=== block 1 ===
==> block_1/layer_met4.png <==
Bar = 100 um.
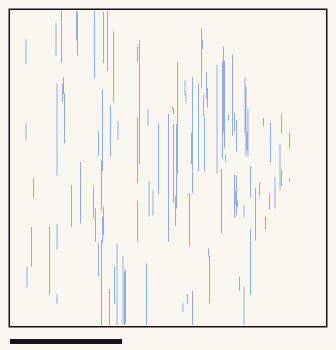

<file path="src/rtl/md5_block_packer.sv">
// md5_block_packer: packs typed bytes into padded hash blocks and hands them out over valid/ready
module md5_block_packer #(
  parameter int          BLOCK_BYTES    = 64,
  parameter int          LEN_BYTES      = 8,
  parameter bit          LEN_BIG_ENDIAN = 0,
  parameter logic [7:0]  DEL_CODE       = 8'h08,
  parameter logic [7:0]  END_CODE       = 8'h0d
) (
  input  logic                     clk,
  input  logic                     reset,
  input  logic                     en,
  input  logic [7:0]               ascii,
  output logic                     in_ready,
  output logic                     dropped,
  output logic                     blk_valid,
  input  logic                     blk_ready,
  output logic [8*BLOCK_BYTES-1:0] blk_data,
  output logic                     blk_first,
  output logic                     blk_last,
  output logic                     msg_done
);
  localparam int PW = $clog2(BLOCK_BYTES);
  localparam int TW = 8*LEN_BYTES-3;
  localparam logic [PW-1:0] P_LAST = PW'(BLOCK_BYTES-1);
  localparam logic [PW-1:0] P_FIT  = PW'(BLOCK_BYTES-LEN_BYTES-1);

  typedef enum logic [2:0] {COLLECT, PAD, SEND_DATA, SEND_PAD, LENBLK, SEND_LAST} state_t;

  state_t                           r_state;
  logic [BLOCK_BYTES-1:0][7:0]      r_buf;
  logic [PW-1:0]                    r_ptr;
  logic [TW-1:0]                    r_total;
  logic                             r_first;
  logic                             r_dropped;
  logic                             r_msg_done;
  logic [LEN_BYTES-1:0][7:0]        w_bits;
  logic [LEN_BYTES-1:0][7:0]        w_len;

  assign in_ready  = r_state == COLLECT;
  assign blk_valid = r_state == SEND_DATA || r_state == SEND_PAD || r_state == SEND_LAST;
  assign blk_last  = r_state == SEND_LAST;
  assign blk_first = r_first;
  assign blk_data  = r_buf;
  assign dropped   = r_dropped;
  assign msg_done  = r_msg_done;

  // message bit length laid out in the selected byte order for the top of the block
  always_comb begin
    w_bits = {r_total, 3'b000};
    for (int j = 0; j < LEN_BYTES; j++) w_len[j] = LEN_BIG_ENDIAN ? w_bits[LEN_BYTES-1-j] : w_bits[j];
  end

  // collection, padding and block handoff state machine
  always_ff @(posedge clk) begin
    if (reset) begin
      r_state    <= COLLECT;
      r_buf      <= '0;
      r_ptr      <= '0;
      r_total    <= '0;
      r_first    <= 1'b1;
      r_dropped  <= 1'b0;
      r_msg_done <= 1'b0;
    end else begin
      r_dropped  <= en && ascii != 8'h00 && r_state != COLLECT;
      r_msg_done <= r_state == SEND_LAST && blk_ready;
      case (r_state)
        COLLECT: if (en && ascii != 8'h00) begin
          if (ascii == DEL_CODE) begin
            if (r_ptr != '0) begin
              r_ptr              <= r_ptr - 1'b1;
              r_total            <= r_total - 1'b1;
              r_buf[r_ptr - 1'b1] <= 8'h00;
            end
          end else if (ascii == END_CODE) begin
            r_state <= PAD;
          end else begin
            r_buf[r_ptr] <= ascii;
            r_total      <= r_total + 1'b1;
            r_ptr        <= r_ptr == P_LAST ? '0 : r_ptr + 1'b1;
            if (r_ptr == P_LAST) r_state <= SEND_DATA;
          end
        end
        PAD: begin
          r_buf[r_ptr] <= 8'h80;
          if (r_ptr <= P_FIT) begin
            r_buf[BLOCK_BYTES-1:BLOCK_BYTES-LEN_BYTES] <= w_len;
            r_state <= SEND_LAST;
          end else begin
            r_state <= SEND_PAD;
          end
        end
        SEND_DATA, SEND_PAD: if (blk_ready) begin
          r_buf   <= '0;
          r_ptr   <= '0;
          r_first <= 1'b0;
          r_state <= r_state == SEND_DATA ? COLLECT : LENBLK;
        end
        LENBLK: begin
          r_buf[BLOCK_BYTES-1:BLOCK_BYTES-LEN_BYTES] <= w_len;
          r_state <= SEND_LAST;
        end
        SEND_LAST: if (blk_ready) begin
          r_buf   <= '0;
          r_ptr   <= '0;
          r_total <= '0;
          r_first <= 1'b1;
          r_state <= COLLECT;
        end
        default: r_state <= COLLECT;
      endcase
    end
  end
endmodule

</file>
<file path="config.mk">
export PLATFORM = sky130hd
export DESIGN_NAME = md5_block_packer
export DESIGN_NICKNAME = d
export VERILOG_FILES = /design/src/rtl/md5_block_packer.sv
export SDC_FILE = /design/constraint.sdc
export NUM_CORES = 2
export LEC_CHECK = 0
export CAP_MARGIN = 20
export CORE_MARGIN = 3
export CORE_UTILIZATION = 36
export CTS_CLUSTER_DIAMETER = 150
export DETAILED_ROUTE_END_ITERATION = 8
export SLEW_MARGIN = 25
export SYNTH_ARGS = -nofsm -noshare
export SYNTH_HDL_FRONTEND = slang
export SYNTH_SLANG_ARGS = --single-unit
</file>
<file path="constraint.sdc">
create_clock -name clk -period 6.8 [get_ports clk]
set_input_delay 1.7 -clock clk [delete_from_list [all_inputs] [get_ports clk]]
set_output_delay 1.7 -clock clk [all_outputs]
set_load 0.05 [all_outputs]
</file>
=== block 2 ===
==> config.mk <==
export PLATFORM = sky130hd
export DESIGN_NAME = hatch_seq_ctrl_flat
export DESIGN_NICKNAME = d
export VERILOG_FILES = /design/src/rtl/hatch_seq_ctrl_if.sv /design/src/rtl/hatch_seq_ctrl.sv /design/src/flat_wrapper.sv
export SDC_FILE = /design/constraint.sdc
export NUM_CORES = 1
export LEC_CHECK = 0
export ABC_AREA = 1
export CORE_MARGIN = 8
export CORE_UTILIZATION = 48
export CTS_CLUSTER_DIAMETER = 150
export DETAILED_ROUTE_END_ITERATION = 6
export PLACE_DENSITY = 0.72
export SETUP_SLACK_MARGIN = 0.15
export SYNTH_ARGS = -nofsm -noshare
export SYNTH_HDL_FRONTEND = slang
export SYNTH_SLANG_ARGS = --single-unit
==> constraint.sdc <==
create_clock -name clk -period 1.4 [get_ports clk]
set_clock_uncertainty 0.05 [all_clocks]
set_input_delay 0.28 -clock clk [delete_from_list [all_inputs] [get_ports clk]]
set_output_delay 0.28 -clock clk [all_outputs]
set_load 0.02 [all_outputs]
==> src/rtl/hatch_seq_ctrl_if.sv <==
// -----------------------------------------------------------------------------
// hatch_seq_ctrl_if
//   Key/sensor inputs and display-driver outputs of the hatch sequencer,
//   bundled into one interface. clk and rst are not part of it.
//
// Handshake: there is no valid/ready pairing on this bus. start_key and
//   stop_key are single-cycle pulses. Each one is consumed on the clock edge
//   where it is high. temp_ok is a level that is sampled on every edge. All
//   outputs are registered, so they change only on a clock edge or on rst.
//
// Signals
//   start_key  : start/resume/re-arm pulse          (master -> slave)
//   stop_key   : pause/abort pulse                  (master -> slave)
//   temp_ok    : 1 = incubator temperature in range (master -> slave)
//   num[3:0]   : current stage number               (slave -> master)
//   st         : display enable                     (slave -> master)
//   temp       : temperature-fault overlay request  (slave -> master)
//   done       : sequence finished                  (slave -> master)
//   alarm      : sustained temperature fault        (slave -> master)
//   state_dbg  : raw sequencer state, for debug     (slave -> master)
// -----------------------------------------------------------------------------
interface hatch_seq_ctrl_if;
    logic       start_key;
    logic       stop_key;
    logic       temp_ok;
    logic [3:0] num;
    logic       st;
    logic       temp;
    logic       done;
    logic       alarm;
    logic [1:0] state_dbg;

    modport master (
        output start_key,
        output stop_key,
        output temp_ok,
        input  num,
        input  st,
        input  temp,
        input  done,
        input  alarm,
        input  state_dbg
    );

    modport slave (
        input  start_key,
        input  stop_key,
        input  temp_ok,
        output num,
        output st,
        output temp,
        output done,
        output alarm,
        output state_dbg
    );
endinterface

==> src/rtl/hatch_seq_ctrl.sv <==
// -----------------------------------------------------------------------------
// hatch_seq_ctrl
//   Incubation sequencer for the egg-hatch dot-matrix display. It counts
//   in-range clock ticks into stages. Each stage is STAGE_MS ticks long.
//   The stage number runs 0..LAST_STAGE and the sequence finishes at
//   LAST_STAGE. The start and stop keys pause, resume, abort and re-arm
//   the sequence.
//
// Ports
//   clk  : 1 kHz system clock
//   rst  : asynchronous, active-high reset
//   bus  : hatch_seq_ctrl_if.slave
//            start_key, stop_key, temp_ok in
//            num, st, temp, done, alarm, state_dbg out
//
// Optional feature
//   HATCH_ALARM_EN : when this macro is defined, the block counts
//   consecutive out-of-range ticks while running or held. It raises alarm
//   when the count reaches ALARM_MS. Once raised, alarm stays set until the
//   sequencer re-enters IDLE or rst is applied. When the macro is not
//   defined, alarm is tied to 0.
// -----------------------------------------------------------------------------
module hatch_seq_ctrl #(
    parameter int STAGE_MS   = 1000,
    parameter int LAST_STAGE = 11,
    parameter int ALARM_MS   = 5000
) (
    input  logic             clk,
    input  logic             rst,
    hatch_seq_ctrl_if.slave  bus
);

    // Reject parameter values the counters cannot represent.
    if (STAGE_MS < 2 || LAST_STAGE < 1 || LAST_STAGE > 15 || ALARM_MS < 1) begin : g_param_check
        $error("hatch_seq_ctrl: parameter out of range");
    end

    localparam int             MS_W     = $clog2(STAGE_MS);
    localparam logic [MS_W-1:0] MS_LAST  = MS_W'(STAGE_MS - 1);
    localparam logic [3:0]      NUM_LAST = 4'(LAST_STAGE);

    typedef enum logic [1:0] {
        S_IDLE = 2'd0,
        S_RUN  = 2'd1,
        S_HOLD = 2'd2,
        S_DONE = 2'd3
    } state_t;

    state_t          state_q, state_d;
    logic [MS_W-1:0] ms_cnt_q, ms_cnt_d;
    logic [3:0]      num_q, num_d;
    logic            st_q, st_d;
    logic            temp_q, temp_d;
    logic            done_q, done_d;
    logic            alarm_w;

    // -------------------------------------------------------------------------
    // Next-state logic. A stop key always takes priority over a start key.
    // -------------------------------------------------------------------------
    always_comb begin
        state_d  = state_q;
        ms_cnt_d = ms_cnt_q;
        num_d    = num_q;

        case (state_q)
            S_IDLE: begin
                ms_cnt_d = '0;
                num_d    = '0;
                // Start and stop together in IDLE: stop wins, so nothing happens.
                if (bus.start_key && !bus.stop_key) begin
                    state_d = S_RUN;
                end
            end

            S_RUN: begin
                if (bus.stop_key) begin
                    // Stop takes priority even over a terminal tick.
                    // The stage progress freezes at its pre-edge value.
                    state_d = S_HOLD;
                end else if (bus.temp_ok) begin
                    if (ms_cnt_q == MS_LAST) begin
                        ms_cnt_d = '0;
                        num_d    = num_q + 4'd1;
                        if (num_q == NUM_LAST - 4'd1) begin
                            state_d = S_DONE;
                        end
                    end else begin
                        ms_cnt_d = ms_cnt_q + MS_W'(1);
                    end
                end
            end

            S_HOLD: begin
                if (bus.stop_key) begin
                    // A second stop aborts the sequence.
                    state_d  = S_IDLE;
                    ms_cnt_d = '0;
                    num_d    = '0;
                end else if (bus.start_key) begin
                    // Resume from the frozen count.
                    state_d = S_RUN;
                end
            end

            S_DONE: begin
                num_d    = NUM_LAST;
                ms_cnt_d = '0;
                if (bus.start_key || bus.stop_key) begin
                    state_d  = S_IDLE;
                    num_d    = '0;
                end
            end

            default: begin
                state_d  = S_IDLE;
                ms_cnt_d = '0;
                num_d    = '0;
            end
        endcase
    end

    // -------------------------------------------------------------------------
    // Output decode. The outputs are decoded from the next state so that the
    // registered values line up with the registered state. The fault overlay
    // shows only while a run is active or held.
    // -------------------------------------------------------------------------
    always_comb begin
        st_d   = (state_d != S_IDLE);
        done_d = (state_d == S_DONE);
        temp_d = ((state_d == S_RUN) || (state_d == S_HOLD)) && !bus.temp_ok;
    end

    always_ff @(posedge clk or posedge rst) begin
        if (rst) begin
            state_q  <= S_IDLE;
            ms_cnt_q <= '0;
            num_q    <= '0;
            st_q     <= 1'b0;
            temp_q   <= 1'b0;
            done_q   <= 1'b0;
        end else begin
            state_q  <= state_d;
            ms_cnt_q <= ms_cnt_d;
            num_q    <= num_d;
            st_q     <= st_d;
            temp_q   <= temp_d;
            done_q   <= done_d;
        end
    end

`ifdef HATCH_ALARM_EN
    // -------------------------------------------------------------------------
    // Sustained-fault alarm. The bad-tick counter only runs while the
    // sequencer stays inside RUN/HOLD. Any in-range tick clears the counter,
    // and so does leaving RUN/HOLD. Once the counter reaches ALARM_MS it
    // saturates.
    // -------------------------------------------------------------------------
    localparam int              BAD_W   = $clog2(ALARM_MS + 1);
    localparam logic [BAD_W-1:0] BAD_MAX = BAD_W'(ALARM_MS);
    localparam logic [BAD_W-1:0] BAD_PRE = BAD_W'(ALARM_MS - 1);

    logic [BAD_W-1:0] bad_cnt_q, bad_cnt_d;
    logic             alarm_q, alarm_d;
    logic             act_q, act_d;

    always_comb begin
        bad_cnt_d = bad_cnt_q;
        alarm_d   = alarm_q;
        act_q     = (state_q == S_RUN) || (state_q == S_HOLD);
        act_d     = (state_d == S_RUN) || (state_d == S_HOLD);

        if (act_q && act_d && !bus.temp_ok) begin
            if (bad_cnt_q >= BAD_PRE) begin
                bad_cnt_d = BAD_MAX;
                alarm_d   = 1'b1;
            end else begin
                bad_cnt_d = bad_cnt_q + BAD_W'(1);
            end
        end else begin
            bad_cnt_d = '0;
        end

        // Temperature recovery alone does not clear the alarm; returning to IDLE does.
        if (state_d == S_IDLE) begin
            alarm_d = 1'b0;
        end
    end

    always_ff @(posedge clk or posedge rst) begin
        if (rst) begin
            bad_cnt_q <= '0;
            alarm_q   <= 1'b0;
        end else begin
            bad_cnt_q <= bad_cnt_d;
            alarm_q   <= alarm_d;
        end
    end

    assign alarm_w = alarm_q;
`else
    assign alarm_w = 1'b0;
`endif

    assign bus.num       = num_q;
    assign bus.st        = st_q;
    assign bus.temp      = temp_q;
    assign bus.done      = done_q;
    assign bus.alarm     = alarm_w;
    assign bus.state_dbg = state_q;

endmodule

==> src/flat_wrapper.sv <==
// flat-port wrapper written by rule: the top's interface ports become plain ports
module hatch_seq_ctrl_flat 
#(
    parameter int STAGE_MS   = 1000,
    parameter int LAST_STAGE = 11,
    parameter int ALARM_MS   = 5000
)
  (clk, rst, bus_start_key, bus_stop_key, bus_temp_ok, bus_num, bus_st, bus_temp, bus_done, bus_alarm, bus_state_dbg);
  hatch_seq_ctrl_if bus_i ();
  input  logic clk;
  input  logic rst;
  input wire logic [$bits(bus_i.start_key)-1:0] bus_start_key;
  input wire logic [$bits(bus_i.stop_key)-1:0] bus_stop_key;
  input wire logic [$bits(bus_i.temp_ok)-1:0] bus_temp_ok;
  output wire logic [$bits(bus_i.num)-1:0] bus_num;
  output wire logic [$bits(bus_i.st)-1:0] bus_st;
  output wire logic [$bits(bus_i.temp)-1:0] bus_temp;
  output wire logic [$bits(bus_i.done)-1:0] bus_done;
  output wire logic [$bits(bus_i.alarm)-1:0] bus_alarm;
  output wire logic [$bits(bus_i.state_dbg)-1:0] bus_state_dbg;
  assign bus_i.start_key = bus_start_key;
  assign bus_i.stop_key = bus_stop_key;
  assign bus_i.temp_ok = bus_temp_ok;
  assign bus_num = bus_i.num;
  assign bus_st = bus_i.st;
  assign bus_temp = bus_i.temp;
  assign bus_done = bus_i.done;
  assign bus_alarm = bus_i.alarm;
  assign bus_state_dbg = bus_i.state_dbg;
  hatch_seq_ctrl #(.STAGE_MS(STAGE_MS), .LAST_STAGE(LAST_STAGE), .ALARM_MS(ALARM_MS)) u_core (.clk(clk), .rst(rst), .bus(bus_i));
endmodule
=== block 3 ===
==> config.mk <==
export PLATFORM = sky130hd
export DESIGN_NAME = two_bit_sequencer
export DESIGN_NICKNAME = d
export VERILOG_FILES = /design/src/rtl/two_bit_sequencer.sv
export SDC_FILE = /design/constraint.sdc
export NUM_CORES = 1
export LEC_CHECK = 0
export CORE_ASPECT_RATIO = 0.6
export CORE_MARGIN = 2
export CORE_UTILIZATION = 40
export CTS_CLUSTER_SIZE = 28
export DETAILED_ROUTE_END_ITERATION = 10
export GPL_TIMING_DRIVEN = 0
export PLACE_DENSITY = 0.58
export SETUP_SLACK_MARGIN = 0.5
export SLEW_MARGIN = 30
export SYNTH_ARGS = -nofsm -noshare
export SYNTH_HDL_FRONTEND = slang
export SYNTH_SLANG_ARGS = --single-unit
==> constraint.sdc <==
create_clock -name clk -period 6.2 [get_ports clk]
set_input_delay 0.62 -clock clk [delete_from_list [all_inputs] [get_ports clk]]
set_output_delay 0.62 -clock clk [all_outputs]
set_load 0.005 [all_outputs]
==> src/rtl/two_bit_sequencer.sv <==
// two_bit_sequencer: program memory, 4x2 register file and FETCH/EXEC/WB control
// driving the external result-select/error stage. Optional macro: HALT_ON_ERROR_EN.
module two_bit_sequencer #(
  parameter int DEPTH  = 8,
  parameter int ADDR_W = 3
) (
  input  logic              clk,
  input  logic              rst,
  input  logic              start,
  input  logic [ADDR_W-1:0] prog_len,
  input  logic              prog_we,
  input  logic [ADDR_W-1:0] prog_addr,
  input  logic [7:0]        prog_data,
  input  logic              rf_we,
  input  logic [1:0]        rf_addr,
  input  logic [1:0]        rf_data,
  input  logic [1:0]        rd_sel,
  output logic [1:0]        rd_data,
  output logic              i0,
  output logic              i1,
  output logic              a0,
  output logic              a1,
  output logic              b0,
  output logic              b1,
  input  logic              f0,
  input  logic              f1,
  input  logic              error,
  output logic              busy,
  output logic              done,
  output logic              err_flag,
  output logic [ADDR_W-1:0] pc
);

  typedef enum logic [2:0] {
    S_IDLE,
    S_FETCH,
    S_EXEC,
    S_WB,
    S_DONE
  } state_e;

  state_e            state_q, state_d;
  logic [ADDR_W-1:0] pc_q, pc_d;
  logic [1:0]        ir_op_q, ir_op_d;
  logic [1:0]        ir_dst_q, ir_dst_d;
  logic [1:0]        opa_q, opa_d;
  logic [1:0]        opb_q, opb_d;
  logic [3:0][1:0]   rf_q, rf_d;
  logic              err_q, err_d;
  logic              mem_we;
  logic              last_instr;
  logic [7:0]        fetch_w;
  logic [7:0]        mem [DEPTH];

  assign fetch_w = mem[pc_q];

  always_comb begin
    state_d    = state_q;
    pc_d       = pc_q;
    ir_op_d    = ir_op_q;
    ir_dst_d   = ir_dst_q;
    opa_d      = opa_q;
    opb_d      = opb_q;
    rf_d       = rf_q;
    err_d      = err_q;
    mem_we     = 1'b0;
    last_instr = 1'b0;
    case (state_q)
      S_IDLE: begin
        mem_we = prog_we;
        if (rf_we) rf_d[rf_addr] = rf_data;
        if (start) begin
          err_d   = 1'b0;
          pc_d    = '0;
          state_d = S_FETCH;
        end
      end
      // Operands are read from the fetched word directly so they are already
      // registered when EXEC begins; the ALU then settles through EXEC.
      S_FETCH: begin
        ir_op_d  = fetch_w[7:6];
        ir_dst_d = fetch_w[1:0];
        opa_d    = rf_q[fetch_w[5:4]];
        opb_d    = rf_q[fetch_w[3:2]];
        state_d  = S_EXEC;
      end
      S_EXEC: state_d = S_WB;
      S_WB: begin
        rf_d[ir_dst_q] = {f1, f0};
        err_d          = err_q | error;
        last_instr     = (pc_q == prog_len);
`ifdef HALT_ON_ERROR_EN
        last_instr     = last_instr | error;
`endif
        if (last_instr) begin
          state_d = S_DONE;
        end else begin
          pc_d    = pc_q + 1'b1;
          state_d = S_FETCH;
        end
      end
      S_DONE:  state_d = S_IDLE;
      default: state_d = S_IDLE;
    endcase
  end

  always_ff @(posedge clk or posedge rst) begin
    if (rst) begin
      state_q  <= S_IDLE;
      pc_q     <= '0;
      ir_op_q  <= '0;
      ir_dst_q <= '0;
      opa_q    <= '0;
      opb_q    <= '0;
      rf_q     <= '0;
      err_q    <= 1'b0;
    end else begin
      state_q  <= state_d;
      pc_q     <= pc_d;
      ir_op_q  <= ir_op_d;
      ir_dst_q <= ir_dst_d;
      opa_q    <= opa_d;
      opb_q    <= opb_d;
      rf_q     <= rf_d;
      err_q    <= err_d;
    end
  end

  // Program memory keeps its contents across reset; writes are blocked while reset is held.
  always_ff @(posedge clk) begin
    if (mem_we && !rst) mem[prog_addr] <= prog_data;
  end

  assign {i1, i0}  = ir_op_q;
  assign {a1, a0}  = opa_q;
  assign {b1, b0}  = opb_q;
  assign rd_data   = rf_q[rd_sel];
  assign busy      = (state_q == S_FETCH) || (state_q == S_EXEC) || (state_q == S_WB);
  assign done      = (state_q == S_DONE);
  assign err_flag  = err_q;
  assign pc        = pc_q;

endmodule

=== block 4 ===
## src/rtl/mips_pkg.sv

```systemverilog
// Shared MIPS encoding types and constants for the instruction encoder slice.
package mips_pkg;

  typedef enum logic [1:0] {
    FMT_R  = 2'd0,
    FMT_I  = 2'd1,
    FMT_J  = 2'd2,
    FMT_LI = 2'd3
  } fmt_e;

  typedef enum logic {
    S_IDLE = 1'b0,
    S_LI2  = 1'b1
  } enc_state_e;

  localparam logic [5:0] OP_RTYPE = 6'h00;
  localparam logic [5:0] OP_J     = 6'h02;
  localparam logic [5:0] OP_JAL   = 6'h03;
  localparam logic [5:0] OP_ADDIU = 6'h09;
  localparam logic [5:0] OP_ANDI  = 6'h0C;
  localparam logic [5:0] OP_ORI   = 6'h0D;
  localparam logic [5:0] OP_XORI  = 6'h0E;
  localparam logic [5:0] OP_LUI   = 6'h0F;

  localparam logic [4:0] REG_ZERO = 5'd0;

endpackage

```

## src/rtl/instr_field_pack.sv

```systemverilog
// Combinational field packer: fmt + fields -> instruction word, range error, optional LI second word.
// Zero latency; no flow control of its own.
module instr_field_pack
  import mips_pkg::*;
(
  input  fmt_e        fmt,
  input  logic [5:0]  opcode,
  input  logic [4:0]  rs,
  input  logic [4:0]  rt,
  input  logic [4:0]  rd,
  input  logic [4:0]  shamt,
  input  logic [5:0]  funct,
  input  logic [31:0] imm,
  input  logic [25:0] target,
  output logic [31:0] instr,
  output logic        err,
  output logic        two_word,
  output logic [31:0] instr2
);

  logic hi_zero;
  logic lo_zero;
  logic sext_ok;

  assign hi_zero = (imm[31:16] == 16'h0000);
  assign lo_zero = (imm[15:0] == 16'h0000);
  assign sext_ok = (&imm[31:15]) | ~(|imm[31:15]);

  always_comb begin
    instr    = '0;
    err      = 1'b0;
    two_word = 1'b0;
    instr2   = '0;
    case (fmt)
      FMT_R: instr = {OP_RTYPE, rs, rt, rd, shamt, funct};
      FMT_I: begin
        instr = {opcode, rs, rt, imm[15:0]};
        // Logical immediates and LUI are zero-extended; everything else sign-extends.
        case (opcode)
          OP_ANDI, OP_ORI, OP_XORI, OP_LUI: err = ~hi_zero;
          default:                          err = ~sext_ok;
        endcase
      end
      FMT_J: instr = {opcode, target};
      FMT_LI: begin
        if (sext_ok) begin
          instr = {OP_ADDIU, REG_ZERO, rt, imm[15:0]};
        end else if (hi_zero) begin
          instr = {OP_ORI, REG_ZERO, rt, imm[15:0]};
        end else if (lo_zero) begin
          instr = {OP_LUI, REG_ZERO, rt, imm[31:16]};
        end else begin
          instr    = {OP_LUI, REG_ZERO, rt, imm[31:16]};
          two_word = 1'b1;
          instr2   = {OP_ORI, rt, rt, imm[15:0]};
        end
      end
      default: instr = '0;
    endcase
  end

endmodule

```

## src/rtl/instr_encoder.sv

```systemverilog
// Packs MIPS field tuples into addressed instruction words; LI expands to one or two words.
// Latency 1; output register holds under out_ready=0, input stalls while the LI ORI word is pending.
module instr_encoder
  import mips_pkg::*;
#(
  parameter int ADDR_W    = 10,
  parameter int BASE_ADDR = 0
) (
  input  logic              clk,
  input  logic              rst_n,
  input  logic              in_valid,
  output logic              in_ready,
  input  fmt_e              in_fmt,
  input  logic [5:0]        in_opcode,
  input  logic [4:0]        in_rs,
  input  logic [4:0]        in_rt,
  input  logic [4:0]        in_rd,
  input  logic [4:0]        in_shamt,
  input  logic [5:0]        in_funct,
  input  logic [31:0]       in_imm,
  input  logic [25:0]       in_target,
  output logic              out_valid,
  input  logic              out_ready,
  output logic [31:0]       out_instr,
  output logic [ADDR_W-1:0] out_addr,
  output logic              out_err
);

  enc_state_e  state;
  logic [31:0] li2_word;
  logic [31:0] pk_instr;
  logic        pk_err;
  logic        pk_two;
  logic [31:0] pk_instr2;
  logic        accept;
  logic        fire;

  instr_field_pack u_pack (
    .fmt      (in_fmt),
    .opcode   (in_opcode),
    .rs       (in_rs),
    .rt       (in_rt),
    .rd       (in_rd),
    .shamt    (in_shamt),
    .funct    (in_funct),
    .imm      (in_imm),
    .target   (in_target),
    .instr    (pk_instr),
    .err      (pk_err),
    .two_word (pk_two),
    .instr2   (pk_instr2)
  );

  assign in_ready = (state == S_IDLE) && (!out_valid || out_ready);
  assign accept   = in_valid && in_ready;
  assign fire     = out_valid && out_ready;

  always_ff @(posedge clk) begin
    if (!rst_n) begin
      state     <= S_IDLE;
      out_valid <= 1'b0;
      out_instr <= '0;
      out_err   <= 1'b0;
      out_addr  <= ADDR_W'(BASE_ADDR);
      li2_word  <= '0;
    end else begin
      if (fire) begin
        out_addr <= out_addr + ADDR_W'(1);
      end
      case (state)
        S_IDLE: begin
          if (accept) begin
            out_valid <= 1'b1;
            out_instr <= pk_instr;
            out_err   <= pk_err;
            if (pk_two) begin
              li2_word <= pk_instr2;
              state    <= S_LI2;
            end
          end else if (fire) begin
            out_valid <= 1'b0;
          end
        end
        S_LI2: begin
          // LUI word is always valid here; the ORI follows directly behind it.
          if (fire) begin
            out_instr <= li2_word;
            out_err   <= 1'b0;
            state     <= S_IDLE;
          end
        end
        default: state <= S_IDLE;
      endcase
    end
  end

endmodule

```

## config.mk

```make
export PLATFORM = sky130hd
export DESIGN_NAME = instr_encoder
export DESIGN_NICKNAME = d
export VERILOG_FILES = /design/src/rtl/mips_pkg.sv /design/src/rtl/instr_field_pack.sv /design/src/rtl/instr_encoder.sv
export SDC_FILE = /design/constraint.sdc
export NUM_CORES = 1
export LEC_CHECK = 0
export ABC_AREA = 1
export CAP_MARGIN = 0
export CORE_AREA = 2 2 96 98
export DETAILED_ROUTE_END_ITERATION = 7
export DIE_AREA = 0 0 98 100
export GPL_TIMING_DRIVEN = 0
export MAX_ROUTING_LAYER = met4
export PLACE_DENSITY = 0.78
export REMOVE_ABC_BUFFERS = 1
export SKIP_LAST_GASP = 1
export SLEW_MARGIN = 0
export SYNTH_ARGS = -nofsm -noshare
export SYNTH_HDL_FRONTEND = slang
export SYNTH_SLANG_ARGS = --single-unit
```

## constraint.sdc

```tcl
create_clock -name clk -period 3.8 [get_ports clk]
set_input_delay 0.76 -clock clk [delete_from_list [all_inputs] [get_ports clk]]
set_output_delay 0.76 -clock clk [all_outputs]
set_load 0.005 [all_outputs]
```

==> block_4/layer_met1.png <==
Bar = 20 um. Cells faint in the background.
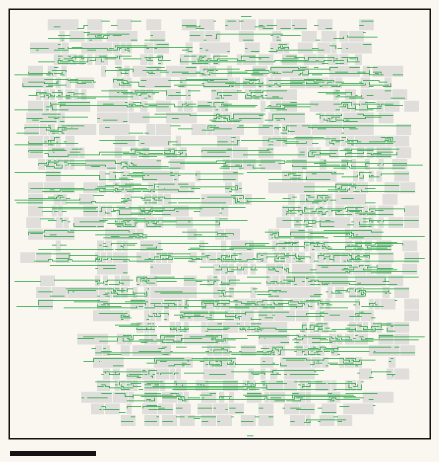
share of all routed wire: 44%
wire length on this layer: 5410 um
main direction: horizontal
nets with wire on the layer: 702

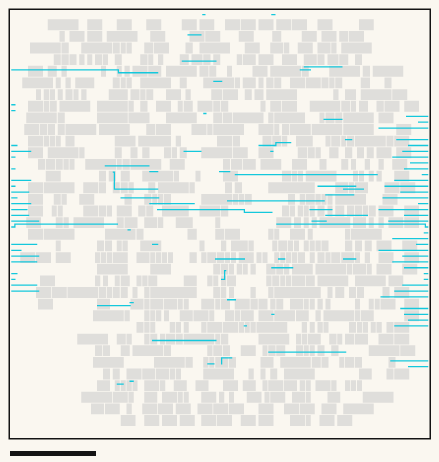
(block_4/layer_met3.png)
Bar = 20 um. Cells faint in the background.
nets with wire on the layer: 86
main direction: horizontal
share of all routed wire: 5.4%

==> job_summary.md, block 4 <==
### Metrics collected by this job

| Metric | Value |
|---|---|
| Outcome | `completed` |
| Met1 track demand over resource | `roughly a third` |
| CP max FO | `40` |
| Post-synth top area cell | `dfxtp_1` |
| Yosys chip area | `3860 um^2` |
| # DRC | `0` |
| ClkCell Share | `4.41%` |
| Maximum clock frequency | `0.328 GHz` |
| Inverters, non-clock | `around 53` |
| Max reg flops | `32` |
| Seq share, synth | `between 30% and 40%` |
| Combinational Power Share | `between 20% and 30%` |
| Worst Path Arrival | `about 3.3 ns` |
| Crit path DRT | `between 4 and 5 ns` |
| DP HPWL | `approximately 8.4 mm` |
| Final Hold Fails | `0` |
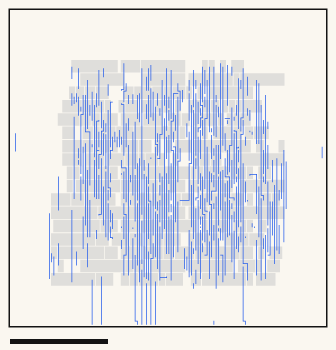
(block_2/layer_met2.png)
Bar = 20 um. Cells faint in the background.
share of all routed wire: 55%
main direction: vertical
nets with wire on the layer: 197
longest straight run: 29.8 um

==> job_summary.md, block 2 <==
### Metrics collected by this job

| Metric | Value |
|---|---|
| Die W | `roughly 65 um` |
| Failing checks | `setup timing` |
| Sequential share of power | `43.5%` |
| Seq share, synth | `42.1%` |
| Placed cells | `between 200 and 250` |
| Combinational Power Share | `between 30% and 40%` |
| XOR/XNOR Area Share | `0%` |
| Clock network power | `about 0.29 mW` |
| Final setup vio count | `18` |
| Pleak | `roughly 0.85 nW` |
| Ys Warns | `0` |
| Post-cts gate resize count | `just under 80` |
| Mapped cell area | `around 1100 um^2` |
| Logic area | `778 um^2` |
| Sink Count | `19` |
| Largest Register | `u_core.ms_cnt_q` |
| Filler cells | `roughly 120` |
| Met1 track demand over resource | `between 10% and 20%` |
| Outcome | `complete, but fails checks` |
| Worst Path Arrival | `about 1.7 ns` |
| Peak supply drop | `between 800 and 900 uV` |
| Final worst setup slack | `-0.122 ns` |
| Delay of the slowest critical-path stage | `0.43 ns` |
| WL/cell | `16.1 um` |
| CLK BUF | `3` |
| Crit path buf inv count | `2` |
| Inverters, non-clock | `21` |
| Critical path origin | `u_core.ms_cnt_q[1]` |
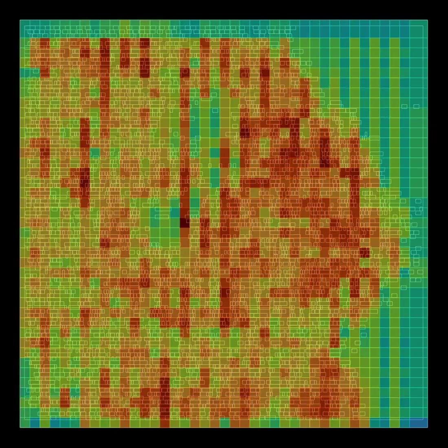
(block_1/congestion.png)
busiest layer in global routing: met2
met3 Resource Use GR: 7.71%

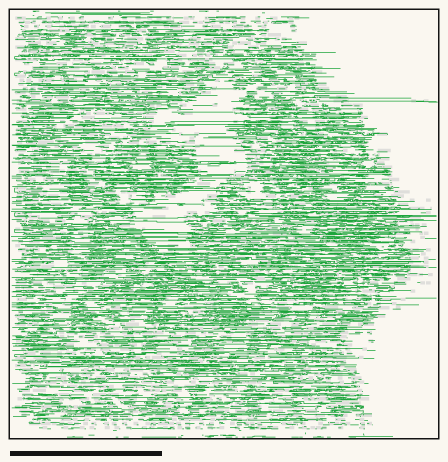
(block_1/layer_met1.png)
Bar = 100 um. Cells faint in the background.
main direction: horizontal
longest straight run: 92.0 um

## Picture notes: block_1/layer_met4.png
nets with wire on the layer: 69
wire length on this layer: 4000 um
share of all routed wire: 3.3%
longest straight run: 114 um

==> job_summary.md, block 1 <==
### Metrics collected by this job

| Metric | Value |
|---|---|
| Vias in the first global route | `between 20000 and 30000` |
| Setup Fix Bufs, Post-CTS | `0` |
| R2R setup slack | `about 2.2 ns` |
| Int Pwr | `about 6 mW` |
| Delay of the slowest critical-path stage | `approximately 0.86 ns` |
| Outcome | `completed` |
| H-Tree Depth | `3` |
| EDFF count, synth | `0` |
| Pleak | `11.9 nW` |
| Mux frac, synth | `less than 1%` |
| Stage-log warning count | `28` |
| Hold path cells | `1` |
| Yosys adder share | `less than 1%` |
| Top class by area | `logic gates` |
| CTS max path bufs | `3` |
| Slowest CP cell | `clkdlybuf4s50_1` |
| Sink Count | `585` |
| First-pass GRT wire length | `182 mm` |
| Worst Path Arrival | `between 3 and 4 ns` |
| Top Consumer | `the clock network` |
| DRT antenna net count | `0` |
| Maximum clock frequency | `~0.19 GHz` |
| Peak supply drop | `215 uV` |
| Most common cell in the netlist | `nor2_1` |
| Logic area | `roughly 14000 um^2` |
| Share of cells above drive strength 1 | `approximately 7.1%` |
| Multi-In Gates | `2538` |
| Max transition margin | `between 20% and 30%` |
| CTS hold repair buffers | `0` |
| Final setup vio count | `0` |
| Inverters, non-clock | `16` |
| I/O pins | `about 530` |
| Seq/total area | `32.8%` |
| Unique cell types | `96` |
| CTS tree | `yes` |
| Filler cells | `between 7000 and 8000` |
| Worst-skew pair later-pin latency | `roughly 0.64 ns` |
| Final period util | `between 70% and 80%` |
| Total power draw | `a little over 8 mW` |
| CLK BUF | `92` |
| Combinational Power Share | `under 10%` |
| Initial antenna violation count | `0` |
| Core Box Area | `about 75000 um^2` |
| Final worst setup slack | `approximately 1.5 ns` |
| Critical Path Source Type | `register` |
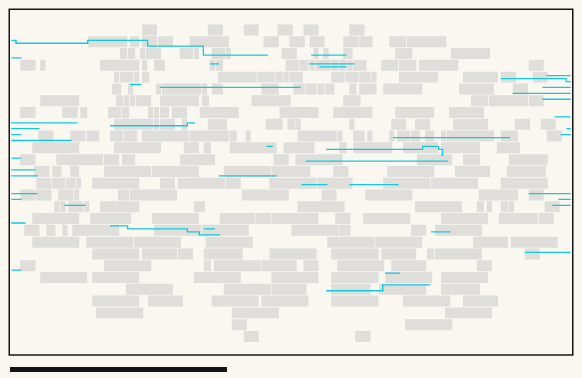
(block_3/layer_met3.png)
Bar = 50 um. Cells faint in the background.
nets with wire on the layer: 39
main direction: horizontal
share of all routed wire: 6.0%
wire length on this layer: 475 um
longest straight run: 32.7 um

==> job_summary.md, block 3 <==
### Metrics collected by this job

| Metric | Value |
|---|---|
| Outcome | `completed` |
| Ys Warns | `0` |
| Final Hold Fails | `0` |
| Largest net degree at the start of global routing | `26` |
| Mapped cell area | `roughly 3800 um^2` |
| Delay of the slowest critical-path stage | `~0.52 ns` |
| Post-synth top area cell | `edfxtp_1` |
| Sw Ratio | `between 30% and 40%` |
| Pwr dens | `405 nW/um^2` |
| Crit path buf inv count | `2` |
| Syn_area_per_cell | `16.5 um^2` |
| Critical path origin | `rd_sel[0]` |
| Share of cells above drive strength 1 | `approximately 20%` |
| CLK BUF | `9` |
| Top delay family on crit path | `buffers and inverters` |
| Diodes inserted | `0` |
| Met1 wire length | `approximately 4.2 mm` |
| Worst R2R End | `opb_q[0]` |
| Rows | `27` |
| R2R setup slack | `3.49 ns` |
| Critical path class | `in2out` |
| Die Y-Extent | `about 80 um` |
| DRT antenna net count | `0` |
| Final Non-Filler Cells | `around 420` |
| Most frequent cells after synthesis | `edfxtp_1, dfrtp_1, nor2_1` |
| Most common cell in the netlist | `edfxtp_1` |
| Worst Path Arrival | `about 2.1 ns` |

=== block 5 ===
==> block_5/layer_met3.png <==
Bar = 20 um. Cells faint in the background.
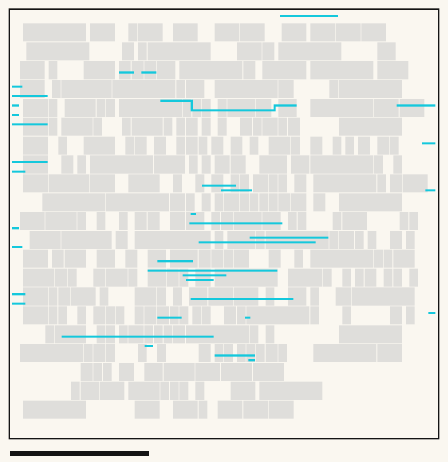

**config.mk**
```make
export PLATFORM = sky130hd
export DESIGN_NAME = vending_machine_multi
export DESIGN_NICKNAME = d
export VERILOG_FILES = /design/src/rtl/vending_machine_multi.sv
export SDC_FILE = /design/constraint.sdc
export NUM_CORES = 1
export LEC_CHECK = 0
export ABC_AREA = 1
export CAP_MARGIN = 20
export CORE_UTILIZATION = 56
export CTS_CLUSTER_DIAMETER = 60
export CTS_CLUSTER_SIZE = 20
export DETAILED_ROUTE_END_ITERATION = 10
export PLACE_DENSITY = 0.85
export SYNTH_ARGS = -nofsm -noshare
export SYNTH_HDL_FRONTEND = slang
export SYNTH_SLANG_ARGS = --single-unit
```
**constraint.sdc**
```tcl
create_clock -name clk_i -period 4.9 [get_ports clk_i]
set_clock_uncertainty 0.2 [all_clocks]
set_input_delay 0.735 -clock clk_i [delete_from_list [all_inputs] [get_ports clk_i]]
set_output_delay 0.735 -clock clk_i [all_outputs]
set_load 0.01 [all_outputs]
```
**src/rtl/vending_machine_multi.sv**
```systemverilog
// Multi-coin, multi-product vending controller.
// Credits coins of any denomination, dispenses one of NUM_ITEMS products
// at its own price, returns change, refunds on cancel or after an idle
// timeout. Every response output is registered, so pulses appear one
// cycle after the inputs that caused them are sampled.
module vending_machine_multi #(
  parameter int                            CREDIT_W  = 8,
  parameter int                            NUM_ITEMS = 4,
  parameter int                            SEL_W     = 2,
  parameter logic [NUM_ITEMS*CREDIT_W-1:0] PRICES    = {8'd10, 8'd7, 8'd5, 8'd3},
  parameter int                            TIMEOUT   = 16
) (
  input  logic                clk_i,
  input  logic                rst_ni,
  input  logic                coin_valid_i,
  input  logic [CREDIT_W-1:0] coin_value_i,
  input  logic                select_valid_i,
  input  logic [SEL_W-1:0]    select_i,
  input  logic                cancel_i,
  output logic                valid_o,
  output logic [SEL_W-1:0]    item_o,
  output logic                change_valid_o,
  output logic [CREDIT_W-1:0] change_o,
  output logic                coin_reject_o,
  output logic                deny_o,
  output logic [CREDIT_W-1:0] credit_o
);

  localparam int TMR_W = $clog2(TIMEOUT + 1);

  typedef enum logic [1:0] {
    IDLE     = 2'd0,
    COLLECT  = 2'd1,
    DISPENSE = 2'd2
  } state_e;

  state_e              state_q, state_d;
  logic [CREDIT_W-1:0] credit_q, credit_d;
  logic [TMR_W-1:0]    timer_q, timer_d;

  logic                valid_q, valid_d;
  logic [SEL_W-1:0]    item_q, item_d;
  logic                change_valid_q, change_valid_d;
  logic [CREDIT_W-1:0] change_q, change_d;
  logic                coin_reject_q, coin_reject_d;
  logic                deny_q, deny_d;

  logic [CREDIT_W-1:0] price;
  logic                selInRange;
  logic [CREDIT_W:0]   coinSum;
  logic                coinPresent;
  logic                accepted;
  logic                coinTaken;

  // Look up the price of the requested item; indices past the last item are flagged out of range.
  always_comb begin
    price      = '0;
    selInRange = 1'b0;
    for (int i = 0; i < NUM_ITEMS; i++) begin
      if (select_i == SEL_W'(i)) begin
        price      = PRICES[i*CREDIT_W +: CREDIT_W];
        selInRange = 1'b1;
      end
    end
  end

  // Extra sum bit detects overflow so the accumulator can refuse a coin instead of wrapping.
  assign coinSum     = {1'b0, credit_q} + {1'b0, coin_value_i};
  assign coinPresent = coin_valid_i && (coin_value_i != '0);

  // Next-state and next-output logic: cancel beats select beats coin; a coin is only refused when something else consumed the cycle.
  always_comb begin
    state_d        = state_q;
    credit_d       = credit_q;
    timer_d        = timer_q;
    valid_d        = 1'b0;
    item_d         = '0;
    change_valid_d = 1'b0;
    change_d       = '0;
    coin_reject_d  = 1'b0;
    deny_d         = 1'b0;
    accepted       = 1'b0;
    coinTaken      = 1'b0;

    case (state_q)
      DISPENSE: begin
        state_d       = IDLE;
        credit_d      = '0;
        timer_d       = '0;
        coin_reject_d = coinPresent;
      end

      default: begin
        if (cancel_i && (credit_q != '0)) begin
          accepted       = 1'b1;
          state_d        = DISPENSE;
          change_valid_d = 1'b1;
          change_d       = credit_q;
          credit_d       = '0;
          timer_d        = '0;
        end else if (select_valid_i) begin
          if (selInRange && (credit_q >= price)) begin
            accepted       = 1'b1;
            state_d        = DISPENSE;
            valid_d        = 1'b1;
            item_d         = select_i;
            change_d       = credit_q - price;
            change_valid_d = (credit_q != price);
            credit_d       = '0;
            timer_d        = '0;
          end else begin
            deny_d = 1'b1;
          end
        end

        if (accepted) begin
          coin_reject_d = coinPresent;
        end else begin
          if (coinPresent) begin
            if (!coinSum[CREDIT_W]) begin
              credit_d  = coinSum[CREDIT_W-1:0];
              coinTaken = 1'b1;
            end else begin
              coin_reject_d = 1'b1;
            end
          end

          if (coinTaken) begin
            timer_d = '0;
            state_d = COLLECT;
          end else if (state_q == COLLECT) begin
            if (timer_q == TMR_W'(TIMEOUT - 1)) begin
              state_d        = DISPENSE;
              change_valid_d = 1'b1;
              change_d       = credit_q;
              credit_d       = '0;
              timer_d        = '0;
            end else begin
              timer_d = timer_q + TMR_W'(1);
            end
          end
        end
      end
    endcase
  end

  // State, credit accumulator and idle timer; reset discards any credit without refunding it.
  always_ff @(posedge clk_i or negedge rst_ni) begin
    if (!rst_ni) begin
      state_q  <= IDLE;
      credit_q <= '0;
      timer_q  <= '0;
    end else begin
      state_q  <= state_d;
      credit_q <= credit_d;
      timer_q  <= timer_d;
    end
  end

  // Registered response pulses; reset drops any pulse that is currently showing.
  always_ff @(posedge clk_i or negedge rst_ni) begin
    if (!rst_ni) begin
      valid_q        <= 1'b0;
      item_q         <= '0;
      change_valid_q <= 1'b0;
      change_q       <= '0;
      coin_reject_q  <= 1'b0;
      deny_q         <= 1'b0;
    end else begin
      valid_q        <= valid_d;
      item_q         <= item_d;
      change_valid_q <= change_valid_d;
      change_q       <= change_d;
      coin_reject_q  <= coin_reject_d;
      deny_q         <= deny_d;
    end
  end

  assign valid_o        = valid_q;
  assign item_o         = item_q;
  assign change_valid_o = change_valid_q;
  assign change_o       = change_q;
  assign coin_reject_o  = coin_reject_q;
  assign deny_o         = deny_q;
  assign credit_o       = credit_q;

endmodule

```
=== block 6 ===
### src/rtl/fetch_stage.sv
// fetch_stage: pre-IF fetch for the mipsel32 pipeline.
// Owns the fetch PC, issues one instruction read at a time on an
// SRAM-like req/addr_ok/data_ok bus, buffers the returned word and
// hands {pc, inst, adel} downstream through a valid/allow handshake.
// Redirects cancel in-flight reads so stale words are never delivered.
module fetch_stage #(
  parameter logic [31:0] RESET_PC = 32'hbfc00000
) (
  input  logic        clk,
  input  logic        reset,
  input  logic        redirect,
  input  logic [31:0] redirect_pc,
  output logic        inst_req,
  output logic [31:0] inst_addr,
  input  logic        inst_addr_ok,
  input  logic        inst_data_ok,
  input  logic [31:0] inst_rdata,
  output logic        valid_out,
  input  logic        allow_out,
  output logic [31:0] out_pc,
  output logic [31:0] out_inst,
  output logic        out_adel
);

  // REQ: presenting pc; WAIT: request accepted, awaiting data;
  // HOLD: buffer full, awaiting downstream.
  typedef enum logic [1:0] {
    REQ  = 2'd0,
    WAIT = 2'd1,
    HOLD = 2'd2
  } state_t;

  state_t      state;
  state_t      state_next;
  logic [31:0] pc;
  logic [31:0] pc_next;
  logic [31:0] req_pc;
  logic [31:0] req_pc_next;
  logic        cancel;
  logic        cancel_next;
  logic        load_buf;
  logic [31:0] buf_pc_next;
  logic [31:0] buf_inst_next;
  logic        buf_adel_next;
  logic        aligned;

  assign aligned = (pc[1:0] == 2'b00);

  // State register.
  always_ff @(posedge clk) begin
    if (reset) begin
      state <= REQ;
    end else begin
      state <= state_next;
    end
  end

  // Datapath registers: fetch pc, accepted-request pc, cancel flag, hold buffer.
  always_ff @(posedge clk) begin
    if (reset) begin
      pc       <= RESET_PC;
      req_pc   <= 32'd0;
      cancel   <= 1'b0;
      out_pc   <= 32'd0;
      out_inst <= 32'd0;
      out_adel <= 1'b0;
    end else begin
      pc     <= pc_next;
      req_pc <= req_pc_next;
      cancel <= cancel_next;
      if (load_buf) begin
        out_pc   <= buf_pc_next;
        out_inst <= buf_inst_next;
        out_adel <= buf_adel_next;
      end
    end
  end

  // Next-state and datapath update; a redirect always wins over delivery.
  always_comb begin
    state_next    = state;
    pc_next       = pc;
    req_pc_next   = req_pc;
    cancel_next   = cancel;
    load_buf      = 1'b0;
    buf_pc_next   = pc;
    buf_inst_next = 32'd0;
    buf_adel_next = 1'b0;
    case (state)
      REQ: begin
        if (!aligned) begin
          // Misaligned pc never reaches the bus; it is delivered as an
          // address-error slot unless a redirect replaces it first.
          if (redirect) begin
            pc_next = redirect_pc;
          end else begin
            load_buf      = 1'b1;
            buf_pc_next   = pc;
            buf_inst_next = 32'd0;
            buf_adel_next = 1'b1;
            pc_next       = pc + 32'd4;
            state_next    = HOLD;
          end
        end else if (inst_addr_ok) begin
          req_pc_next = pc;
          state_next  = WAIT;
          if (redirect) begin
            // The read is already on the bus; let it finish but drop the data.
            pc_next     = redirect_pc;
            cancel_next = 1'b1;
          end else begin
            pc_next = pc + 32'd4;
          end
        end else if (redirect) begin
          // Unaccepted request may simply change its address.
          pc_next = redirect_pc;
        end
      end
      WAIT: begin
        if (redirect) begin
          cancel_next = 1'b1;
          pc_next     = redirect_pc;
        end
        if (inst_data_ok) begin
          if (cancel || redirect) begin
            cancel_next = 1'b0;
            state_next  = REQ;
          end else begin
            load_buf      = 1'b1;
            buf_pc_next   = req_pc;
            buf_inst_next = inst_rdata;
            buf_adel_next = 1'b0;
            state_next    = HOLD;
          end
        end
      end
      HOLD: begin
        if (redirect) begin
          pc_next    = redirect_pc;
          state_next = REQ;
        end else if (allow_out) begin
          state_next = REQ;
        end
      end
      default: begin
        state_next = REQ;
      end
    endcase
  end

  // Bus request and downstream valid.
  always_comb begin
    inst_req  = (state == REQ) && aligned && !reset;
    inst_addr = pc;
    valid_out = (state == HOLD) && !redirect;
  end

endmodule
### config.mk
export PLATFORM = sky130hd
export DESIGN_NAME = fetch_stage
export DESIGN_NICKNAME = d
export VERILOG_FILES = /design/src/rtl/fetch_stage.sv
export SDC_FILE = /design/constraint.sdc
export NUM_CORES = 1
export LEC_CHECK = 0
export ABC_AREA = 1
export CORE_MARGIN = 1.5
export CORE_UTILIZATION = 30
export CTS_CLUSTER_SIZE = 25
export DETAILED_ROUTE_END_ITERATION = 8
export MAX_ROUTING_LAYER = met4
export PLACE_DENSITY = 0.63
export SYNTH_ARGS = -nofsm -noshare
export SYNTH_HDL_FRONTEND = slang
export SYNTH_SLANG_ARGS = --single-unit
### constraint.sdc
create_clock -name clk -period 3.3 [get_ports clk]
set_clock_uncertainty 0.1 [all_clocks]
set_input_delay 0.66 -clock clk [delete_from_list [all_inputs] [get_ports clk]]
set_output_delay 0.66 -clock clk [all_outputs]
set_load 0.03 [all_outputs]
=== block 7 ===
===== config.mk =====
export PLATFORM = sky130hd
export DESIGN_NAME = vga_rx_capture_flat
export DESIGN_NICKNAME = d
export VERILOG_FILES = /design/src/rtl/vga_rx_capture_if.sv /design/src/rtl/vga_rx_capture.sv /design/src/flat_wrapper.sv
export SDC_FILE = /design/constraint.sdc
export NUM_CORES = 1
export LEC_CHECK = 0
export ABC_AREA = 0
export CORE_UTILIZATION = 45
export CTS_CLUSTER_SIZE = 25
export DETAILED_ROUTE_END_ITERATION = 16
export GPL_ROUTABILITY_DRIVEN = 0
export PLACE_DENSITY = 0.69
export SLEW_MARGIN = 30
export SYNTH_ARGS = -nofsm -noshare
export SYNTH_HDL_FRONTEND = slang
export SYNTH_SLANG_ARGS = --single-unit
export TNS_END_PERCENT = 30

===== constraint.sdc =====
create_clock -name clk -period 9.6 [get_ports clk]
set_input_delay 0.96 -clock clk [delete_from_list [all_inputs] [get_ports clk]]
set_output_delay 0.96 -clock clk [all_outputs]
set_load 0.005 [all_outputs]

===== src/rtl/vga_rx_capture_if.sv =====
// Sync/RGB pins of a VGA link plus the recovered pixel stream and lock status.
// master drives the pins and observes the stream; slave is the capture block.
interface vga_rx_capture_if;
  logic       hsync;
  logic       vsync;
  logic       red;
  logic       green;
  logic       blue;
  logic       px_valid;
  logic [9:0] px_x;
  logic [9:0] px_y;
  logic [2:0] px_rgb;
  logic       frame_start;
  logic       locked;
  logic       line_err;
  logic       frame_err;
  logic [7:0] err_count;

  modport master (
    output hsync, vsync, red, green, blue,
    input  px_valid, px_x, px_y, px_rgb, frame_start, locked, line_err, frame_err, err_count
  );

  modport slave (
    input  hsync, vsync, red, green, blue,
    output px_valid, px_x, px_y, px_rgb, frame_start, locked, line_err, frame_err, err_count
  );
endinterface


===== src/rtl/vga_rx_capture.sv =====
// VGA receiver: recovers pixel coordinates from hsync/vsync, checks line and frame
// timing against the expected mode, and emits a gated pixel stream with lock status.
module vga_rx_capture #(
  parameter int unsigned HRES        = 640,
  parameter int unsigned HF          = 16,
  parameter int unsigned HS          = 96,
  parameter int unsigned HB          = 48,
  parameter int unsigned VRES        = 480,
  parameter int unsigned VF          = 10,
  parameter int unsigned VS          = 2,
  parameter int unsigned VB          = 33,
  parameter int unsigned LOCK_FRAMES = 2
) (
  input logic              clk,
  input logic              reset,
  vga_rx_capture_if.slave  vga
);

  localparam logic [9:0] CntMax    = 10'd1023;
  localparam logic [9:0] HsLen     = 10'(HS);
  localparam logic [9:0] HLast     = 10'(HS + HF + HB + HRES - 1);
  localparam logic [9:0] HActFirst = 10'(HS + HB);
  localparam logic [9:0] HActLast  = 10'(HS + HB + HRES - 1);
  localparam logic [9:0] VsLen     = 10'(VS);
  localparam logic [9:0] VLast     = 10'(VS + VF + VB + VRES - 1);
  localparam logic [9:0] VActFirst = 10'(VS + VB - 1);
  localparam logic [9:0] VActLast  = 10'(VS + VB + VRES - 2);
  localparam logic [7:0] LockLast  = 8'(LOCK_FRAMES - 1);

  typedef enum logic [1:0] {StSearch, StTrain, StLocked} state_e;

  // Input sample stage and edge-detect history
  logic       hs_q, hs_d, hs_prev_q, hs_prev_d;
  logic       vs_q, vs_d, vs_prev_q, vs_prev_d;
  logic [2:0] rgb_in_q, rgb_in_d;

  // Timing recovery
  logic [9:0] hc_q, hc_d;
  logic [9:0] vc_q, vc_d;
  logic [9:0] vs_cnt_q, vs_cnt_d;
  logic       arm_q, arm_d;

  // Lock tracking
  state_e     state_q, state_d;
  logic [7:0] good_q, good_d;
  logic       frame_bad_q, frame_bad_d;

  // Registered outputs
  logic       px_valid_q, px_valid_d;
  logic [9:0] px_x_q, px_x_d;
  logic [9:0] px_y_q, px_y_d;
  logic [2:0] px_rgb_q, px_rgb_d;
  logic       frame_start_q, frame_start_d;
  logic       line_err_q, line_err_d;
  logic       frame_err_q, frame_err_d;
  logic [7:0] err_count_q, err_count_d;

  logic       hs_fall, hs_rise, vs_fall, vs_rise;
  logic       line_bad, frame_bad_now, err_any;
  logic       h_act, v_act;
  logic [8:0] err_sum;

  always_comb begin
    hs_d      = vga.hsync;
    vs_d      = vga.vsync;
    rgb_in_d  = {vga.red, vga.green, vga.blue};
    hs_prev_d = hs_q;
    vs_prev_d = vs_q;

    hs_fall = hs_prev_q & ~hs_q;
    hs_rise = ~hs_prev_q & hs_q;
    vs_fall = vs_prev_q & ~vs_q;
    vs_rise = ~vs_prev_q & vs_q;

    // hc_d/vc_d are the coordinates of the sample currently held in hs_q/rgb_in_q
    if (hs_fall) begin
      hc_d = '0;
    end else if (hc_q == CntMax) begin
      hc_d = CntMax;
    end else begin
      hc_d = hc_q + 10'd1;
    end

    vc_d = vc_q;
    if (hs_fall) begin
      if (arm_q || vs_fall) begin
        vc_d = '0;
      end else if (vc_q != CntMax) begin
        vc_d = vc_q + 10'd1;
      end
    end
    arm_d = (arm_q | vs_fall) & ~hs_fall;

    // Number of hsync falling edges seen while vsync is low
    vs_cnt_d = vs_cnt_q;
    if (vs_fall) begin
      vs_cnt_d = hs_fall ? 10'd1 : 10'd0;
    end else if (!vs_q && hs_fall && vs_cnt_q != CntMax) begin
      vs_cnt_d = vs_cnt_q + 10'd1;
    end

    line_bad = (hs_rise && hc_d != HsLen) ||
               (hs_fall && hc_q != HLast) ||
               (hc_d == CntMax && hc_q != CntMax);
    frame_bad_now = (vs_fall && vc_q != VLast) || (vs_rise && vs_cnt_q != VsLen);

    line_err_d  = line_bad && (state_q != StSearch);
    frame_err_d = frame_bad_now && (state_q != StSearch);
    err_any     = line_err_d | frame_err_d;

    err_sum     = {1'b0, err_count_q} + {8'b0, line_err_d} + {8'b0, frame_err_d};
    err_count_d = err_sum[8] ? 8'hff : err_sum[7:0];

    state_d     = state_q;
    good_d      = good_q;
    frame_bad_d = frame_bad_q;
    case (state_q)
      StSearch: begin
        if (vs_fall) begin
          state_d     = StTrain;
          good_d      = '0;
          frame_bad_d = 1'b0;
        end
      end
      StTrain: begin
        // A frame counts as good only if nothing went wrong from arm to arm
        if (vs_fall) begin
          frame_bad_d = 1'b0;
          if (frame_bad_q || err_any) begin
            good_d = '0;
          end else if (good_q >= LockLast) begin
            state_d = StLocked;
            good_d  = '0;
          end else begin
            good_d = good_q + 8'd1;
          end
        end else if (err_any) begin
          good_d      = '0;
          frame_bad_d = 1'b1;
        end
      end
      StLocked: begin
        if (err_any) begin
          state_d = StSearch;
        end
      end
      default: state_d = StSearch;
    endcase

    h_act = (hc_d >= HActFirst) && (hc_d <= HActLast);
    v_act = (vc_d >= VActFirst) && (vc_d <= VActLast);

    px_valid_d    = (state_d == StLocked) && h_act && v_act;
    px_x_d        = px_valid_d ? (hc_d - HActFirst) : px_x_q;
    px_y_d        = px_valid_d ? (vc_d - VActFirst) : px_y_q;
    px_rgb_d      = px_valid_d ? rgb_in_q : px_rgb_q;
    frame_start_d = px_valid_d && (hc_d == HActFirst) && (vc_d == VActFirst);
  end

  always_ff @(posedge clk or posedge reset) begin
    if (reset) begin
      hs_q          <= 1'b1;
      hs_prev_q     <= 1'b1;
      vs_q          <= 1'b1;
      vs_prev_q     <= 1'b1;
      rgb_in_q      <= '0;
      hc_q          <= '0;
      vc_q          <= '0;
      vs_cnt_q      <= '0;
      arm_q         <= 1'b0;
      state_q       <= StSearch;
      good_q        <= '0;
      frame_bad_q   <= 1'b0;
      px_valid_q    <= 1'b0;
      px_x_q        <= '0;
      px_y_q        <= '0;
      px_rgb_q      <= '0;
      frame_start_q <= 1'b0;
      line_err_q    <= 1'b0;
      frame_err_q   <= 1'b0;
      err_count_q   <= '0;
    end else begin
      hs_q          <= hs_d;
      hs_prev_q     <= hs_prev_d;
      vs_q          <= vs_d;
      vs_prev_q     <= vs_prev_d;
      rgb_in_q      <= rgb_in_d;
      hc_q          <= hc_d;
      vc_q          <= vc_d;
      vs_cnt_q      <= vs_cnt_d;
      arm_q         <= arm_d;
      state_q       <= state_d;
      good_q        <= good_d;
      frame_bad_q   <= frame_bad_d;
      px_valid_q    <= px_valid_d;
      px_x_q        <= px_x_d;
      px_y_q        <= px_y_d;
      px_rgb_q      <= px_rgb_d;
      frame_start_q <= frame_start_d;
      line_err_q    <= line_err_d;
      frame_err_q   <= frame_err_d;
      err_count_q   <= err_count_d;
    end
  end

  assign vga.px_valid    = px_valid_q;
  assign vga.px_x        = px_x_q;
  assign vga.px_y        = px_y_q;
  assign vga.px_rgb      = px_rgb_q;
  assign vga.frame_start = frame_start_q;
  assign vga.locked      = (state_q == StLocked);
  assign vga.line_err    = line_err_q;
  assign vga.frame_err   = frame_err_q;
  assign vga.err_count   = err_count_q;

endmodule


===== src/flat_wrapper.sv =====
// flat-port wrapper written by rule: the top's interface ports become plain ports
module vga_rx_capture_flat 
#(
  parameter int unsigned HRES        = 640,
  parameter int unsigned HF          = 16,
  parameter int unsigned HS          = 96,
  parameter int unsigned HB          = 48,
  parameter int unsigned VRES        = 480,
  parameter int unsigned VF          = 10,
  parameter int unsigned VS          = 2,
  parameter int unsigned VB          = 33,
  parameter int unsigned LOCK_FRAMES = 2
)
  (clk, reset, vga_hsync, vga_vsync, vga_red, vga_green, vga_blue, vga_px_valid, vga_px_x, vga_px_y, vga_px_rgb, vga_frame_start, vga_locked, vga_line_err, vga_frame_err, vga_err_count);
  vga_rx_capture_if vga_i ();
  input logic clk;
  input logic reset;
  input wire logic [$bits(vga_i.hsync)-1:0] vga_hsync;
  input wire logic [$bits(vga_i.vsync)-1:0] vga_vsync;
  input wire logic [$bits(vga_i.red)-1:0] vga_red;
  input wire logic [$bits(vga_i.green)-1:0] vga_green;
  input wire logic [$bits(vga_i.blue)-1:0] vga_blue;
  output wire logic [$bits(vga_i.px_valid)-1:0] vga_px_valid;
  output wire logic [$bits(vga_i.px_x)-1:0] vga_px_x;
  output wire logic [$bits(vga_i.px_y)-1:0] vga_px_y;
  output wire logic [$bits(vga_i.px_rgb)-1:0] vga_px_rgb;
  output wire logic [$bits(vga_i.frame_start)-1:0] vga_frame_start;
  output wire logic [$bits(vga_i.locked)-1:0] vga_locked;
  output wire logic [$bits(vga_i.line_err)-1:0] vga_line_err;
  output wire logic [$bits(vga_i.frame_err)-1:0] vga_frame_err;
  output wire logic [$bits(vga_i.err_count)-1:0] vga_err_count;
  assign vga_i.hsync = vga_hsync;
  assign vga_i.vsync = vga_vsync;
  assign vga_i.red = vga_red;
  assign vga_i.green = vga_green;
  assign vga_i.blue = vga_blue;
  assign vga_px_valid = vga_i.px_valid;
  assign vga_px_x = vga_i.px_x;
  assign vga_px_y = vga_i.px_y;
  assign vga_px_rgb = vga_i.px_rgb;
  assign vga_frame_start = vga_i.frame_start;
  assign vga_locked = vga_i.locked;
  assign vga_line_err = vga_i.line_err;
  assign vga_frame_err = vga_i.frame_err;
  assign vga_err_count = vga_i.err_count;
  vga_rx_capture #(.HRES(HRES), .HF(HF), .HS(HS), .HB(HB), .VRES(VRES), .VF(VF), .VS(VS), .VB(VB), .LOCK_FRAMES(LOCK_FRAMES)) u_core (.clk(clk), .reset(reset), .vga(vga_i));
endmodule

=== block 8 ===
`config.mk`:
```
export PLATFORM = sky130hd
export DESIGN_NAME = slot_spin_controller_flat
export DESIGN_NICKNAME = d
export VERILOG_FILES = /design/src/rtl/slot_pkg.sv /design/src/rtl/slot_spin_controller_if.sv /design/src/rtl/slot_payout_eval.sv /design/src/rtl/slot_spin_controller.sv /design/src/flat_wrapper.sv
export SDC_FILE = /design/constraint.sdc
export NUM_CORES = 1
export LEC_CHECK = 0
export ABC_AREA = 1
export CORE_MARGIN = 2
export CORE_UTILIZATION = 52
export CTS_BUF_LIST = sky130_fd_sc_hd__clkbuf_8
export CTS_CLUSTER_DIAMETER = 40
export DETAILED_ROUTE_END_ITERATION = 7
export PLACE_DENSITY = 0.79
export SYNTH_ARGS = -nofsm -noshare
export SYNTH_HDL_FRONTEND = slang
export SYNTH_SLANG_ARGS = --single-unit
export TNS_END_PERCENT = 5
```
`constraint.sdc`:
```
create_clock -name clock -period 2.9 [get_ports clock]
set_input_delay 0.29 -clock clock [delete_from_list [all_inputs] [get_ports clock]]
set_output_delay 0.29 -clock clock [all_outputs]
set_load 0.05 [all_outputs]
```
`src/rtl/slot_pkg.sv`:
```
// Shared types and constants for the slot machine sequencer and its scoring logic.
package slot_pkg;

    localparam int SYM_W = 3;
    localparam logic [SYM_W-1:0] SYM_SEVEN = 3'd7;
    localparam int PAY_W = 8;

    localparam int DEF_PAY_JACKPOT = 50;
    localparam int DEF_PAY_TRIPLE  = 10;
    localparam int DEF_PAY_PAIR    = 2;

    typedef enum logic [2:0] {
        IDLE,
        SPIN,
        STOP,
        EVAL,
        PAYOUT
    } state_t;

endpackage

```
`src/rtl/slot_spin_controller_if.sv`:
```
// Player-side inputs and display-side outputs of the spin controller.
interface slot_spin_controller_if #(
    parameter int CREDIT_W = 8
);
    import slot_pkg::*;

    logic                 coin;
    logic                 spin_req;
    logic [SYM_W-1:0]     sym_in;
    logic                 reel_run;
    logic [SYM_W-1:0]     reel1;
    logic [SYM_W-1:0]     reel2;
    logic [SYM_W-1:0]     reel3;
    logic [CREDIT_W-1:0]  credits;
    logic                 win;
    logic [PAY_W-1:0]     last_payout;
    logic                 busy;

    modport master (
        output coin, spin_req, sym_in,
        input  reel_run, reel1, reel2, reel3, credits, win, last_payout, busy
    );

    modport slave (
        input  coin, spin_req, sym_in,
        output reel_run, reel1, reel2, reel3, credits, win, last_payout, busy
    );

endinterface

```
`src/rtl/slot_payout_eval.sv`:
```
// Scores three stopped reels; purely combinational so display logic can reuse it.
module slot_payout_eval
    import slot_pkg::*;
#(
    parameter int PAY_JACKPOT = DEF_PAY_JACKPOT,
    parameter int PAY_TRIPLE  = DEF_PAY_TRIPLE,
    parameter int PAY_PAIR    = DEF_PAY_PAIR
) (
    input  logic [SYM_W-1:0] reel1,
    input  logic [SYM_W-1:0] reel2,
    input  logic [SYM_W-1:0] reel3,
    output logic [PAY_W-1:0] payout
);

    logic pair;
    logic triple;

    assign pair   = (reel1 == reel2);
    assign triple = pair && (reel2 == reel3);

    always_comb begin
        payout = '0;
        if (triple) begin
            payout = (reel1 == SYM_SEVEN) ? PAY_W'(PAY_JACKPOT) : PAY_W'(PAY_TRIPLE);
        end else if (pair) begin
            payout = PAY_W'(PAY_PAIR);
        end
    end

endmodule

```
`src/rtl/slot_spin_controller.sv`:
```
// Slot game sequencer: credit balance, timed reel stops, scoring and one-per-cycle payout.
module slot_spin_controller
    import slot_pkg::*;
#(
    parameter int CREDIT_W    = 8,
    parameter int SPIN_CYCLES = 16,
    parameter int STOP_GAP    = 8,
    parameter int PAY_JACKPOT = DEF_PAY_JACKPOT,
    parameter int PAY_TRIPLE  = DEF_PAY_TRIPLE,
    parameter int PAY_PAIR    = DEF_PAY_PAIR
) (
    input  logic                   clock,
    input  logic                   reset,
    slot_spin_controller_if.slave  bus
);

    localparam int TIMER_MAX = (SPIN_CYCLES > STOP_GAP) ? SPIN_CYCLES : STOP_GAP;
    localparam int TIMER_W   = $clog2(TIMER_MAX + 1);
    localparam logic [TIMER_W-1:0] SPIN_RELOAD = TIMER_W'(SPIN_CYCLES - 1);
    localparam logic [TIMER_W-1:0] GAP_RELOAD  = TIMER_W'(STOP_GAP - 1);
    localparam logic [CREDIT_W+1:0] CREDIT_MAX = {2'b00, {CREDIT_W{1'b1}}};

    state_t              state;
    logic [TIMER_W-1:0]  timer;
    logic [1:0]          idx;
    logic [PAY_W-1:0]    remaining;
    logic [CREDIT_W-1:0] credits;
    logic [SYM_W-1:0]    reel1;
    logic [SYM_W-1:0]    reel2;
    logic [SYM_W-1:0]    reel3;
    logic                win;
    logic [PAY_W-1:0]    last_payout;
    logic [PAY_W-1:0]    payout;

    logic                spin_accept;
    logic                payout_inc;
    logic [CREDIT_W+1:0] credit_sum;
    logic [CREDIT_W-1:0] credit_next;

    slot_payout_eval #(
        .PAY_JACKPOT (PAY_JACKPOT),
        .PAY_TRIPLE  (PAY_TRIPLE),
        .PAY_PAIR    (PAY_PAIR)
    ) u_eval (
        .reel1  (reel1),
        .reel2  (reel2),
        .reel3  (reel3),
        .payout (payout)
    );

    // A coin in the same cycle pays for the spin, so an empty balance never underflows.
    assign spin_accept = (state == IDLE) && bus.spin_req && ((credits != '0) || bus.coin);
    assign payout_inc  = (state == PAYOUT);

    assign credit_sum  = {2'b00, credits}
                       + (CREDIT_W+2)'(bus.coin)
                       + (CREDIT_W+2)'(payout_inc)
                       - (CREDIT_W+2)'(spin_accept);
    assign credit_next = (credit_sum > CREDIT_MAX) ? CREDIT_MAX[CREDIT_W-1:0]
                                                   : credit_sum[CREDIT_W-1:0];

    // NOTE: sequential state uses non-blocking assignments so every register samples pre-edge values.
    always_ff @(posedge clock or posedge reset) begin
        if (reset) begin
            state       <= IDLE;
            timer       <= '0;
            idx         <= '0;
            remaining   <= '0;
            credits     <= '0;
            reel1       <= '0;
            reel2       <= '0;
            reel3       <= '0;
            win         <= 1'b0;
            last_payout <= '0;
        end else begin
            credits <= credit_next;
            case (state)
                IDLE: begin
                    if (spin_accept) begin
                        win         <= 1'b0;
                        last_payout <= '0;
                        reel1       <= '0;
                        reel2       <= '0;
                        reel3       <= '0;
                        timer       <= SPIN_RELOAD;
                        state       <= SPIN;
                    end
                end
                SPIN: begin
                    if (timer == '0) begin
                        timer <= GAP_RELOAD;
                        idx   <= '0;
                        state <= STOP;
                    end else begin
                        timer <= timer - TIMER_W'(1);
                    end
                end
                STOP: begin
                    if (timer == '0) begin
                        timer <= GAP_RELOAD;
                        idx   <= idx + 2'd1;
                        case (idx)
                            2'd0:    reel1 <= bus.sym_in;
                            2'd1:    reel2 <= bus.sym_in;
                            default: begin
                                reel3 <= bus.sym_in;
                                idx   <= '0;
                                state <= EVAL;
                            end
                        endcase
                    end else begin
                        timer <= timer - TIMER_W'(1);
                    end
                end
                EVAL: begin
                    last_payout <= payout;
                    win         <= (payout != '0);
                    remaining   <= payout;
                    state       <= (payout == '0) ? IDLE : PAYOUT;
                end
                PAYOUT: begin
                    // Saturated increments are dropped, but the countdown still runs its full length.
                    remaining <= remaining - PAY_W'(1);
                    if (remaining == PAY_W'(1)) begin
                        state <= IDLE;
                    end
                end
                default: state <= IDLE;
            endcase
        end
    end

    assign bus.reel_run    = (state == SPIN) || (state == STOP);
    assign bus.busy        = (state != IDLE);
    assign bus.credits     = credits;
    assign bus.reel1       = reel1;
    assign bus.reel2       = reel2;
    assign bus.reel3       = reel3;
    assign bus.win         = win;
    assign bus.last_payout = last_payout;

endmodule

```
`src/flat_wrapper.sv`:
```
// flat-port wrapper written by rule: the top's interface ports become plain ports
module slot_spin_controller_flat import slot_pkg::*;
#(
    parameter int CREDIT_W    = 8,
    parameter int SPIN_CYCLES = 16,
    parameter int STOP_GAP    = 8,
    parameter int PAY_JACKPOT = DEF_PAY_JACKPOT,
    parameter int PAY_TRIPLE  = DEF_PAY_TRIPLE,
    parameter int PAY_PAIR    = DEF_PAY_PAIR
)
  (clock, reset, bus_coin, bus_spin_req, bus_sym_in, bus_reel_run, bus_reel1, bus_reel2, bus_reel3, bus_credits, bus_win, bus_last_payout, bus_busy);
  slot_spin_controller_if #(.CREDIT_W(CREDIT_W)) bus_i ();
  input  logic clock;
  input  logic reset;
  input wire logic [$bits(bus_i.coin)-1:0] bus_coin;
  input wire logic [$bits(bus_i.spin_req)-1:0] bus_spin_req;
  input wire logic [$bits(bus_i.sym_in)-1:0] bus_sym_in;
  output wire logic [$bits(bus_i.reel_run)-1:0] bus_reel_run;
  output wire logic [$bits(bus_i.reel1)-1:0] bus_reel1;
  output wire logic [$bits(bus_i.reel2)-1:0] bus_reel2;
  output wire logic [$bits(bus_i.reel3)-1:0] bus_reel3;
  output wire logic [$bits(bus_i.credits)-1:0] bus_credits;
  output wire logic [$bits(bus_i.win)-1:0] bus_win;
  output wire logic [$bits(bus_i.last_payout)-1:0] bus_last_payout;
  output wire logic [$bits(bus_i.busy)-1:0] bus_busy;
  assign bus_i.coin = bus_coin;
  assign bus_i.spin_req = bus_spin_req;
  assign bus_i.sym_in = bus_sym_in;
  assign bus_reel_run = bus_i.reel_run;
  assign bus_reel1 = bus_i.reel1;
  assign bus_reel2 = bus_i.reel2;
  assign bus_reel3 = bus_i.reel3;
  assign bus_credits = bus_i.credits;
  assign bus_win = bus_i.win;
  assign bus_last_payout = bus_i.last_payout;
  assign bus_busy = bus_i.busy;
  slot_spin_controller #(.CREDIT_W(CREDIT_W), .SPIN_CYCLES(SPIN_CYCLES), .STOP_GAP(STOP_GAP), .PAY_JACKPOT(PAY_JACKPOT), .PAY_TRIPLE(PAY_TRIPLE), .PAY_PAIR(PAY_PAIR)) u_core (.clock(clock), .reset(reset), .bus(bus_i));
endmodule
```

## Gallery

Signal wires on met3.
shot_01.png
Bar = 50 um. Cells faint in the background.
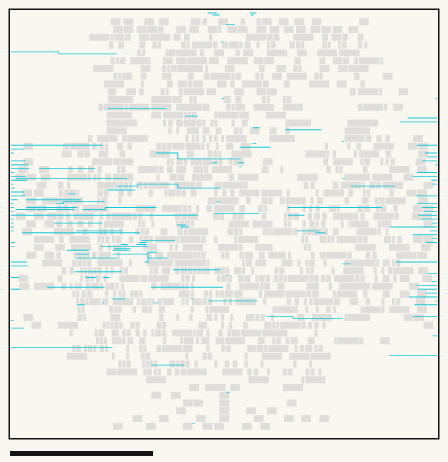
shot_02.png
Bar = 20 um. Cells faint in the background.
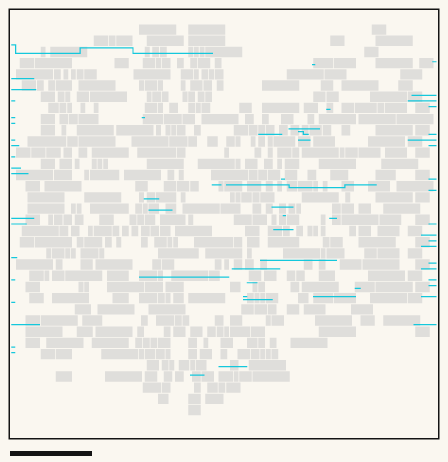
shot_03.png
Bar = 20 um. Cells faint in the background.
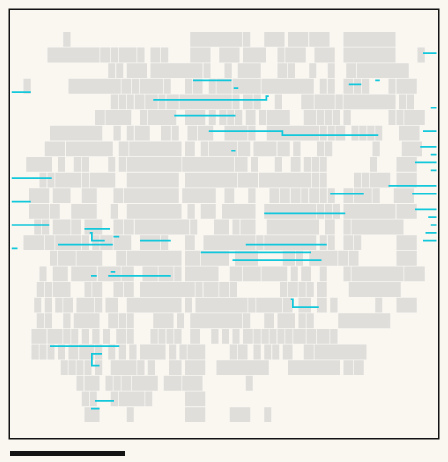
| picture | from |
|---|---|
| shot_02.png | block 7 |
| shot_01.png | block 6 |
| shot_03.png | block 8 |

==> block_8/congestion.png <==
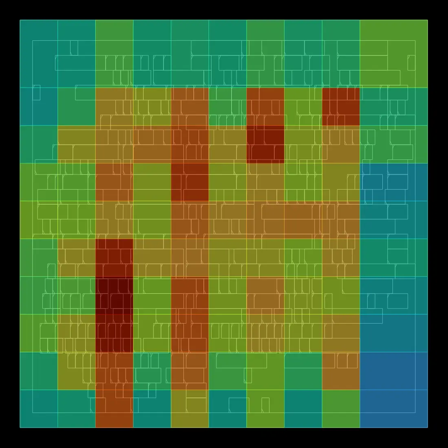
GRT Util Overall: 21.2%
Layout Utilization: 65.8%

==> job_summary.md, block 8 <==
### Metrics collected by this job

| Metric | Value |
|---|---|
| Outcome | `completed` |
| Max Cap Viol | `0` |
| Uppermost routed layer | `met4` |
| IO Port Bufs | `30` |
| Crit path DRT | `between 3 and 4 ns` |
| Top class by area | `logic gates` |
| WL met3 | `~250 um` |
| Worst Path Arrival | `between 2 and 3 ns` |
| Final Non-Filler Cells | `between 400 and 500` |
| Crit. End Element | `register` |
| Total power draw | `2.48 mW` |
| DR iter-0 viols | `roughly 150` |
| Clock network power | `between 0.3 and 0.4 mW` |
| Ys Warns | `0` |
| Multi-In Gates | `between 200 and 250` |
| Placed cells | `448` |
| Grt total ovfl | `0` |
| Final Wtd Congestion | `a little over 0.9` |
| Syn_area_per_cell | `~7.4 um^2` |
| CLK BUF | `5` |
| Yosys adder share | `just over 8%` |
| Grt met2 use | `between 30% and 40%` |
| Maximum clock frequency | `~0.38 GHz` |
| Min-Delay Path Class | `in2async` |
| Rows | `25` |
| Final worst setup slack | `about 0.29 ns` |
| Mux frac, synth | `0%` |
| CTS clock-pin slew for the worst setup and hold paths | `around 0.070 ns` |
| Worst-skew pair later-pin latency | `between 0.2 and 0.3 ns` |
| Synth Instances | `between 300 and 400` |
| Unique cell types | `32` |
| Vias | `2284` |
| Vias in the first global route | `between 2000 and 2500` |
| # DRC | `0` |
| Delay of the slowest critical-path stage | `0.49 ns` |
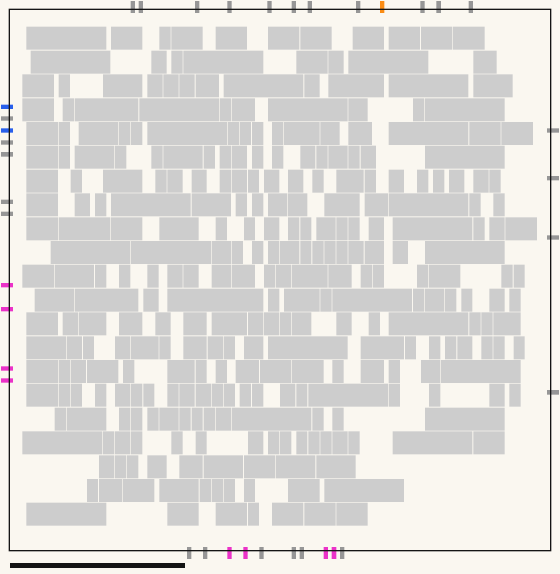
(block_5/io_placement.png)
Bar = 20 um. Pins as bars across the die edge, other pins in gray.
[orange] deny_o | pins: 1 | direction: output | edge: top
[blue] select_i | pins: 2 | direction: input | edge: left
[magenta] coin_value_i | pins: 8 | direction: input | edge: 4 left, 4 bottom
all pins by edge: 12 top, 11 left, 10 bottom, 4 right

Notes on block_5/layer_met3.png above:
nets with wire on the layer: 30
longest straight run: 21.6 um

==> job_summary.md, block 5 <==
### Metrics collected by this job

| Metric | Value |
|---|---|
| Outcome | `completed` |
| CP max FO | `7` |
| Final period util | `~63%` |
| IO Port Bufs | `36` |
| Most frequent cells after synthesis | `nand2_1, nor2_1, inv_1` |
| Met3 Resource Use GR | `between 4 and 5%` |
| Final setup vio count | `0` |
| CTS clock-pin slew for the worst setup and hold paths | `around 0.09 ns` |
| Die Y-Extent | `~60 um` |
| Layout area overhead | `25.0%` |
| Final worst setup slack | `around 1.8 ns` |
| Commonest flop | `dfrtp_1` |
| Share of cells above drive strength 1 | `about 9.3%` |
| Clock network power | `between 0.2 and 0.25 mW` |
| NonClk Buf Share | `around 15%` |
| Mapped cell area | `roughly 2000 um^2` |
| Top delay family on crit path | `adder cells` |
| Syn_area_per_cell | `~7.7 um^2` |
| Int Pwr | `roughly 0.82 mW` |
| Yosys adder share | `between 10% and 20%` |
| Worst R2R End | `state_q[1]` |
| Top class by area | `logic gates` |
| Reg2reg path depth | `12` |
| Die area | `between 3000 and 4000 um^2` |
| Max-slew violations | `0` |
| Combinational Power | `roughly 0.94 mW` |
| Worst setup endpoint | `change_valid_o` |
| Inverters, non-clock | `33` |
| # Cells Yosys | `258` |
| Maximum clock frequency | `between 0.3 and 0.4 GHz` |
| Routed vias/inst | `between 5 and 6` |
| Fin crit period | `about 3 ns` |
| Worst-skew pair later-pin latency | `~0.33 ns` |
| Top Layout Cells | `nand2_1, clkdlybuf4s50_1, nor2_1` |
| Multi-input combinational area share | `45.4%` |
| Placed inst area | `approximately 2400 um^2` |
| Crit path DRT | `4.95 ns` |
| Slowest CP cell | `clkdlybuf4s50_1` |
| Largest net degree at the start of global routing | `30` |
| Diodes inserted | `0` |
| Ao+oa area frac | `roughly 11%` |
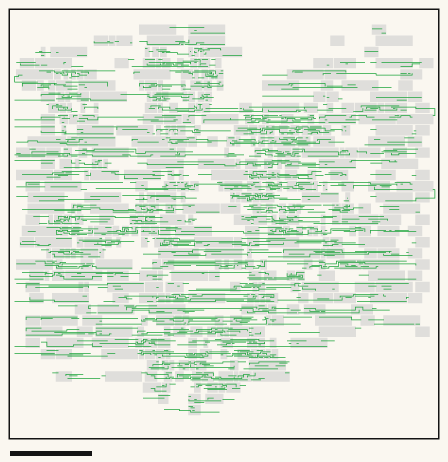
(block_7/layer_met1.png)
Bar = 20 um. Cells faint in the background.
main direction: horizontal
nets with wire on the layer: 455
longest straight run: 29.4 um
wire length on this layer: 4880 um

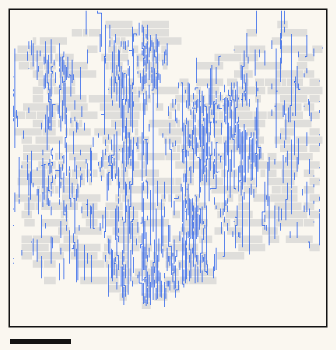
(block_7/layer_met2.png)
Bar = 20 um. Cells faint in the background.
share of all routed wire: 44%
nets with wire on the layer: 435
wire length on this layer: 4160 um
main direction: vertical

==> job_summary.md, block 7 <==
### Metrics collected by this job

| Metric | Value |
|---|---|
| Clk pwr share | `between 20 and 30%` |
| IO Port Bufs | `42` |
| Pwr dens | `about 160 nW/um^2` |
| First drt pass iteration count | `4` |
| Reg2reg path depth | `17` |
| Layout area overhead | `13.7%` |
| H-Tree Depth | `3` |
| DP HPWL | `about 6.7 mm` |
| Slowest CP cell | `or3_1` |
| Met3 Resource Use GR | `between 4 and 5%` |
| Flops | `84` |
| Grt met2 use | `between 20% and 30%` |
| Net Sw Power | `0.271 mW` |
| WL/cell | `15.3 um` |
| Top Layout Cells | `dfrtp_1, clkdlybuf4s50_1, nor2_1` |
| Worst setup endpoint | `u_core.vga.err_count[1]` |
| Seq/total area | `approximately 40%` |
| Non-clock buffer count | `around 46` |
| Mapped cell area | `between 4000 and 5000 um^2` |
| WL met2 | `4.16 mm` |
| Crit path cell chain | `ha_1 -> and4_1 -> nand2_2 -> or3_1 -> a21oi_1 -> ha_1 -> nand2_1 -> nor2_1 -> nor4b_1 -> o22ai_1 -> fa_1 -> inv_1 -> ha_1 -> and3_1 -> nand2_1 -> or2_2 -> nand2b_1` |
| Hold EP | `u_core.vs_prev_q` |
| CP Depth | `17` |
| Outcome | `completed` |
| Most frequent cells after synthesis | `dfrtp_1, nor2_1, nand2_1` |
| Inverters, non-clock | `25` |
| Top delay family on crit path | `simple AND/OR/NAND/NOR gates` |
| Final period util | `about 47%` |
| Peak supply drop | `around 140 uV` |
| DRT antenna net count | `0` |
| FFs w/ async S/R, synth | `100%` |
| Share of cells above drive strength 1 | `between 10 and 15%` |
| Yosys adder share | `4.43%` |
| Vias in the first global route | `3347` |
| Layout Utilization | `between 50 and 60%` |
| Pre-Place Util | `a little under half` |
| CTS tree | `yes` |
| Stage-log warning count | `34` |
| First-pass GRT wire length | `16.2 mm` |
| Worst Path Arrival | `approximately 4.8 ns` |
| Final Cell Area | `between 5000 and 6000 um^2` |
| Tap cells | `around 130` |
| DR iter-0 viols | `213` |
| Worst-skew pair later-pin latency | `approximately 0.37 ns` |
| Placed inst area | `approximately 5200 um^2` |
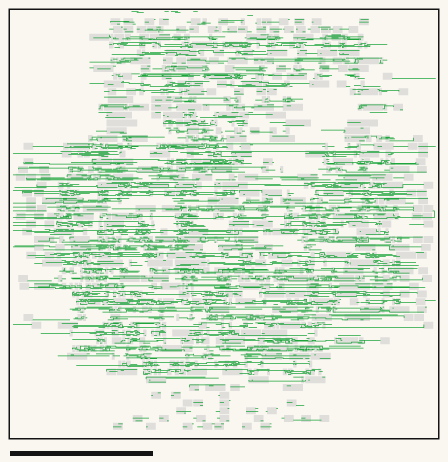
(block_6/layer_met1.png)
Bar = 50 um. Cells faint in the background.
wire length on this layer: 9780 um
longest straight run: 50.6 um
share of all routed wire: 45%
nets with wire on the layer: 977

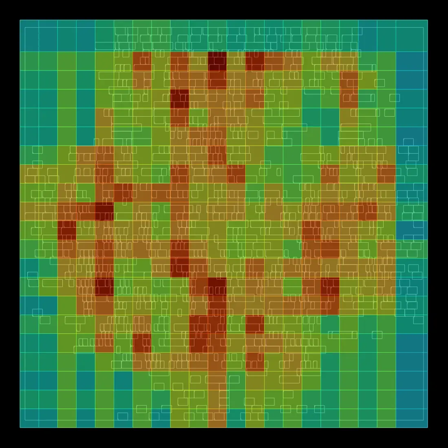
(block_6/congestion.png)
WL/cell: 16.5 um
met1 track demand over resource: 25.3%
met3 Resource Use GR: 4.15%
grt met2 use: 31.6%

==> job_summary.md, block 6 <==
### Metrics collected by this job

| Metric | Value |
|---|---|
| Synthesized Nets | `slightly below 1000` |
| CTS max path bufs | `2` |
| Commonest flop | `dfxtp_1` |
| Top Consumer | `registers` |
| Pwr dens | `a little under 700 nW/um^2` |
| Most common cell in the netlist | `nand2_1` |
| XOR/XNOR Area Share | `less than 1%` |
| R2R setup slack | `between 0.9 and 1 ns` |
| Setup_tns | `0 ns` |
| Setup Fix Bufs, Post-CTS | `0` |
| NonClk Buf Share | `between 20% and 30%` |
| Max-slew violations | `0` |
| Total power draw | `6.06 mW` |
| Final setup vio count | `0` |
| Post-place setup slack | `around 0.55 ns` |
| Share of cells above drive strength 1 | `8.95%` |
| Vias in the first global route | `around 6400` |
| Syn_area_per_cell | `7.22 um^2` |
| Hold EP | `req_pc[19]` |
| Int Pwr | `3.81 mW` |
| Sequential share of power | `34.9%` |
| Outcome | `completed` |
| Layout area overhead | `38.2%` |
| Mapped cell area | `6450 um^2` |
| CP max FO | `4` |
| Unrepaired setup endpoints after global routing | `no` |

=== block 9 ===
==> block_9/layer_met1.png <==
Bar = 20 um. Cells faint in the background.
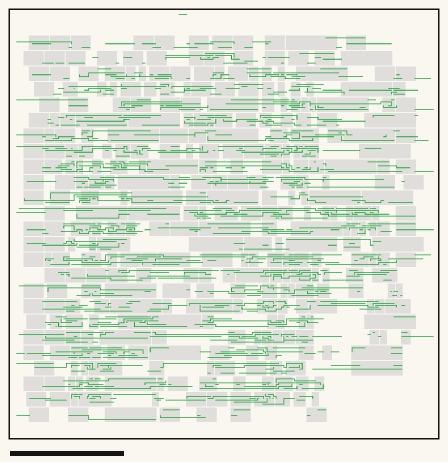

### src/rtl/rect_pkg.sv
`default_nettype none
// ============================================================================
// Module   : rect_pkg
// Brief    : Rectangle geometry and scheduler state encoding.
// Revision : 1.0 - initial release
// ============================================================================
package rect_pkg;

    localparam int RECT_WIDTH  = 48;
    localparam int RECT_HEIGHT = 64;

    typedef enum logic [0:0] {
        IDLE  = 1'b0,
        OWNED = 1'b1
    } rect_sched_state_t;

endpackage
`default_nettype wire

### src/rtl/vga_pkg.sv
`default_nettype none
// ============================================================================
// Module   : vga_pkg
// Brief    : Screen geometry shared by the display pipeline.
// Revision : 1.0 - initial release
// ============================================================================
package vga_pkg;

    localparam int HOR_PIXELS = 640;
    localparam int VER_PIXELS = 480;

endpackage
`default_nettype wire

### src/rtl/rect_pos_sched_if.sv
`default_nettype none
// ============================================================================
// Module   : rect_pos_sched_if
// Brief    : Position-source / draw-stage bundle around the scheduler.
// Revision : 1.0 - initial release
// ============================================================================
interface rect_pos_sched_if #(
    parameter int NREQ = 3
);
    logic                      vblank_start;
    logic [NREQ-1:0]           req;
    logic [NREQ-1:0][11:0]     req_xpos;
    logic [NREQ-1:0][11:0]     req_ypos;
    logic [NREQ-1:0]           gnt;
    logic [11:0]               xpos;
    logic [11:0]               ypos;
    logic                      frame_upd;

    modport master (
        output vblank_start, req, req_xpos, req_ypos,
        input  gnt, xpos, ypos, frame_upd
    );

    modport slave (
        input  vblank_start, req, req_xpos, req_ypos,
        output gnt, xpos, ypos, frame_upd
    );
endinterface
`default_nettype wire

### src/rtl/rect_pos_sched_rr_arbiter.sv
`default_nettype none
// ============================================================================
// Module   : rr_arbiter
// Brief    : Combinational round-robin pick starting at a given index.
// Revision : 1.0 - initial release
// ============================================================================
module rr_arbiter #(
    parameter int NREQ = 3,
    parameter int IW   = (NREQ > 1) ? $clog2(NREQ) : 1
) (
    input  wire logic [NREQ-1:0] req,
    input  wire logic [IW-1:0]   start,
    output logic      [NREQ-1:0] pick,
    output logic                 valid
);
    localparam logic [IW:0] c_nreq = (IW+1)'(NREQ);

    logic [IW:0] w_idx;

    always_comb begin
        pick  = '0;
        valid = 1'b0;
        w_idx = '0;
        for (int i = 0; i < NREQ; i++) begin
            // Walk the ring from the start index, wrapping past the top.
            w_idx = {1'b0, start} + (IW+1)'(i);
            if (w_idx >= c_nreq) begin
                w_idx = w_idx - c_nreq;
            end
            if (!valid && req[w_idx[IW-1:0]]) begin
                pick[w_idx[IW-1:0]] = 1'b1;
                valid               = 1'b1;
            end
        end
    end

endmodule
`default_nettype wire

### src/rtl/rect_pos_sched.sv
`default_nettype none
// ============================================================================
// Module   : rect_pos_sched
// Brief    : Frame-synchronous owner scheduler for the rectangle position.
// Revision : 1.0 - initial release
// ============================================================================
module rect_pos_sched
    import rect_pkg::*;
    import vga_pkg::*;
#(
    parameter int NREQ           = 3,
    parameter int HOLD_FRAMES    = 4,
    parameter int TIMEOUT_FRAMES = 60
) (
    input  wire logic           clk,
    input  wire logic           rst_n,
    rect_pos_sched_if.slave     bus
);
    localparam int IW = (NREQ > 1) ? $clog2(NREQ) : 1;
    localparam int HW = $clog2(TIMEOUT_FRAMES + 1);

    localparam logic [HW-1:0]   c_hold     = HW'(HOLD_FRAMES);
    localparam logic [HW-1:0]   c_timeout  = HW'(TIMEOUT_FRAMES);
    localparam logic [IW-1:0]   c_last_idx = IW'(NREQ - 1);
    localparam logic [NREQ-1:0] c_top      = NREQ'(1);
    localparam logic [11:0]     c_xmax     = 12'(HOR_PIXELS - RECT_WIDTH);
    localparam logic [11:0]     c_ymax     = 12'(VER_PIXELS - RECT_HEIGHT);

    rect_sched_state_t r_state, w_state_nxt;
    logic [NREQ-1:0]   r_gnt, w_gnt_nxt;
    logic [HW-1:0]     r_held, w_held_nxt;
    logic [IW-1:0]     r_last_owner;
    logic [11:0]       r_xpos, r_ypos;
    logic              r_frame_upd;

    logic              w_commit;
    logic              w_new_grant;
    logic [IW-1:0]     w_start;
    logic [NREQ-1:0]   w_arb_pick;
    logic              w_arb_valid;
    logic [IW-1:0]     w_new_owner;
    logic [11:0]       w_sel_x, w_sel_y;

    // The current owner's request is masked so one arbiter serves both the
    // idle/release pick and the timeout rotation.
    assign w_start = (r_last_owner == c_last_idx) ? '0 : r_last_owner + 1'b1;

    rr_arbiter #(
        .NREQ (NREQ),
        .IW   (IW)
    ) u_rr_arbiter (
        .req   (bus.req & ~r_gnt),
        .start (w_start),
        .pick  (w_arb_pick),
        .valid (w_arb_valid)
    );

    always_comb begin
        w_state_nxt = r_state;
        w_gnt_nxt   = r_gnt;
        w_held_nxt  = r_held;
        w_commit    = 1'b0;
        w_new_grant = 1'b0;
        if (bus.vblank_start) begin
            case (r_state)
                IDLE: begin
                    if (w_arb_valid) begin
                        w_gnt_nxt   = w_arb_pick;
                        w_new_grant = 1'b1;
                    end
                end
                OWNED: begin
                    if ((bus.req & r_gnt) == '0) begin
                        if (w_arb_valid) begin
                            w_gnt_nxt   = w_arb_pick;
                            w_new_grant = 1'b1;
                        end else begin
                            w_gnt_nxt   = '0;
                            w_state_nxt = IDLE;
                        end
                    end else if (bus.req[0] && !r_gnt[0] && (r_held >= c_hold)) begin
                        w_gnt_nxt   = c_top;
                        w_new_grant = 1'b1;
                    end else if ((r_held >= c_timeout) && w_arb_valid) begin
                        w_gnt_nxt   = w_arb_pick;
                        w_new_grant = 1'b1;
                    end else begin
                        w_commit = 1'b1;
                        if (r_held < c_timeout) begin
                            w_held_nxt = r_held + 1'b1;
                        end
                    end
                end
                default: begin
                    w_state_nxt = IDLE;
                    w_gnt_nxt   = '0;
                end
            endcase
            if (w_new_grant) begin
                w_state_nxt = OWNED;
                w_held_nxt  = HW'(1);
                w_commit    = 1'b1;
            end
        end
    end

    always_comb begin
        w_sel_x     = '0;
        w_sel_y     = '0;
        w_new_owner = '0;
        for (int i = 0; i < NREQ; i++) begin
            if (w_gnt_nxt[i]) begin
                w_sel_x     = bus.req_xpos[i];
                w_sel_y     = bus.req_ypos[i];
                w_new_owner = IW'(i);
            end
        end
    end

    always_ff @(posedge clk or negedge rst_n) begin
        if (!rst_n) begin
            r_state      <= IDLE;
            r_gnt        <= '0;
            r_held       <= '0;
            r_last_owner <= c_last_idx;
            r_xpos       <= '0;
            r_ypos       <= '0;
            r_frame_upd  <= 1'b0;
        end else begin
            r_state     <= w_state_nxt;
            r_gnt       <= w_gnt_nxt;
            r_held      <= w_held_nxt;
            r_frame_upd <= w_commit;
            if (w_new_grant) begin
                r_last_owner <= w_new_owner;
            end
            if (w_commit) begin
                r_xpos <= (w_sel_x > c_xmax) ? c_xmax : w_sel_x;
                r_ypos <= (w_sel_y > c_ymax) ? c_ymax : w_sel_y;
            end
        end
    end

    assign bus.gnt       = r_gnt;
    assign bus.xpos      = r_xpos;
    assign bus.ypos      = r_ypos;
    assign bus.frame_upd = r_frame_upd;

endmodule
`default_nettype wire

### src/flat_wrapper.sv
// flat-port wrapper written by rule: the top's interface ports become plain ports
module rect_pos_sched_flat import rect_pkg::*; import vga_pkg::*;
#(
    parameter int NREQ           = 3,
    parameter int HOLD_FRAMES    = 4,
    parameter int TIMEOUT_FRAMES = 60
)
  (clk, rst_n, bus_vblank_start, bus_req, bus_req_xpos, bus_req_ypos, bus_gnt, bus_xpos, bus_ypos, bus_frame_upd);
  rect_pos_sched_if #(.NREQ(NREQ)) bus_i ();
  input  wire logic clk;
  input  wire logic rst_n;
  input wire logic [$bits(bus_i.vblank_start)-1:0] bus_vblank_start;
  input wire logic [$bits(bus_i.req)-1:0] bus_req;
  input wire logic [$bits(bus_i.req_xpos)-1:0] bus_req_xpos;
  input wire logic [$bits(bus_i.req_ypos)-1:0] bus_req_ypos;
  output wire logic [$bits(bus_i.gnt)-1:0] bus_gnt;
  output wire logic [$bits(bus_i.xpos)-1:0] bus_xpos;
  output wire logic [$bits(bus_i.ypos)-1:0] bus_ypos;
  output wire logic [$bits(bus_i.frame_upd)-1:0] bus_frame_upd;
  assign bus_i.vblank_start = bus_vblank_start;
  assign bus_i.req = bus_req;
  assign bus_i.req_xpos = bus_req_xpos;
  assign bus_i.req_ypos = bus_req_ypos;
  assign bus_gnt = bus_i.gnt;
  assign bus_xpos = bus_i.xpos;
  assign bus_ypos = bus_i.ypos;
  assign bus_frame_upd = bus_i.frame_upd;
  rect_pos_sched #(.NREQ(NREQ), .HOLD_FRAMES(HOLD_FRAMES), .TIMEOUT_FRAMES(TIMEOUT_FRAMES)) u_core (.clk(clk), .rst_n(rst_n), .bus(bus_i));
endmodule
### config.mk
export PLATFORM = sky130hd
export DESIGN_NAME = rect_pos_sched_flat
export DESIGN_NICKNAME = d
export VERILOG_FILES = /design/src/rtl/rect_pkg.sv /design/src/rtl/vga_pkg.sv /design/src/rtl/rect_pos_sched_if.sv /design/src/rtl/rect_pos_sched_rr_arbiter.sv /design/src/rtl/rect_pos_sched.sv /design/src/flat_wrapper.sv
export SDC_FILE = /design/constraint.sdc
export NUM_CORES = 1
export LEC_CHECK = 0
export CORE_MARGIN = 2
export CORE_UTILIZATION = 46
export CTS_BUF_LIST = sky130_fd_sc_hd__clkbuf_8
export DETAILED_ROUTE_END_ITERATION = 6
export PLACE_DENSITY = 0.9
export SYNTH_ARGS = -nofsm -noshare
export SYNTH_HDL_FRONTEND = slang
export SYNTH_SLANG_ARGS = --single-unit
### constraint.sdc
create_clock -name clk -period 4.3 [get_ports clk]
set_input_delay 0.645 -clock clk [delete_from_list [all_inputs] [get_ports clk]]
set_output_delay 0.645 -clock clk [all_outputs]
set_load 0.005 [all_outputs]
=== block 10 ===
File: src/rtl/adder_accum_pkg.sv
// Shared definitions for the operand accumulator: FSM state encoding, operation
// modes and small helpers that decode a mode into its add/sub and wrap/saturate parts.
package adder_accum_pkg;

   typedef enum logic [1:0] {
      IDLE  = 2'd0,
      ACCUM = 2'd1,
      HOLD  = 2'd2
   } state_t;

   localparam logic [1:0] MODE_ADD_WRAP = 2'b00;
   localparam logic [1:0] MODE_ADD_SAT  = 2'b01;
   localparam logic [1:0] MODE_SUB_WRAP = 2'b10;
   localparam logic [1:0] MODE_SUB_SAT  = 2'b11;

   function automatic logic is_subtract(input logic [1:0] m);
      return (m == MODE_SUB_WRAP) || (m == MODE_SUB_SAT);
   endfunction

   function automatic logic is_saturate(input logic [1:0] m);
      return (m == MODE_ADD_SAT) || (m == MODE_SUB_SAT);
   endfunction

endpackage

File: src/rtl/adder_accum_alu.sv
// Combinational add/subtract step of the accumulator, one bit wider than the
// operands so carry and borrow fall out as the top bit; saturating modes clamp.
module adder_accum_alu
   import adder_accum_pkg::*;
#(
   parameter int WIDTH = 8
) (
   input  logic [WIDTH-1:0] acc,
   input  logic [WIDTH-1:0] a,
   input  logic [1:0]       mode,
   output logic [WIDTH-1:0] next_acc,
   output logic             flag
);

   logic [WIDTH:0] wide;
   logic           subtract;
   logic           saturate;

   always_comb begin
      subtract = is_subtract(mode);
      saturate = is_saturate(mode);
      if (subtract) begin
         wide = {1'b0, acc} - {1'b0, a};
      end else begin
         wide = {1'b0, acc} + {1'b0, a};
      end
      flag     = wide[WIDTH];
      next_acc = wide[WIDTH-1:0];
      // A borrow clamps to zero, a carry clamps to all-ones.
      if (saturate && flag) begin
         next_acc = subtract ? '0 : '1;
      end
   end

endmodule

File: src/rtl/adder_accum.sv
// Accumulates COUNT operands per group with a latched mode, then holds the
// result and sticky overflow flag until the consumer takes it.
module adder_accum
   import adder_accum_pkg::*;
#(
   parameter int WIDTH = 8,
   parameter int COUNT = 4
) (
   input  logic             clk,
   input  logic             reset,
   input  logic             ena,
   input  logic             in_valid,
   output logic             in_ready,
   input  logic [WIDTH-1:0] a,
   input  logic [1:0]       mode,
   output logic             out_valid,
   input  logic             out_ready,
   output logic [WIDTH-1:0] z,
   output logic             ovf
);

   localparam int             CW   = $clog2(COUNT + 1);
   localparam logic [CW-1:0]  LAST = CW'(COUNT);
   localparam logic [CW-1:0]  ONE  = CW'(1);

   state_t           state;
   state_t           state_next;
   logic [CW-1:0]    count;
   logic [CW-1:0]    count_inc;
   logic [WIDTH-1:0] acc;
   logic [1:0]       mode_q;
   logic [WIDTH-1:0] alu_next;
   logic             alu_flag;
   logic             accept;
   logic             deliver;
   logic             group_done;

   adder_accum_alu #(.WIDTH(WIDTH)) alu (
      .acc      (acc),
      .a        (a),
      .mode     (mode_q),
      .next_acc (alu_next),
      .flag     (alu_flag)
   );

   always_ff @(posedge clk) begin
      if (reset) begin
         state <= IDLE;
      end else begin
         state <= state_next;
      end
   end

   always_comb begin
      count_inc  = count + ONE;
      group_done = (count_inc == LAST);
      state_next = state;
      case (state)
         IDLE:    if (accept) state_next = (COUNT == 1) ? HOLD : ACCUM;
         ACCUM:   if (accept && group_done) state_next = HOLD;
         HOLD:    if (deliver) state_next = IDLE;
         default: state_next = IDLE;
      endcase
   end

   // The output handshake deliberately ignores ena so a stalled producer never blocks the consumer.
   always_comb begin
      in_ready  = ena && (state != HOLD) && !reset;
      out_valid = (state == HOLD);
      accept    = in_valid && in_ready;
      deliver   = out_valid && out_ready;
   end

   always_ff @(posedge clk) begin
      if (reset) begin
         acc    <= '0;
         count  <= '0;
         mode_q <= MODE_ADD_WRAP;
         z      <= '0;
         ovf    <= 1'b0;
      end else begin
         case (state)
            IDLE: begin
               if (accept) begin
                  acc    <= a;
                  count  <= ONE;
                  mode_q <= mode;
                  ovf    <= 1'b0;
                  if (COUNT == 1) z <= a;
               end
            end
            ACCUM: begin
               if (accept) begin
                  acc   <= alu_next;
                  count <= count_inc;
                  ovf   <= ovf | alu_flag;
                  if (group_done) z <= alu_next;
               end
            end
            HOLD: begin
               if (deliver) count <= '0;
            end
            default: begin
               count <= '0;
            end
         endcase
      end
   end

endmodule

File: config.mk
export PLATFORM = sky130hd
export DESIGN_NAME = adder_accum
export DESIGN_NICKNAME = d
export VERILOG_FILES = /design/src/rtl/adder_accum_pkg.sv /design/src/rtl/adder_accum_alu.sv /design/src/rtl/adder_accum.sv
export SDC_FILE = /design/constraint.sdc
export NUM_CORES = 1
export LEC_CHECK = 0
export CORE_MARGIN = 5
export CORE_UTILIZATION = 48
export DETAILED_ROUTE_END_ITERATION = 8
export PLACE_DENSITY = 0.74
export SLEW_MARGIN = 20
export SYNTH_ARGS = -nofsm -noshare
export SYNTH_HDL_FRONTEND = slang
export SYNTH_SLANG_ARGS = --single-unit
File: constraint.sdc
create_clock -name clk -period 3.2 [get_ports clk]
set_input_delay 0.64 -clock clk [delete_from_list [all_inputs] [get_ports clk]]
set_output_delay 0.64 -clock clk [all_outputs]
set_load 0.005 [all_outputs]
=== block 11 ===
`config.mk`:
```
export PLATFORM = sky130hd
export DESIGN_NAME = fan_psum_collector
export DESIGN_NICKNAME = d
export VERILOG_FILES = /design/src/rtl/fan_psum_collector.sv
export SDC_FILE = /design/constraint.sdc
export NUM_CORES = 2
export LEC_CHECK = 0
export CAP_MARGIN = 20
export CORE_AREA = 3 3 486 343
export CTS_CLUSTER_DIAMETER = 30
export DETAILED_ROUTE_END_ITERATION = 10
export DIE_AREA = 0 0 489 346
export GPL_TIMING_DRIVEN = 0
export PLACE_DENSITY = 0.49
export SETUP_SLACK_MARGIN = 0.05
export SLEW_MARGIN = 10
export SYNTH_ARGS = -nofsm -noshare
export SYNTH_HDL_FRONTEND = slang
export SYNTH_SLANG_ARGS = --single-unit
```
`constraint.sdc`:
```
create_clock -name clk -period 6.9 [get_ports clk]
set_input_delay 1.725 -clock clk [delete_from_list [all_inputs] [get_ports clk]]
set_output_delay 1.725 -clock clk [all_outputs]
set_load 0.01 [all_outputs]
```
`src/rtl/fan_psum_collector.sv`:
```
`default_nettype none
// ============================================================================
// Module      : fan_psum_collector
// Description : Partial-sum collector placed after the FAN adder stage.
//               Two (valid, data, row) lanes accumulate into NUM_ROWS
//               accumulator rows. When a tile ends (in_last), every row is
//               drained in order over a valid/ready stream and cleared as it
//               goes. Input is stalled for the whole drain.
// Ports       :
//   clk        in   1            rising-edge clock
//   rst_n      in   1            synchronous reset, active low
//   in_valid   in   2            per-lane valid
//   in_data    in   2*DW_DATA    lane i data at [i*DW_DATA +: DW_DATA]
//   in_row     in   2*ROW_W      lane i row  at [i*ROW_W +: ROW_W]
//   in_last    in   1            tile end; same-cycle lane data included
//   in_ready   out  1            inputs accepted this cycle
//   out_valid  out  1            drain beat valid
//   out_data   out  DW_DATA      accumulated sum of out_row
//   out_row    out  ROW_W        row index of current beat
//   out_last   out  1            beat for row NUM_ROWS-1
//   out_ready  in   1            downstream accepts beat
//   err        out  1            sticky out-of-range row flag
// Revision    : 1.0 - initial release
// ============================================================================
module fan_psum_collector #(
  parameter int DW_DATA  = 32,
  parameter int NUM_ROWS = 16,
  parameter int ROW_W    = 5
) (
  input  logic                 clk,
  input  logic                 rst_n,
  input  logic [1:0]           in_valid,
  input  logic [2*DW_DATA-1:0] in_data,
  input  logic [2*ROW_W-1:0]   in_row,
  input  logic                 in_last,
  output logic                 in_ready,
  output logic                 out_valid,
  output logic [DW_DATA-1:0]   out_data,
  output logic [ROW_W-1:0]     out_row,
  output logic                 out_last,
  input  logic                 out_ready,
  output logic                 err
);

  // One extra bit so NUM_ROWS == 2**ROW_W still compares correctly.
  localparam logic [ROW_W:0]   c_num_rows = (ROW_W+1)'(NUM_ROWS);
  localparam logic [ROW_W-1:0] c_last_row = ROW_W'(NUM_ROWS - 1);

  typedef enum logic [0:0] {
    ST_ACCUM = 1'b0,
    ST_DRAIN = 1'b1
  } state_t;

  state_t             state_q, state_d;
  logic [ROW_W-1:0]   idx_q, idx_d;
  logic               err_q, err_d;
  // Becomes 1 only once rst_n has been sampled high at an edge.
  logic               rdy_q, rdy_d;
  logic [DW_DATA-1:0] acc_q [NUM_ROWS];
  logic [DW_DATA-1:0] acc_d [NUM_ROWS];

  logic [DW_DATA-1:0] lane_data [2];
  logic [ROW_W-1:0]   lane_row  [2];
  logic [1:0]         lane_ok;
  logic [1:0]         lane_bad;
  logic               beat;
  logic [DW_DATA-1:0] sel_acc;

  // Handshake-level outputs are gated by rst_n so they drop in the very
  // cycle reset is asserted, not one edge later.
  assign in_ready  = rst_n & rdy_q & (state_q == ST_ACCUM);
  assign out_valid = rst_n & (state_q == ST_DRAIN);
  assign beat      = out_valid & out_ready;

  // Lane unpacking and range classification.
  always_comb begin
    for (int i = 0; i < 2; i++) begin
      lane_data[i] = in_data[i*DW_DATA +: DW_DATA];
      lane_row[i]  = in_row[i*ROW_W +: ROW_W];
      lane_ok[i]   = in_ready & in_valid[i] & ({1'b0, lane_row[i]} <  c_num_rows);
      lane_bad[i]  = in_ready & in_valid[i] & ({1'b0, lane_row[i]} >= c_num_rows);
    end
  end

  // Mux of the row currently being drained; a loop avoids indexing the
  // array with a wider-than-needed index.
  always_comb begin
    sel_acc = '0;
    for (int r = 0; r < NUM_ROWS; r++) begin
      if (idx_q == ROW_W'(r)) begin
        sel_acc = acc_q[r];
      end
    end
  end

  assign out_data = out_valid ? sel_acc : '0;
  assign out_row  = out_valid ? idx_q : '0;
  assign out_last = out_valid & (idx_q == c_last_row);
  assign err      = err_q;

  // Next-state logic.
  always_comb begin
    state_d = state_q;
    idx_d   = idx_q;
    rdy_d   = 1'b1;
    err_d   = err_q | lane_bad[0] | lane_bad[1];

    // Both lanes may hit the same row; the two addends fold into one
    // update so neither contribution is lost. Sums wrap naturally.
    for (int r = 0; r < NUM_ROWS; r++) begin
      acc_d[r] = acc_q[r]
               + ((lane_ok[0] && lane_row[0] == ROW_W'(r)) ? lane_data[0] : '0)
               + ((lane_ok[1] && lane_row[1] == ROW_W'(r)) ? lane_data[1] : '0);
      if (beat && idx_q == ROW_W'(r)) begin
        acc_d[r] = '0;
      end
    end

    case (state_q)
      ST_ACCUM: begin
        if (in_ready && in_last) begin
          state_d = ST_DRAIN;
          idx_d   = '0;
        end
      end
      ST_DRAIN: begin
        if (beat) begin
          if (idx_q == c_last_row) begin
            idx_d   = '0;
            state_d = ST_ACCUM;
          end else begin
            idx_d = idx_q + 1'b1;
          end
        end
      end
      default: begin
        state_d = ST_ACCUM;
        idx_d   = '0;
      end
    endcase
  end

  always_ff @(posedge clk) begin
    if (!rst_n) begin
      state_q <= ST_ACCUM;
      idx_q   <= '0;
      err_q   <= 1'b0;
      rdy_q   <= 1'b0;
      for (int r = 0; r < NUM_ROWS; r++) begin
        acc_q[r] <= '0;
      end
    end else begin
      state_q <= state_d;
      idx_q   <= idx_d;
      err_q   <= err_d;
      rdy_q   <= rdy_d;
      acc_q   <= acc_d;
    end
  end

endmodule
`default_nettype wire
```
==> block_10/layer_met1.png <==
Bar = 20 um. Cells faint in the background.
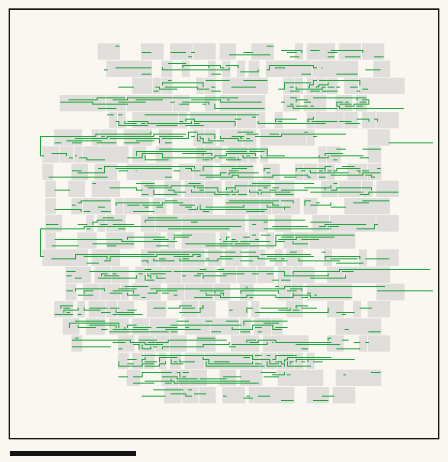
wire length on this layer: 1990 um
nets with wire on the layer: 257
longest straight run: 25.3 um
share of all routed wire: 45%
main direction: horizontal

==> job_summary.md, block 10 <==
### Metrics collected by this job

| Metric | Value |
|---|---|
| Most common cell in the netlist | `nor2_1` |
| Multi-In Gates | `approximately 160` |
| Clock network power | `approximately 0.14 mW` |
| Diodes inserted | `0` |
| Delay of the slowest critical-path stage | `about 0.53 ns` |
| Largest net degree at the start of global routing | `23` |
| Logic area | `1130 um^2` |
| CP max FO | `7` |
| Vias in the first global route | `between 1500 and 2000` |
| Filler cells | `287` |
| Reg2reg start | `mode_q[1]` |
| Comb area leader | `AND-OR/OR-AND gates` |
| WL met3 | `201 um` |
| Post-cts gate resize count | `14` |
| Initial antenna violation count | `0` |
| ClkCell Share | `~1.0%` |
| R2R setup slack | `roughly 0.54 ns` |
| CTS max path bufs | `2` |
| Critical Path Source Type | `primary input` |
| Sink Count | `24` |
| Outcome | `completed` |
| Multi-input combinational area share | `51.1%` |
| Mux frac, synth | `~2.8%` |
| Worst setup endpoint | `z[4]` |
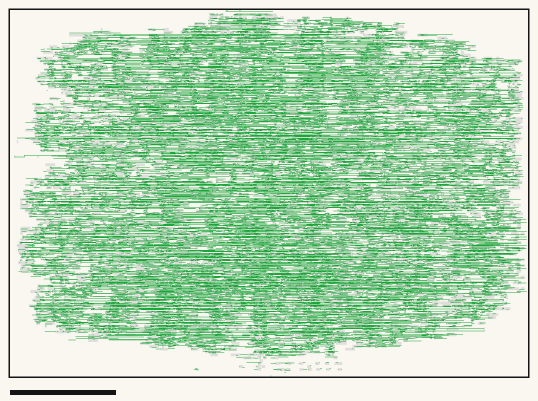
(block_11/layer_met1.png)
Bar = 100 um. Cells faint in the background.
wire length on this layer: 134 mm
share of all routed wire: 44%
main direction: horizontal
nets with wire on the layer: 7716
longest straight run: 107 um

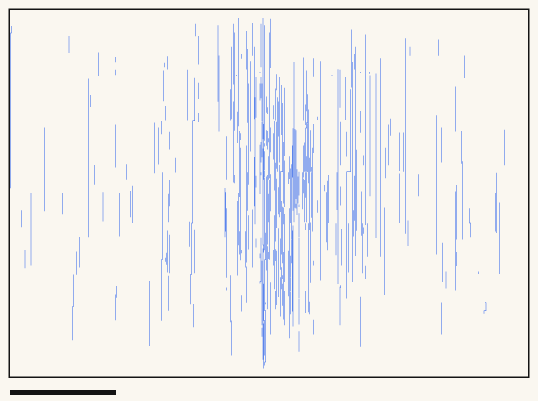
(block_11/layer_met4.png)
Bar = 100 um.
main direction: vertical
wire length on this layer: 13500 um

==> job_summary.md, block 11 <==
### Metrics collected by this job

| Metric | Value |
|---|---|
| Outcome | `complete, but fails checks` |
| Failing checks | `setup timing` |
| Top cell excl fill/tap | `and2_1` |
| Max-slew violations | `0` |
| CP Depth | `15` |
| Comb area leader | `adder cells` |
| Total power draw | `12.4 mW` |
| Met3 Resource Use GR | `approximately 16%` |
| Max Cap Viol | `0` |
| Logic area | `45600 um^2` |
| Yosys adder share | `between 20 and 30%` |
| Placed cells | `between 8000 and 9000` |
| Final worst setup slack | `-0.149 ns` |
| Critical Path Source Type | `register` |
| Tightest Pin Transition | `roughly 1.2 ns` |
| Net Sw Power | `between 3 and 4 mW` |
| Crit path cell chain | `inv_1 -> ha_2 -> inv_1 -> and2_1 -> buf_2 -> buf_6 -> a221oi_2 -> nor3_1 -> a221oi_2 -> a211oi_1 -> a21oi_1 -> o21ai_1 -> a21oi_1 -> nor3_2 -> clkdlybuf4s50_1` |
| Vias | `approximately 57000` |
| Registers, synthesis | `roughly 520` |
| Crit path buf inv count | `5` |
| Top class by area | `logic gates` |
| Final period util | `102%` |
| Seq share, synth | `between 10% and 20%` |
| Critical path origin | `idx_q[1]` |
| DR iter-0 viols | `approximately 8400` |
| Crit. End Element | `output port` |
| WL/cell | `32.6 um` |
| Final setup vio count | `10` |
| Slowest CP cell | `clkdlybuf4s50_1` |
| DRT antenna net count | `0` |
| Worst setup endpoint | `out_data[1]` |
| Seq/total area | `15.0%` |
| Mapped cell area | `about 57000 um^2` |
| Hold EP | `err` |
| Flops | `between 500 and 600` |
| Top Consumer | `the clock network` |
| Final Hold Fails | `0` |
| Synth Instances | `6652` |
| Placed inst area | `roughly 60000 um^2` |
| Tap cells | `2142` |
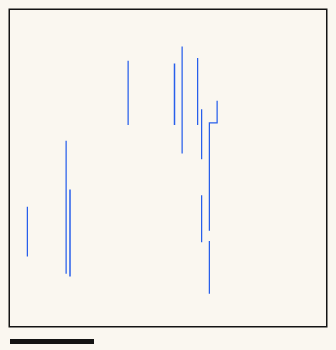
(block_9/layer_met4.png)
Bar = 20 um.
share of all routed wire: 2.7%
wire length on this layer: 200 um

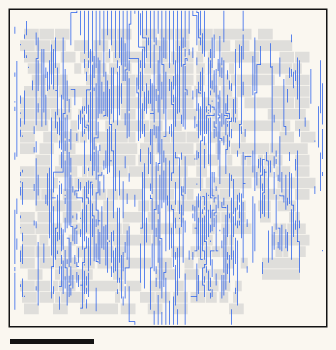
(block_9/layer_met2.png)
Bar = 20 um. Cells faint in the background.
share of all routed wire: 50%
nets with wire on the layer: 379
longest straight run: 32.6 um
wire length on this layer: 3730 um

## Picture notes: block_9/layer_met1.png
share of all routed wire: 41%
wire length on this layer: 3090 um

==> job_summary.md, block 9 <==
### Metrics collected by this job

| Metric | Value |
|---|---|
| Outcome | `completed` |
| Unrepaired setup endpoints after global routing | `no` |
| WL/cell | `17.6 um` |
| Non-clock buffer count | `109` |
| Max transition margin | `between 40% and 50%` |
| Yosys chip area | `between 2000 and 2500 um^2` |
| Reg2reg start | `u_core.bus.gnt[1]` |
| P_seq | `around 0.55 mW` |
| Comb area leader | `AND-OR/OR-AND gates` |
| TritonCTS buffer count | `5` |
| Die Y-Extent | `roughly 75 um` |
| H-Tree Depth | `2` |
| FFs w/ async S/R, synth | `100%` |
| Clock network power | `0.259 mW` |
| CP max FO | `15` |
| Rows | `25` |
| Die area | `around 5600 um^2` |
| Grt met2 use | `45.2%` |

=== block 12 ===
==> block_12/layer_met4.png <==
Bar = 50 um.
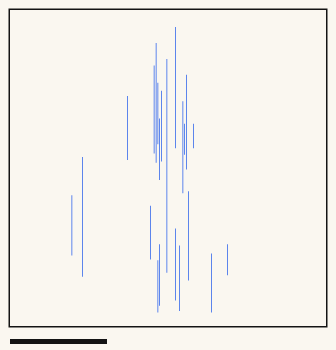
==> block_12/layer_met3.png <==
Bar = 50 um. Cells faint in the background.
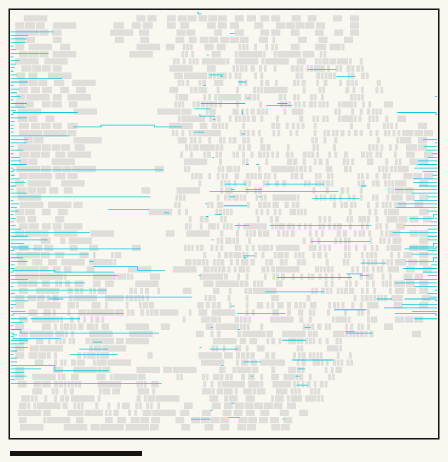
**src/rtl/ifetch_unit.sv**
```systemverilog
// RV32 instruction fetch stage: owns the PC, fetches over a valid/ready memory
// handshake, holds one instruction for downstream and resolves the next PC on accept.
module ifetch_unit #(
    parameter logic [31:0] RESET_PC = 32'h0000_0000
) (
    input  logic        clk,
    input  logic        rst,
    output logic        imem_req,
    output logic [31:0] imem_addr,
    input  logic        imem_ready,
    input  logic [31:0] imem_rdata,
    output logic        inst_valid,
    output logic [31:0] inst,
    output logic [31:0] pc,
    output logic [31:0] pc_plus4,
    input  logic        inst_ready,
    input  logic        branch,
    input  logic        zero,
    input  logic        jal,
    input  logic        jalr,
    input  logic [31:0] imm32,
    input  logic [31:0] alu_result,
    input  logic        halt,
    output logic        misalign_fault,
    output logic [31:0] retired
);

    typedef enum logic [2:0] {
        S_IDLE,
        S_FETCH,
        S_VALID,
        S_HALT,
        S_FAULT
    } state_t;

    state_t      r_state;
    state_t      w_next_state;
    logic [31:0] r_pc;
    logic [31:0] r_inst;
    logic [31:0] r_retired;
    logic [31:0] w_next_pc;
    logic [31:0] w_jalr_target;
    logic        w_accept;
    logic        w_fetch_done;
    logic        w_misalign;

    assign w_accept      = (r_state == S_VALID) && inst_ready;
    assign w_fetch_done  = (r_state == S_FETCH) && imem_ready;
    assign w_jalr_target = alu_result & ~32'h0000_0001;

    // jalr outranks jal, which outranks a taken branch
    always_comb begin
        if (jalr) begin
            w_next_pc = w_jalr_target;
        end else if (jal || (branch && zero)) begin
            w_next_pc = r_pc + imm32;
        end else begin
            w_next_pc = r_pc + 32'd4;
        end
    end

    assign w_misalign = (w_next_pc[1:0] != 2'b00);

    always_ff @(posedge clk or posedge rst) begin
        if (rst) begin
            r_state <= S_IDLE;
        end else begin
            r_state <= w_next_state;
        end
    end

    always_comb begin
        w_next_state   = r_state;
        imem_req       = 1'b0;
        inst_valid     = 1'b0;
        misalign_fault = 1'b0;
        case (r_state)
            S_IDLE: begin
                w_next_state = S_FETCH;
            end
            S_FETCH: begin
                imem_req = 1'b1;
                if (imem_ready) begin
                    w_next_state = S_VALID;
                end
            end
            S_VALID: begin
                inst_valid = 1'b1;
                // a misaligned target wins over halt
                if (inst_ready) begin
                    if (w_misalign) begin
                        w_next_state = S_FAULT;
                    end else if (halt) begin
                        w_next_state = S_HALT;
                    end else begin
                        w_next_state = S_FETCH;
                    end
                end
            end
            S_HALT: begin
                w_next_state = S_HALT;
            end
            S_FAULT: begin
                misalign_fault = 1'b1;
            end
            default: begin
                w_next_state = S_IDLE;
            end
        endcase
    end

    always_ff @(posedge clk or posedge rst) begin
        if (rst) begin
            r_pc      <= RESET_PC;
            r_inst    <= 32'h0;
            r_retired <= 32'h0;
        end else begin
            if (w_fetch_done) begin
                r_inst <= imem_rdata;
            end
            if (w_accept) begin
                r_retired <= r_retired + 32'd1;
                // keep the last good pc when the target is misaligned
                if (!w_misalign) begin
                    r_pc <= w_next_pc;
                end
            end
        end
    end

    assign imem_addr = r_pc;
    assign pc        = r_pc;
    assign pc_plus4  = r_pc + 32'd4;
    assign inst      = r_inst;
    assign retired   = r_retired;

endmodule

```
**config.mk**
```make
export PLATFORM = sky130hd
export DESIGN_NAME = ifetch_unit
export DESIGN_NICKNAME = d
export VERILOG_FILES = /design/src/rtl/ifetch_unit.sv
export SDC_FILE = /design/constraint.sdc
export NUM_CORES = 1
export LEC_CHECK = 0
export ABC_AREA = 1
export CAP_MARGIN = 40
export CORE_MARGIN = 1.5
export CORE_UTILIZATION = 33
export DETAILED_ROUTE_END_ITERATION = 6
export MAX_ROUTING_LAYER = met4
export PLACE_DENSITY = 0.67
export SLEW_MARGIN = 20
export SYNTH_ARGS = -nofsm -noshare
export SYNTH_HDL_FRONTEND = slang
export SYNTH_SLANG_ARGS = --single-unit
```
**constraint.sdc**
```tcl
create_clock -name clk -period 3.15 [get_ports clk]
set_input_delay 0.315 -clock clk [delete_from_list [all_inputs] [get_ports clk]]
set_output_delay 0.315 -clock clk [all_outputs]
set_load 0.01 [all_outputs]
```
==> job_summary.md <==
### Metrics collected by this job

| Metric | Value |
|---|---|
| Outcome | `completed` |
| Top Consumer | `registers` |
| Net Sw Power | `1.26 mW` |
| NonClk Buf Share | `about a quarter` |
| Post-synth top area cell | `dfrtp_1` |
| Worst Path Arrival | `~2.7 ns` |
| Worst setup endpoint | `pc_plus4[17]` |
| Total power draw | `3.69 mW` |
| Unique cell types | `roughly 41` |
| Clk pwr share | `roughly a third` |
| Final Wtd Congestion | `roughly 0.93` |
| Registers, synthesis | `between 90 and 100` |
| Synth Instances | `about 1300` |
| WL met2 | `13.9 mm` |
| Multi-input combinational area share | `between 40% and 50%` |
| R2R setup slack | `0.67 ns` |
| DRT Wirelength | `approximately 29 mm` |
| H-Tree Depth | `3` |
| Seq share, synth | `between 20 and 30%` |
| Met1 track demand over resource | `around 28%` |
| Ys Warns | `0` |
| Crit path DRT | `~2.8 ns` |
| Tap cells | `~330` |
| Pleak | `about 6.0 nW` |
About block_12/layer_met4.png:
nets with wire on the layer: 20
main direction: vertical
longest straight run: 110 um

About block_12/layer_met3.png:
longest straight run: 68.3 um
wire length on this layer: 2010 um
nets with wire on the layer: 205
share of all routed wire: 6.8%



==> gallery <==
The metal 1 layer.
panel A
Bar = 20 um. Cells faint in the background.
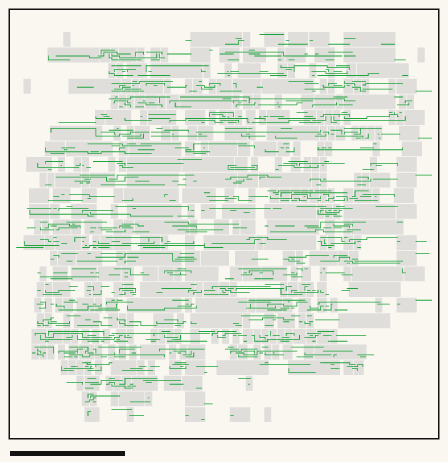
panel B
Bar = 20 um. Cells faint in the background.
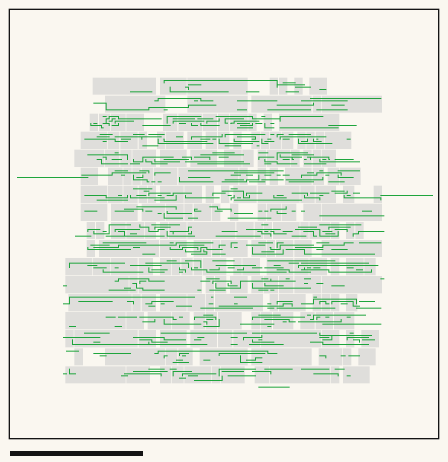
panel C
Bar = 50 um. Cells faint in the background.
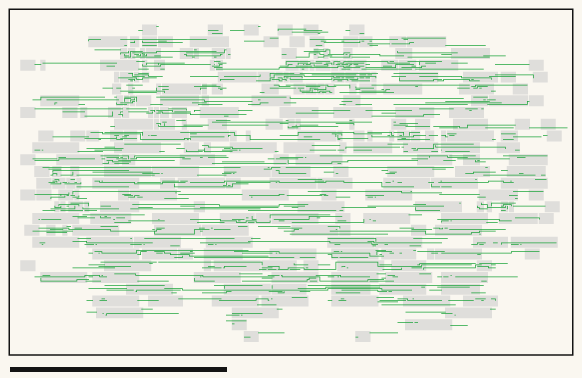
panel D
Bar = 50 um. Cells faint in the background.
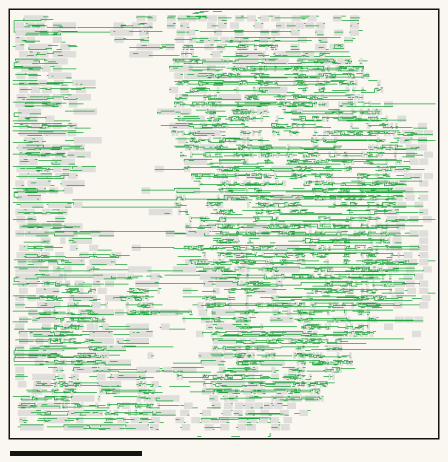
panel E
Bar = 20 um. Cells faint in the background.
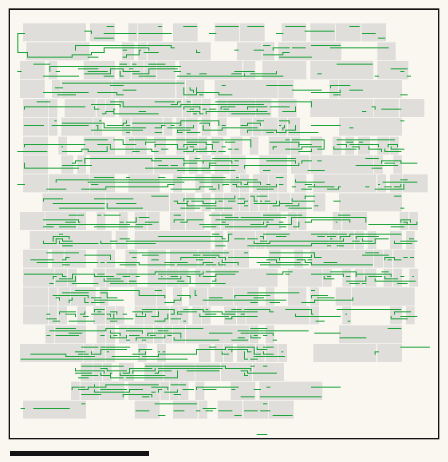
Of these, largest die: panel D
Panel D comes from block 12.
Panel C comes from block 3.
Panel B comes from block 2.
Panel A comes from block 8.
Panel E comes from block 5.

Key to panel B:
main direction: horizontal
wire length on this layer: 1510 um
longest straight run: 20.2 um


==> screenshots <==
The metal 4 layer.
Plate I
Bar = 20 um.
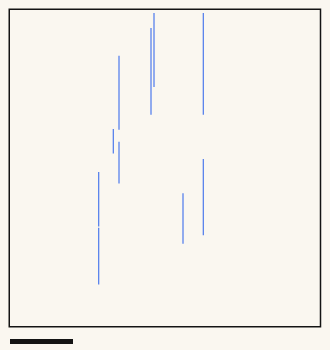
Plate II
Bar = 20 um.
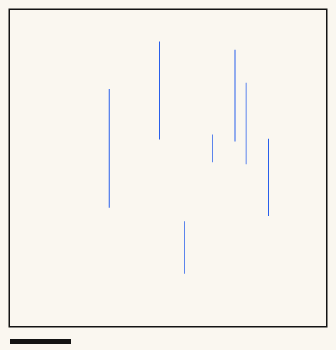
Plate III
Bar = 50 um.
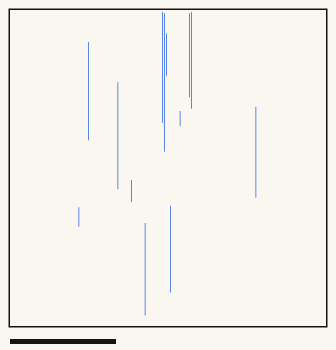
Block 7 is Plate II.
Block 4 is Plate I.
Block 6 is Plate III.

Power and IR drop assume default switching activity.
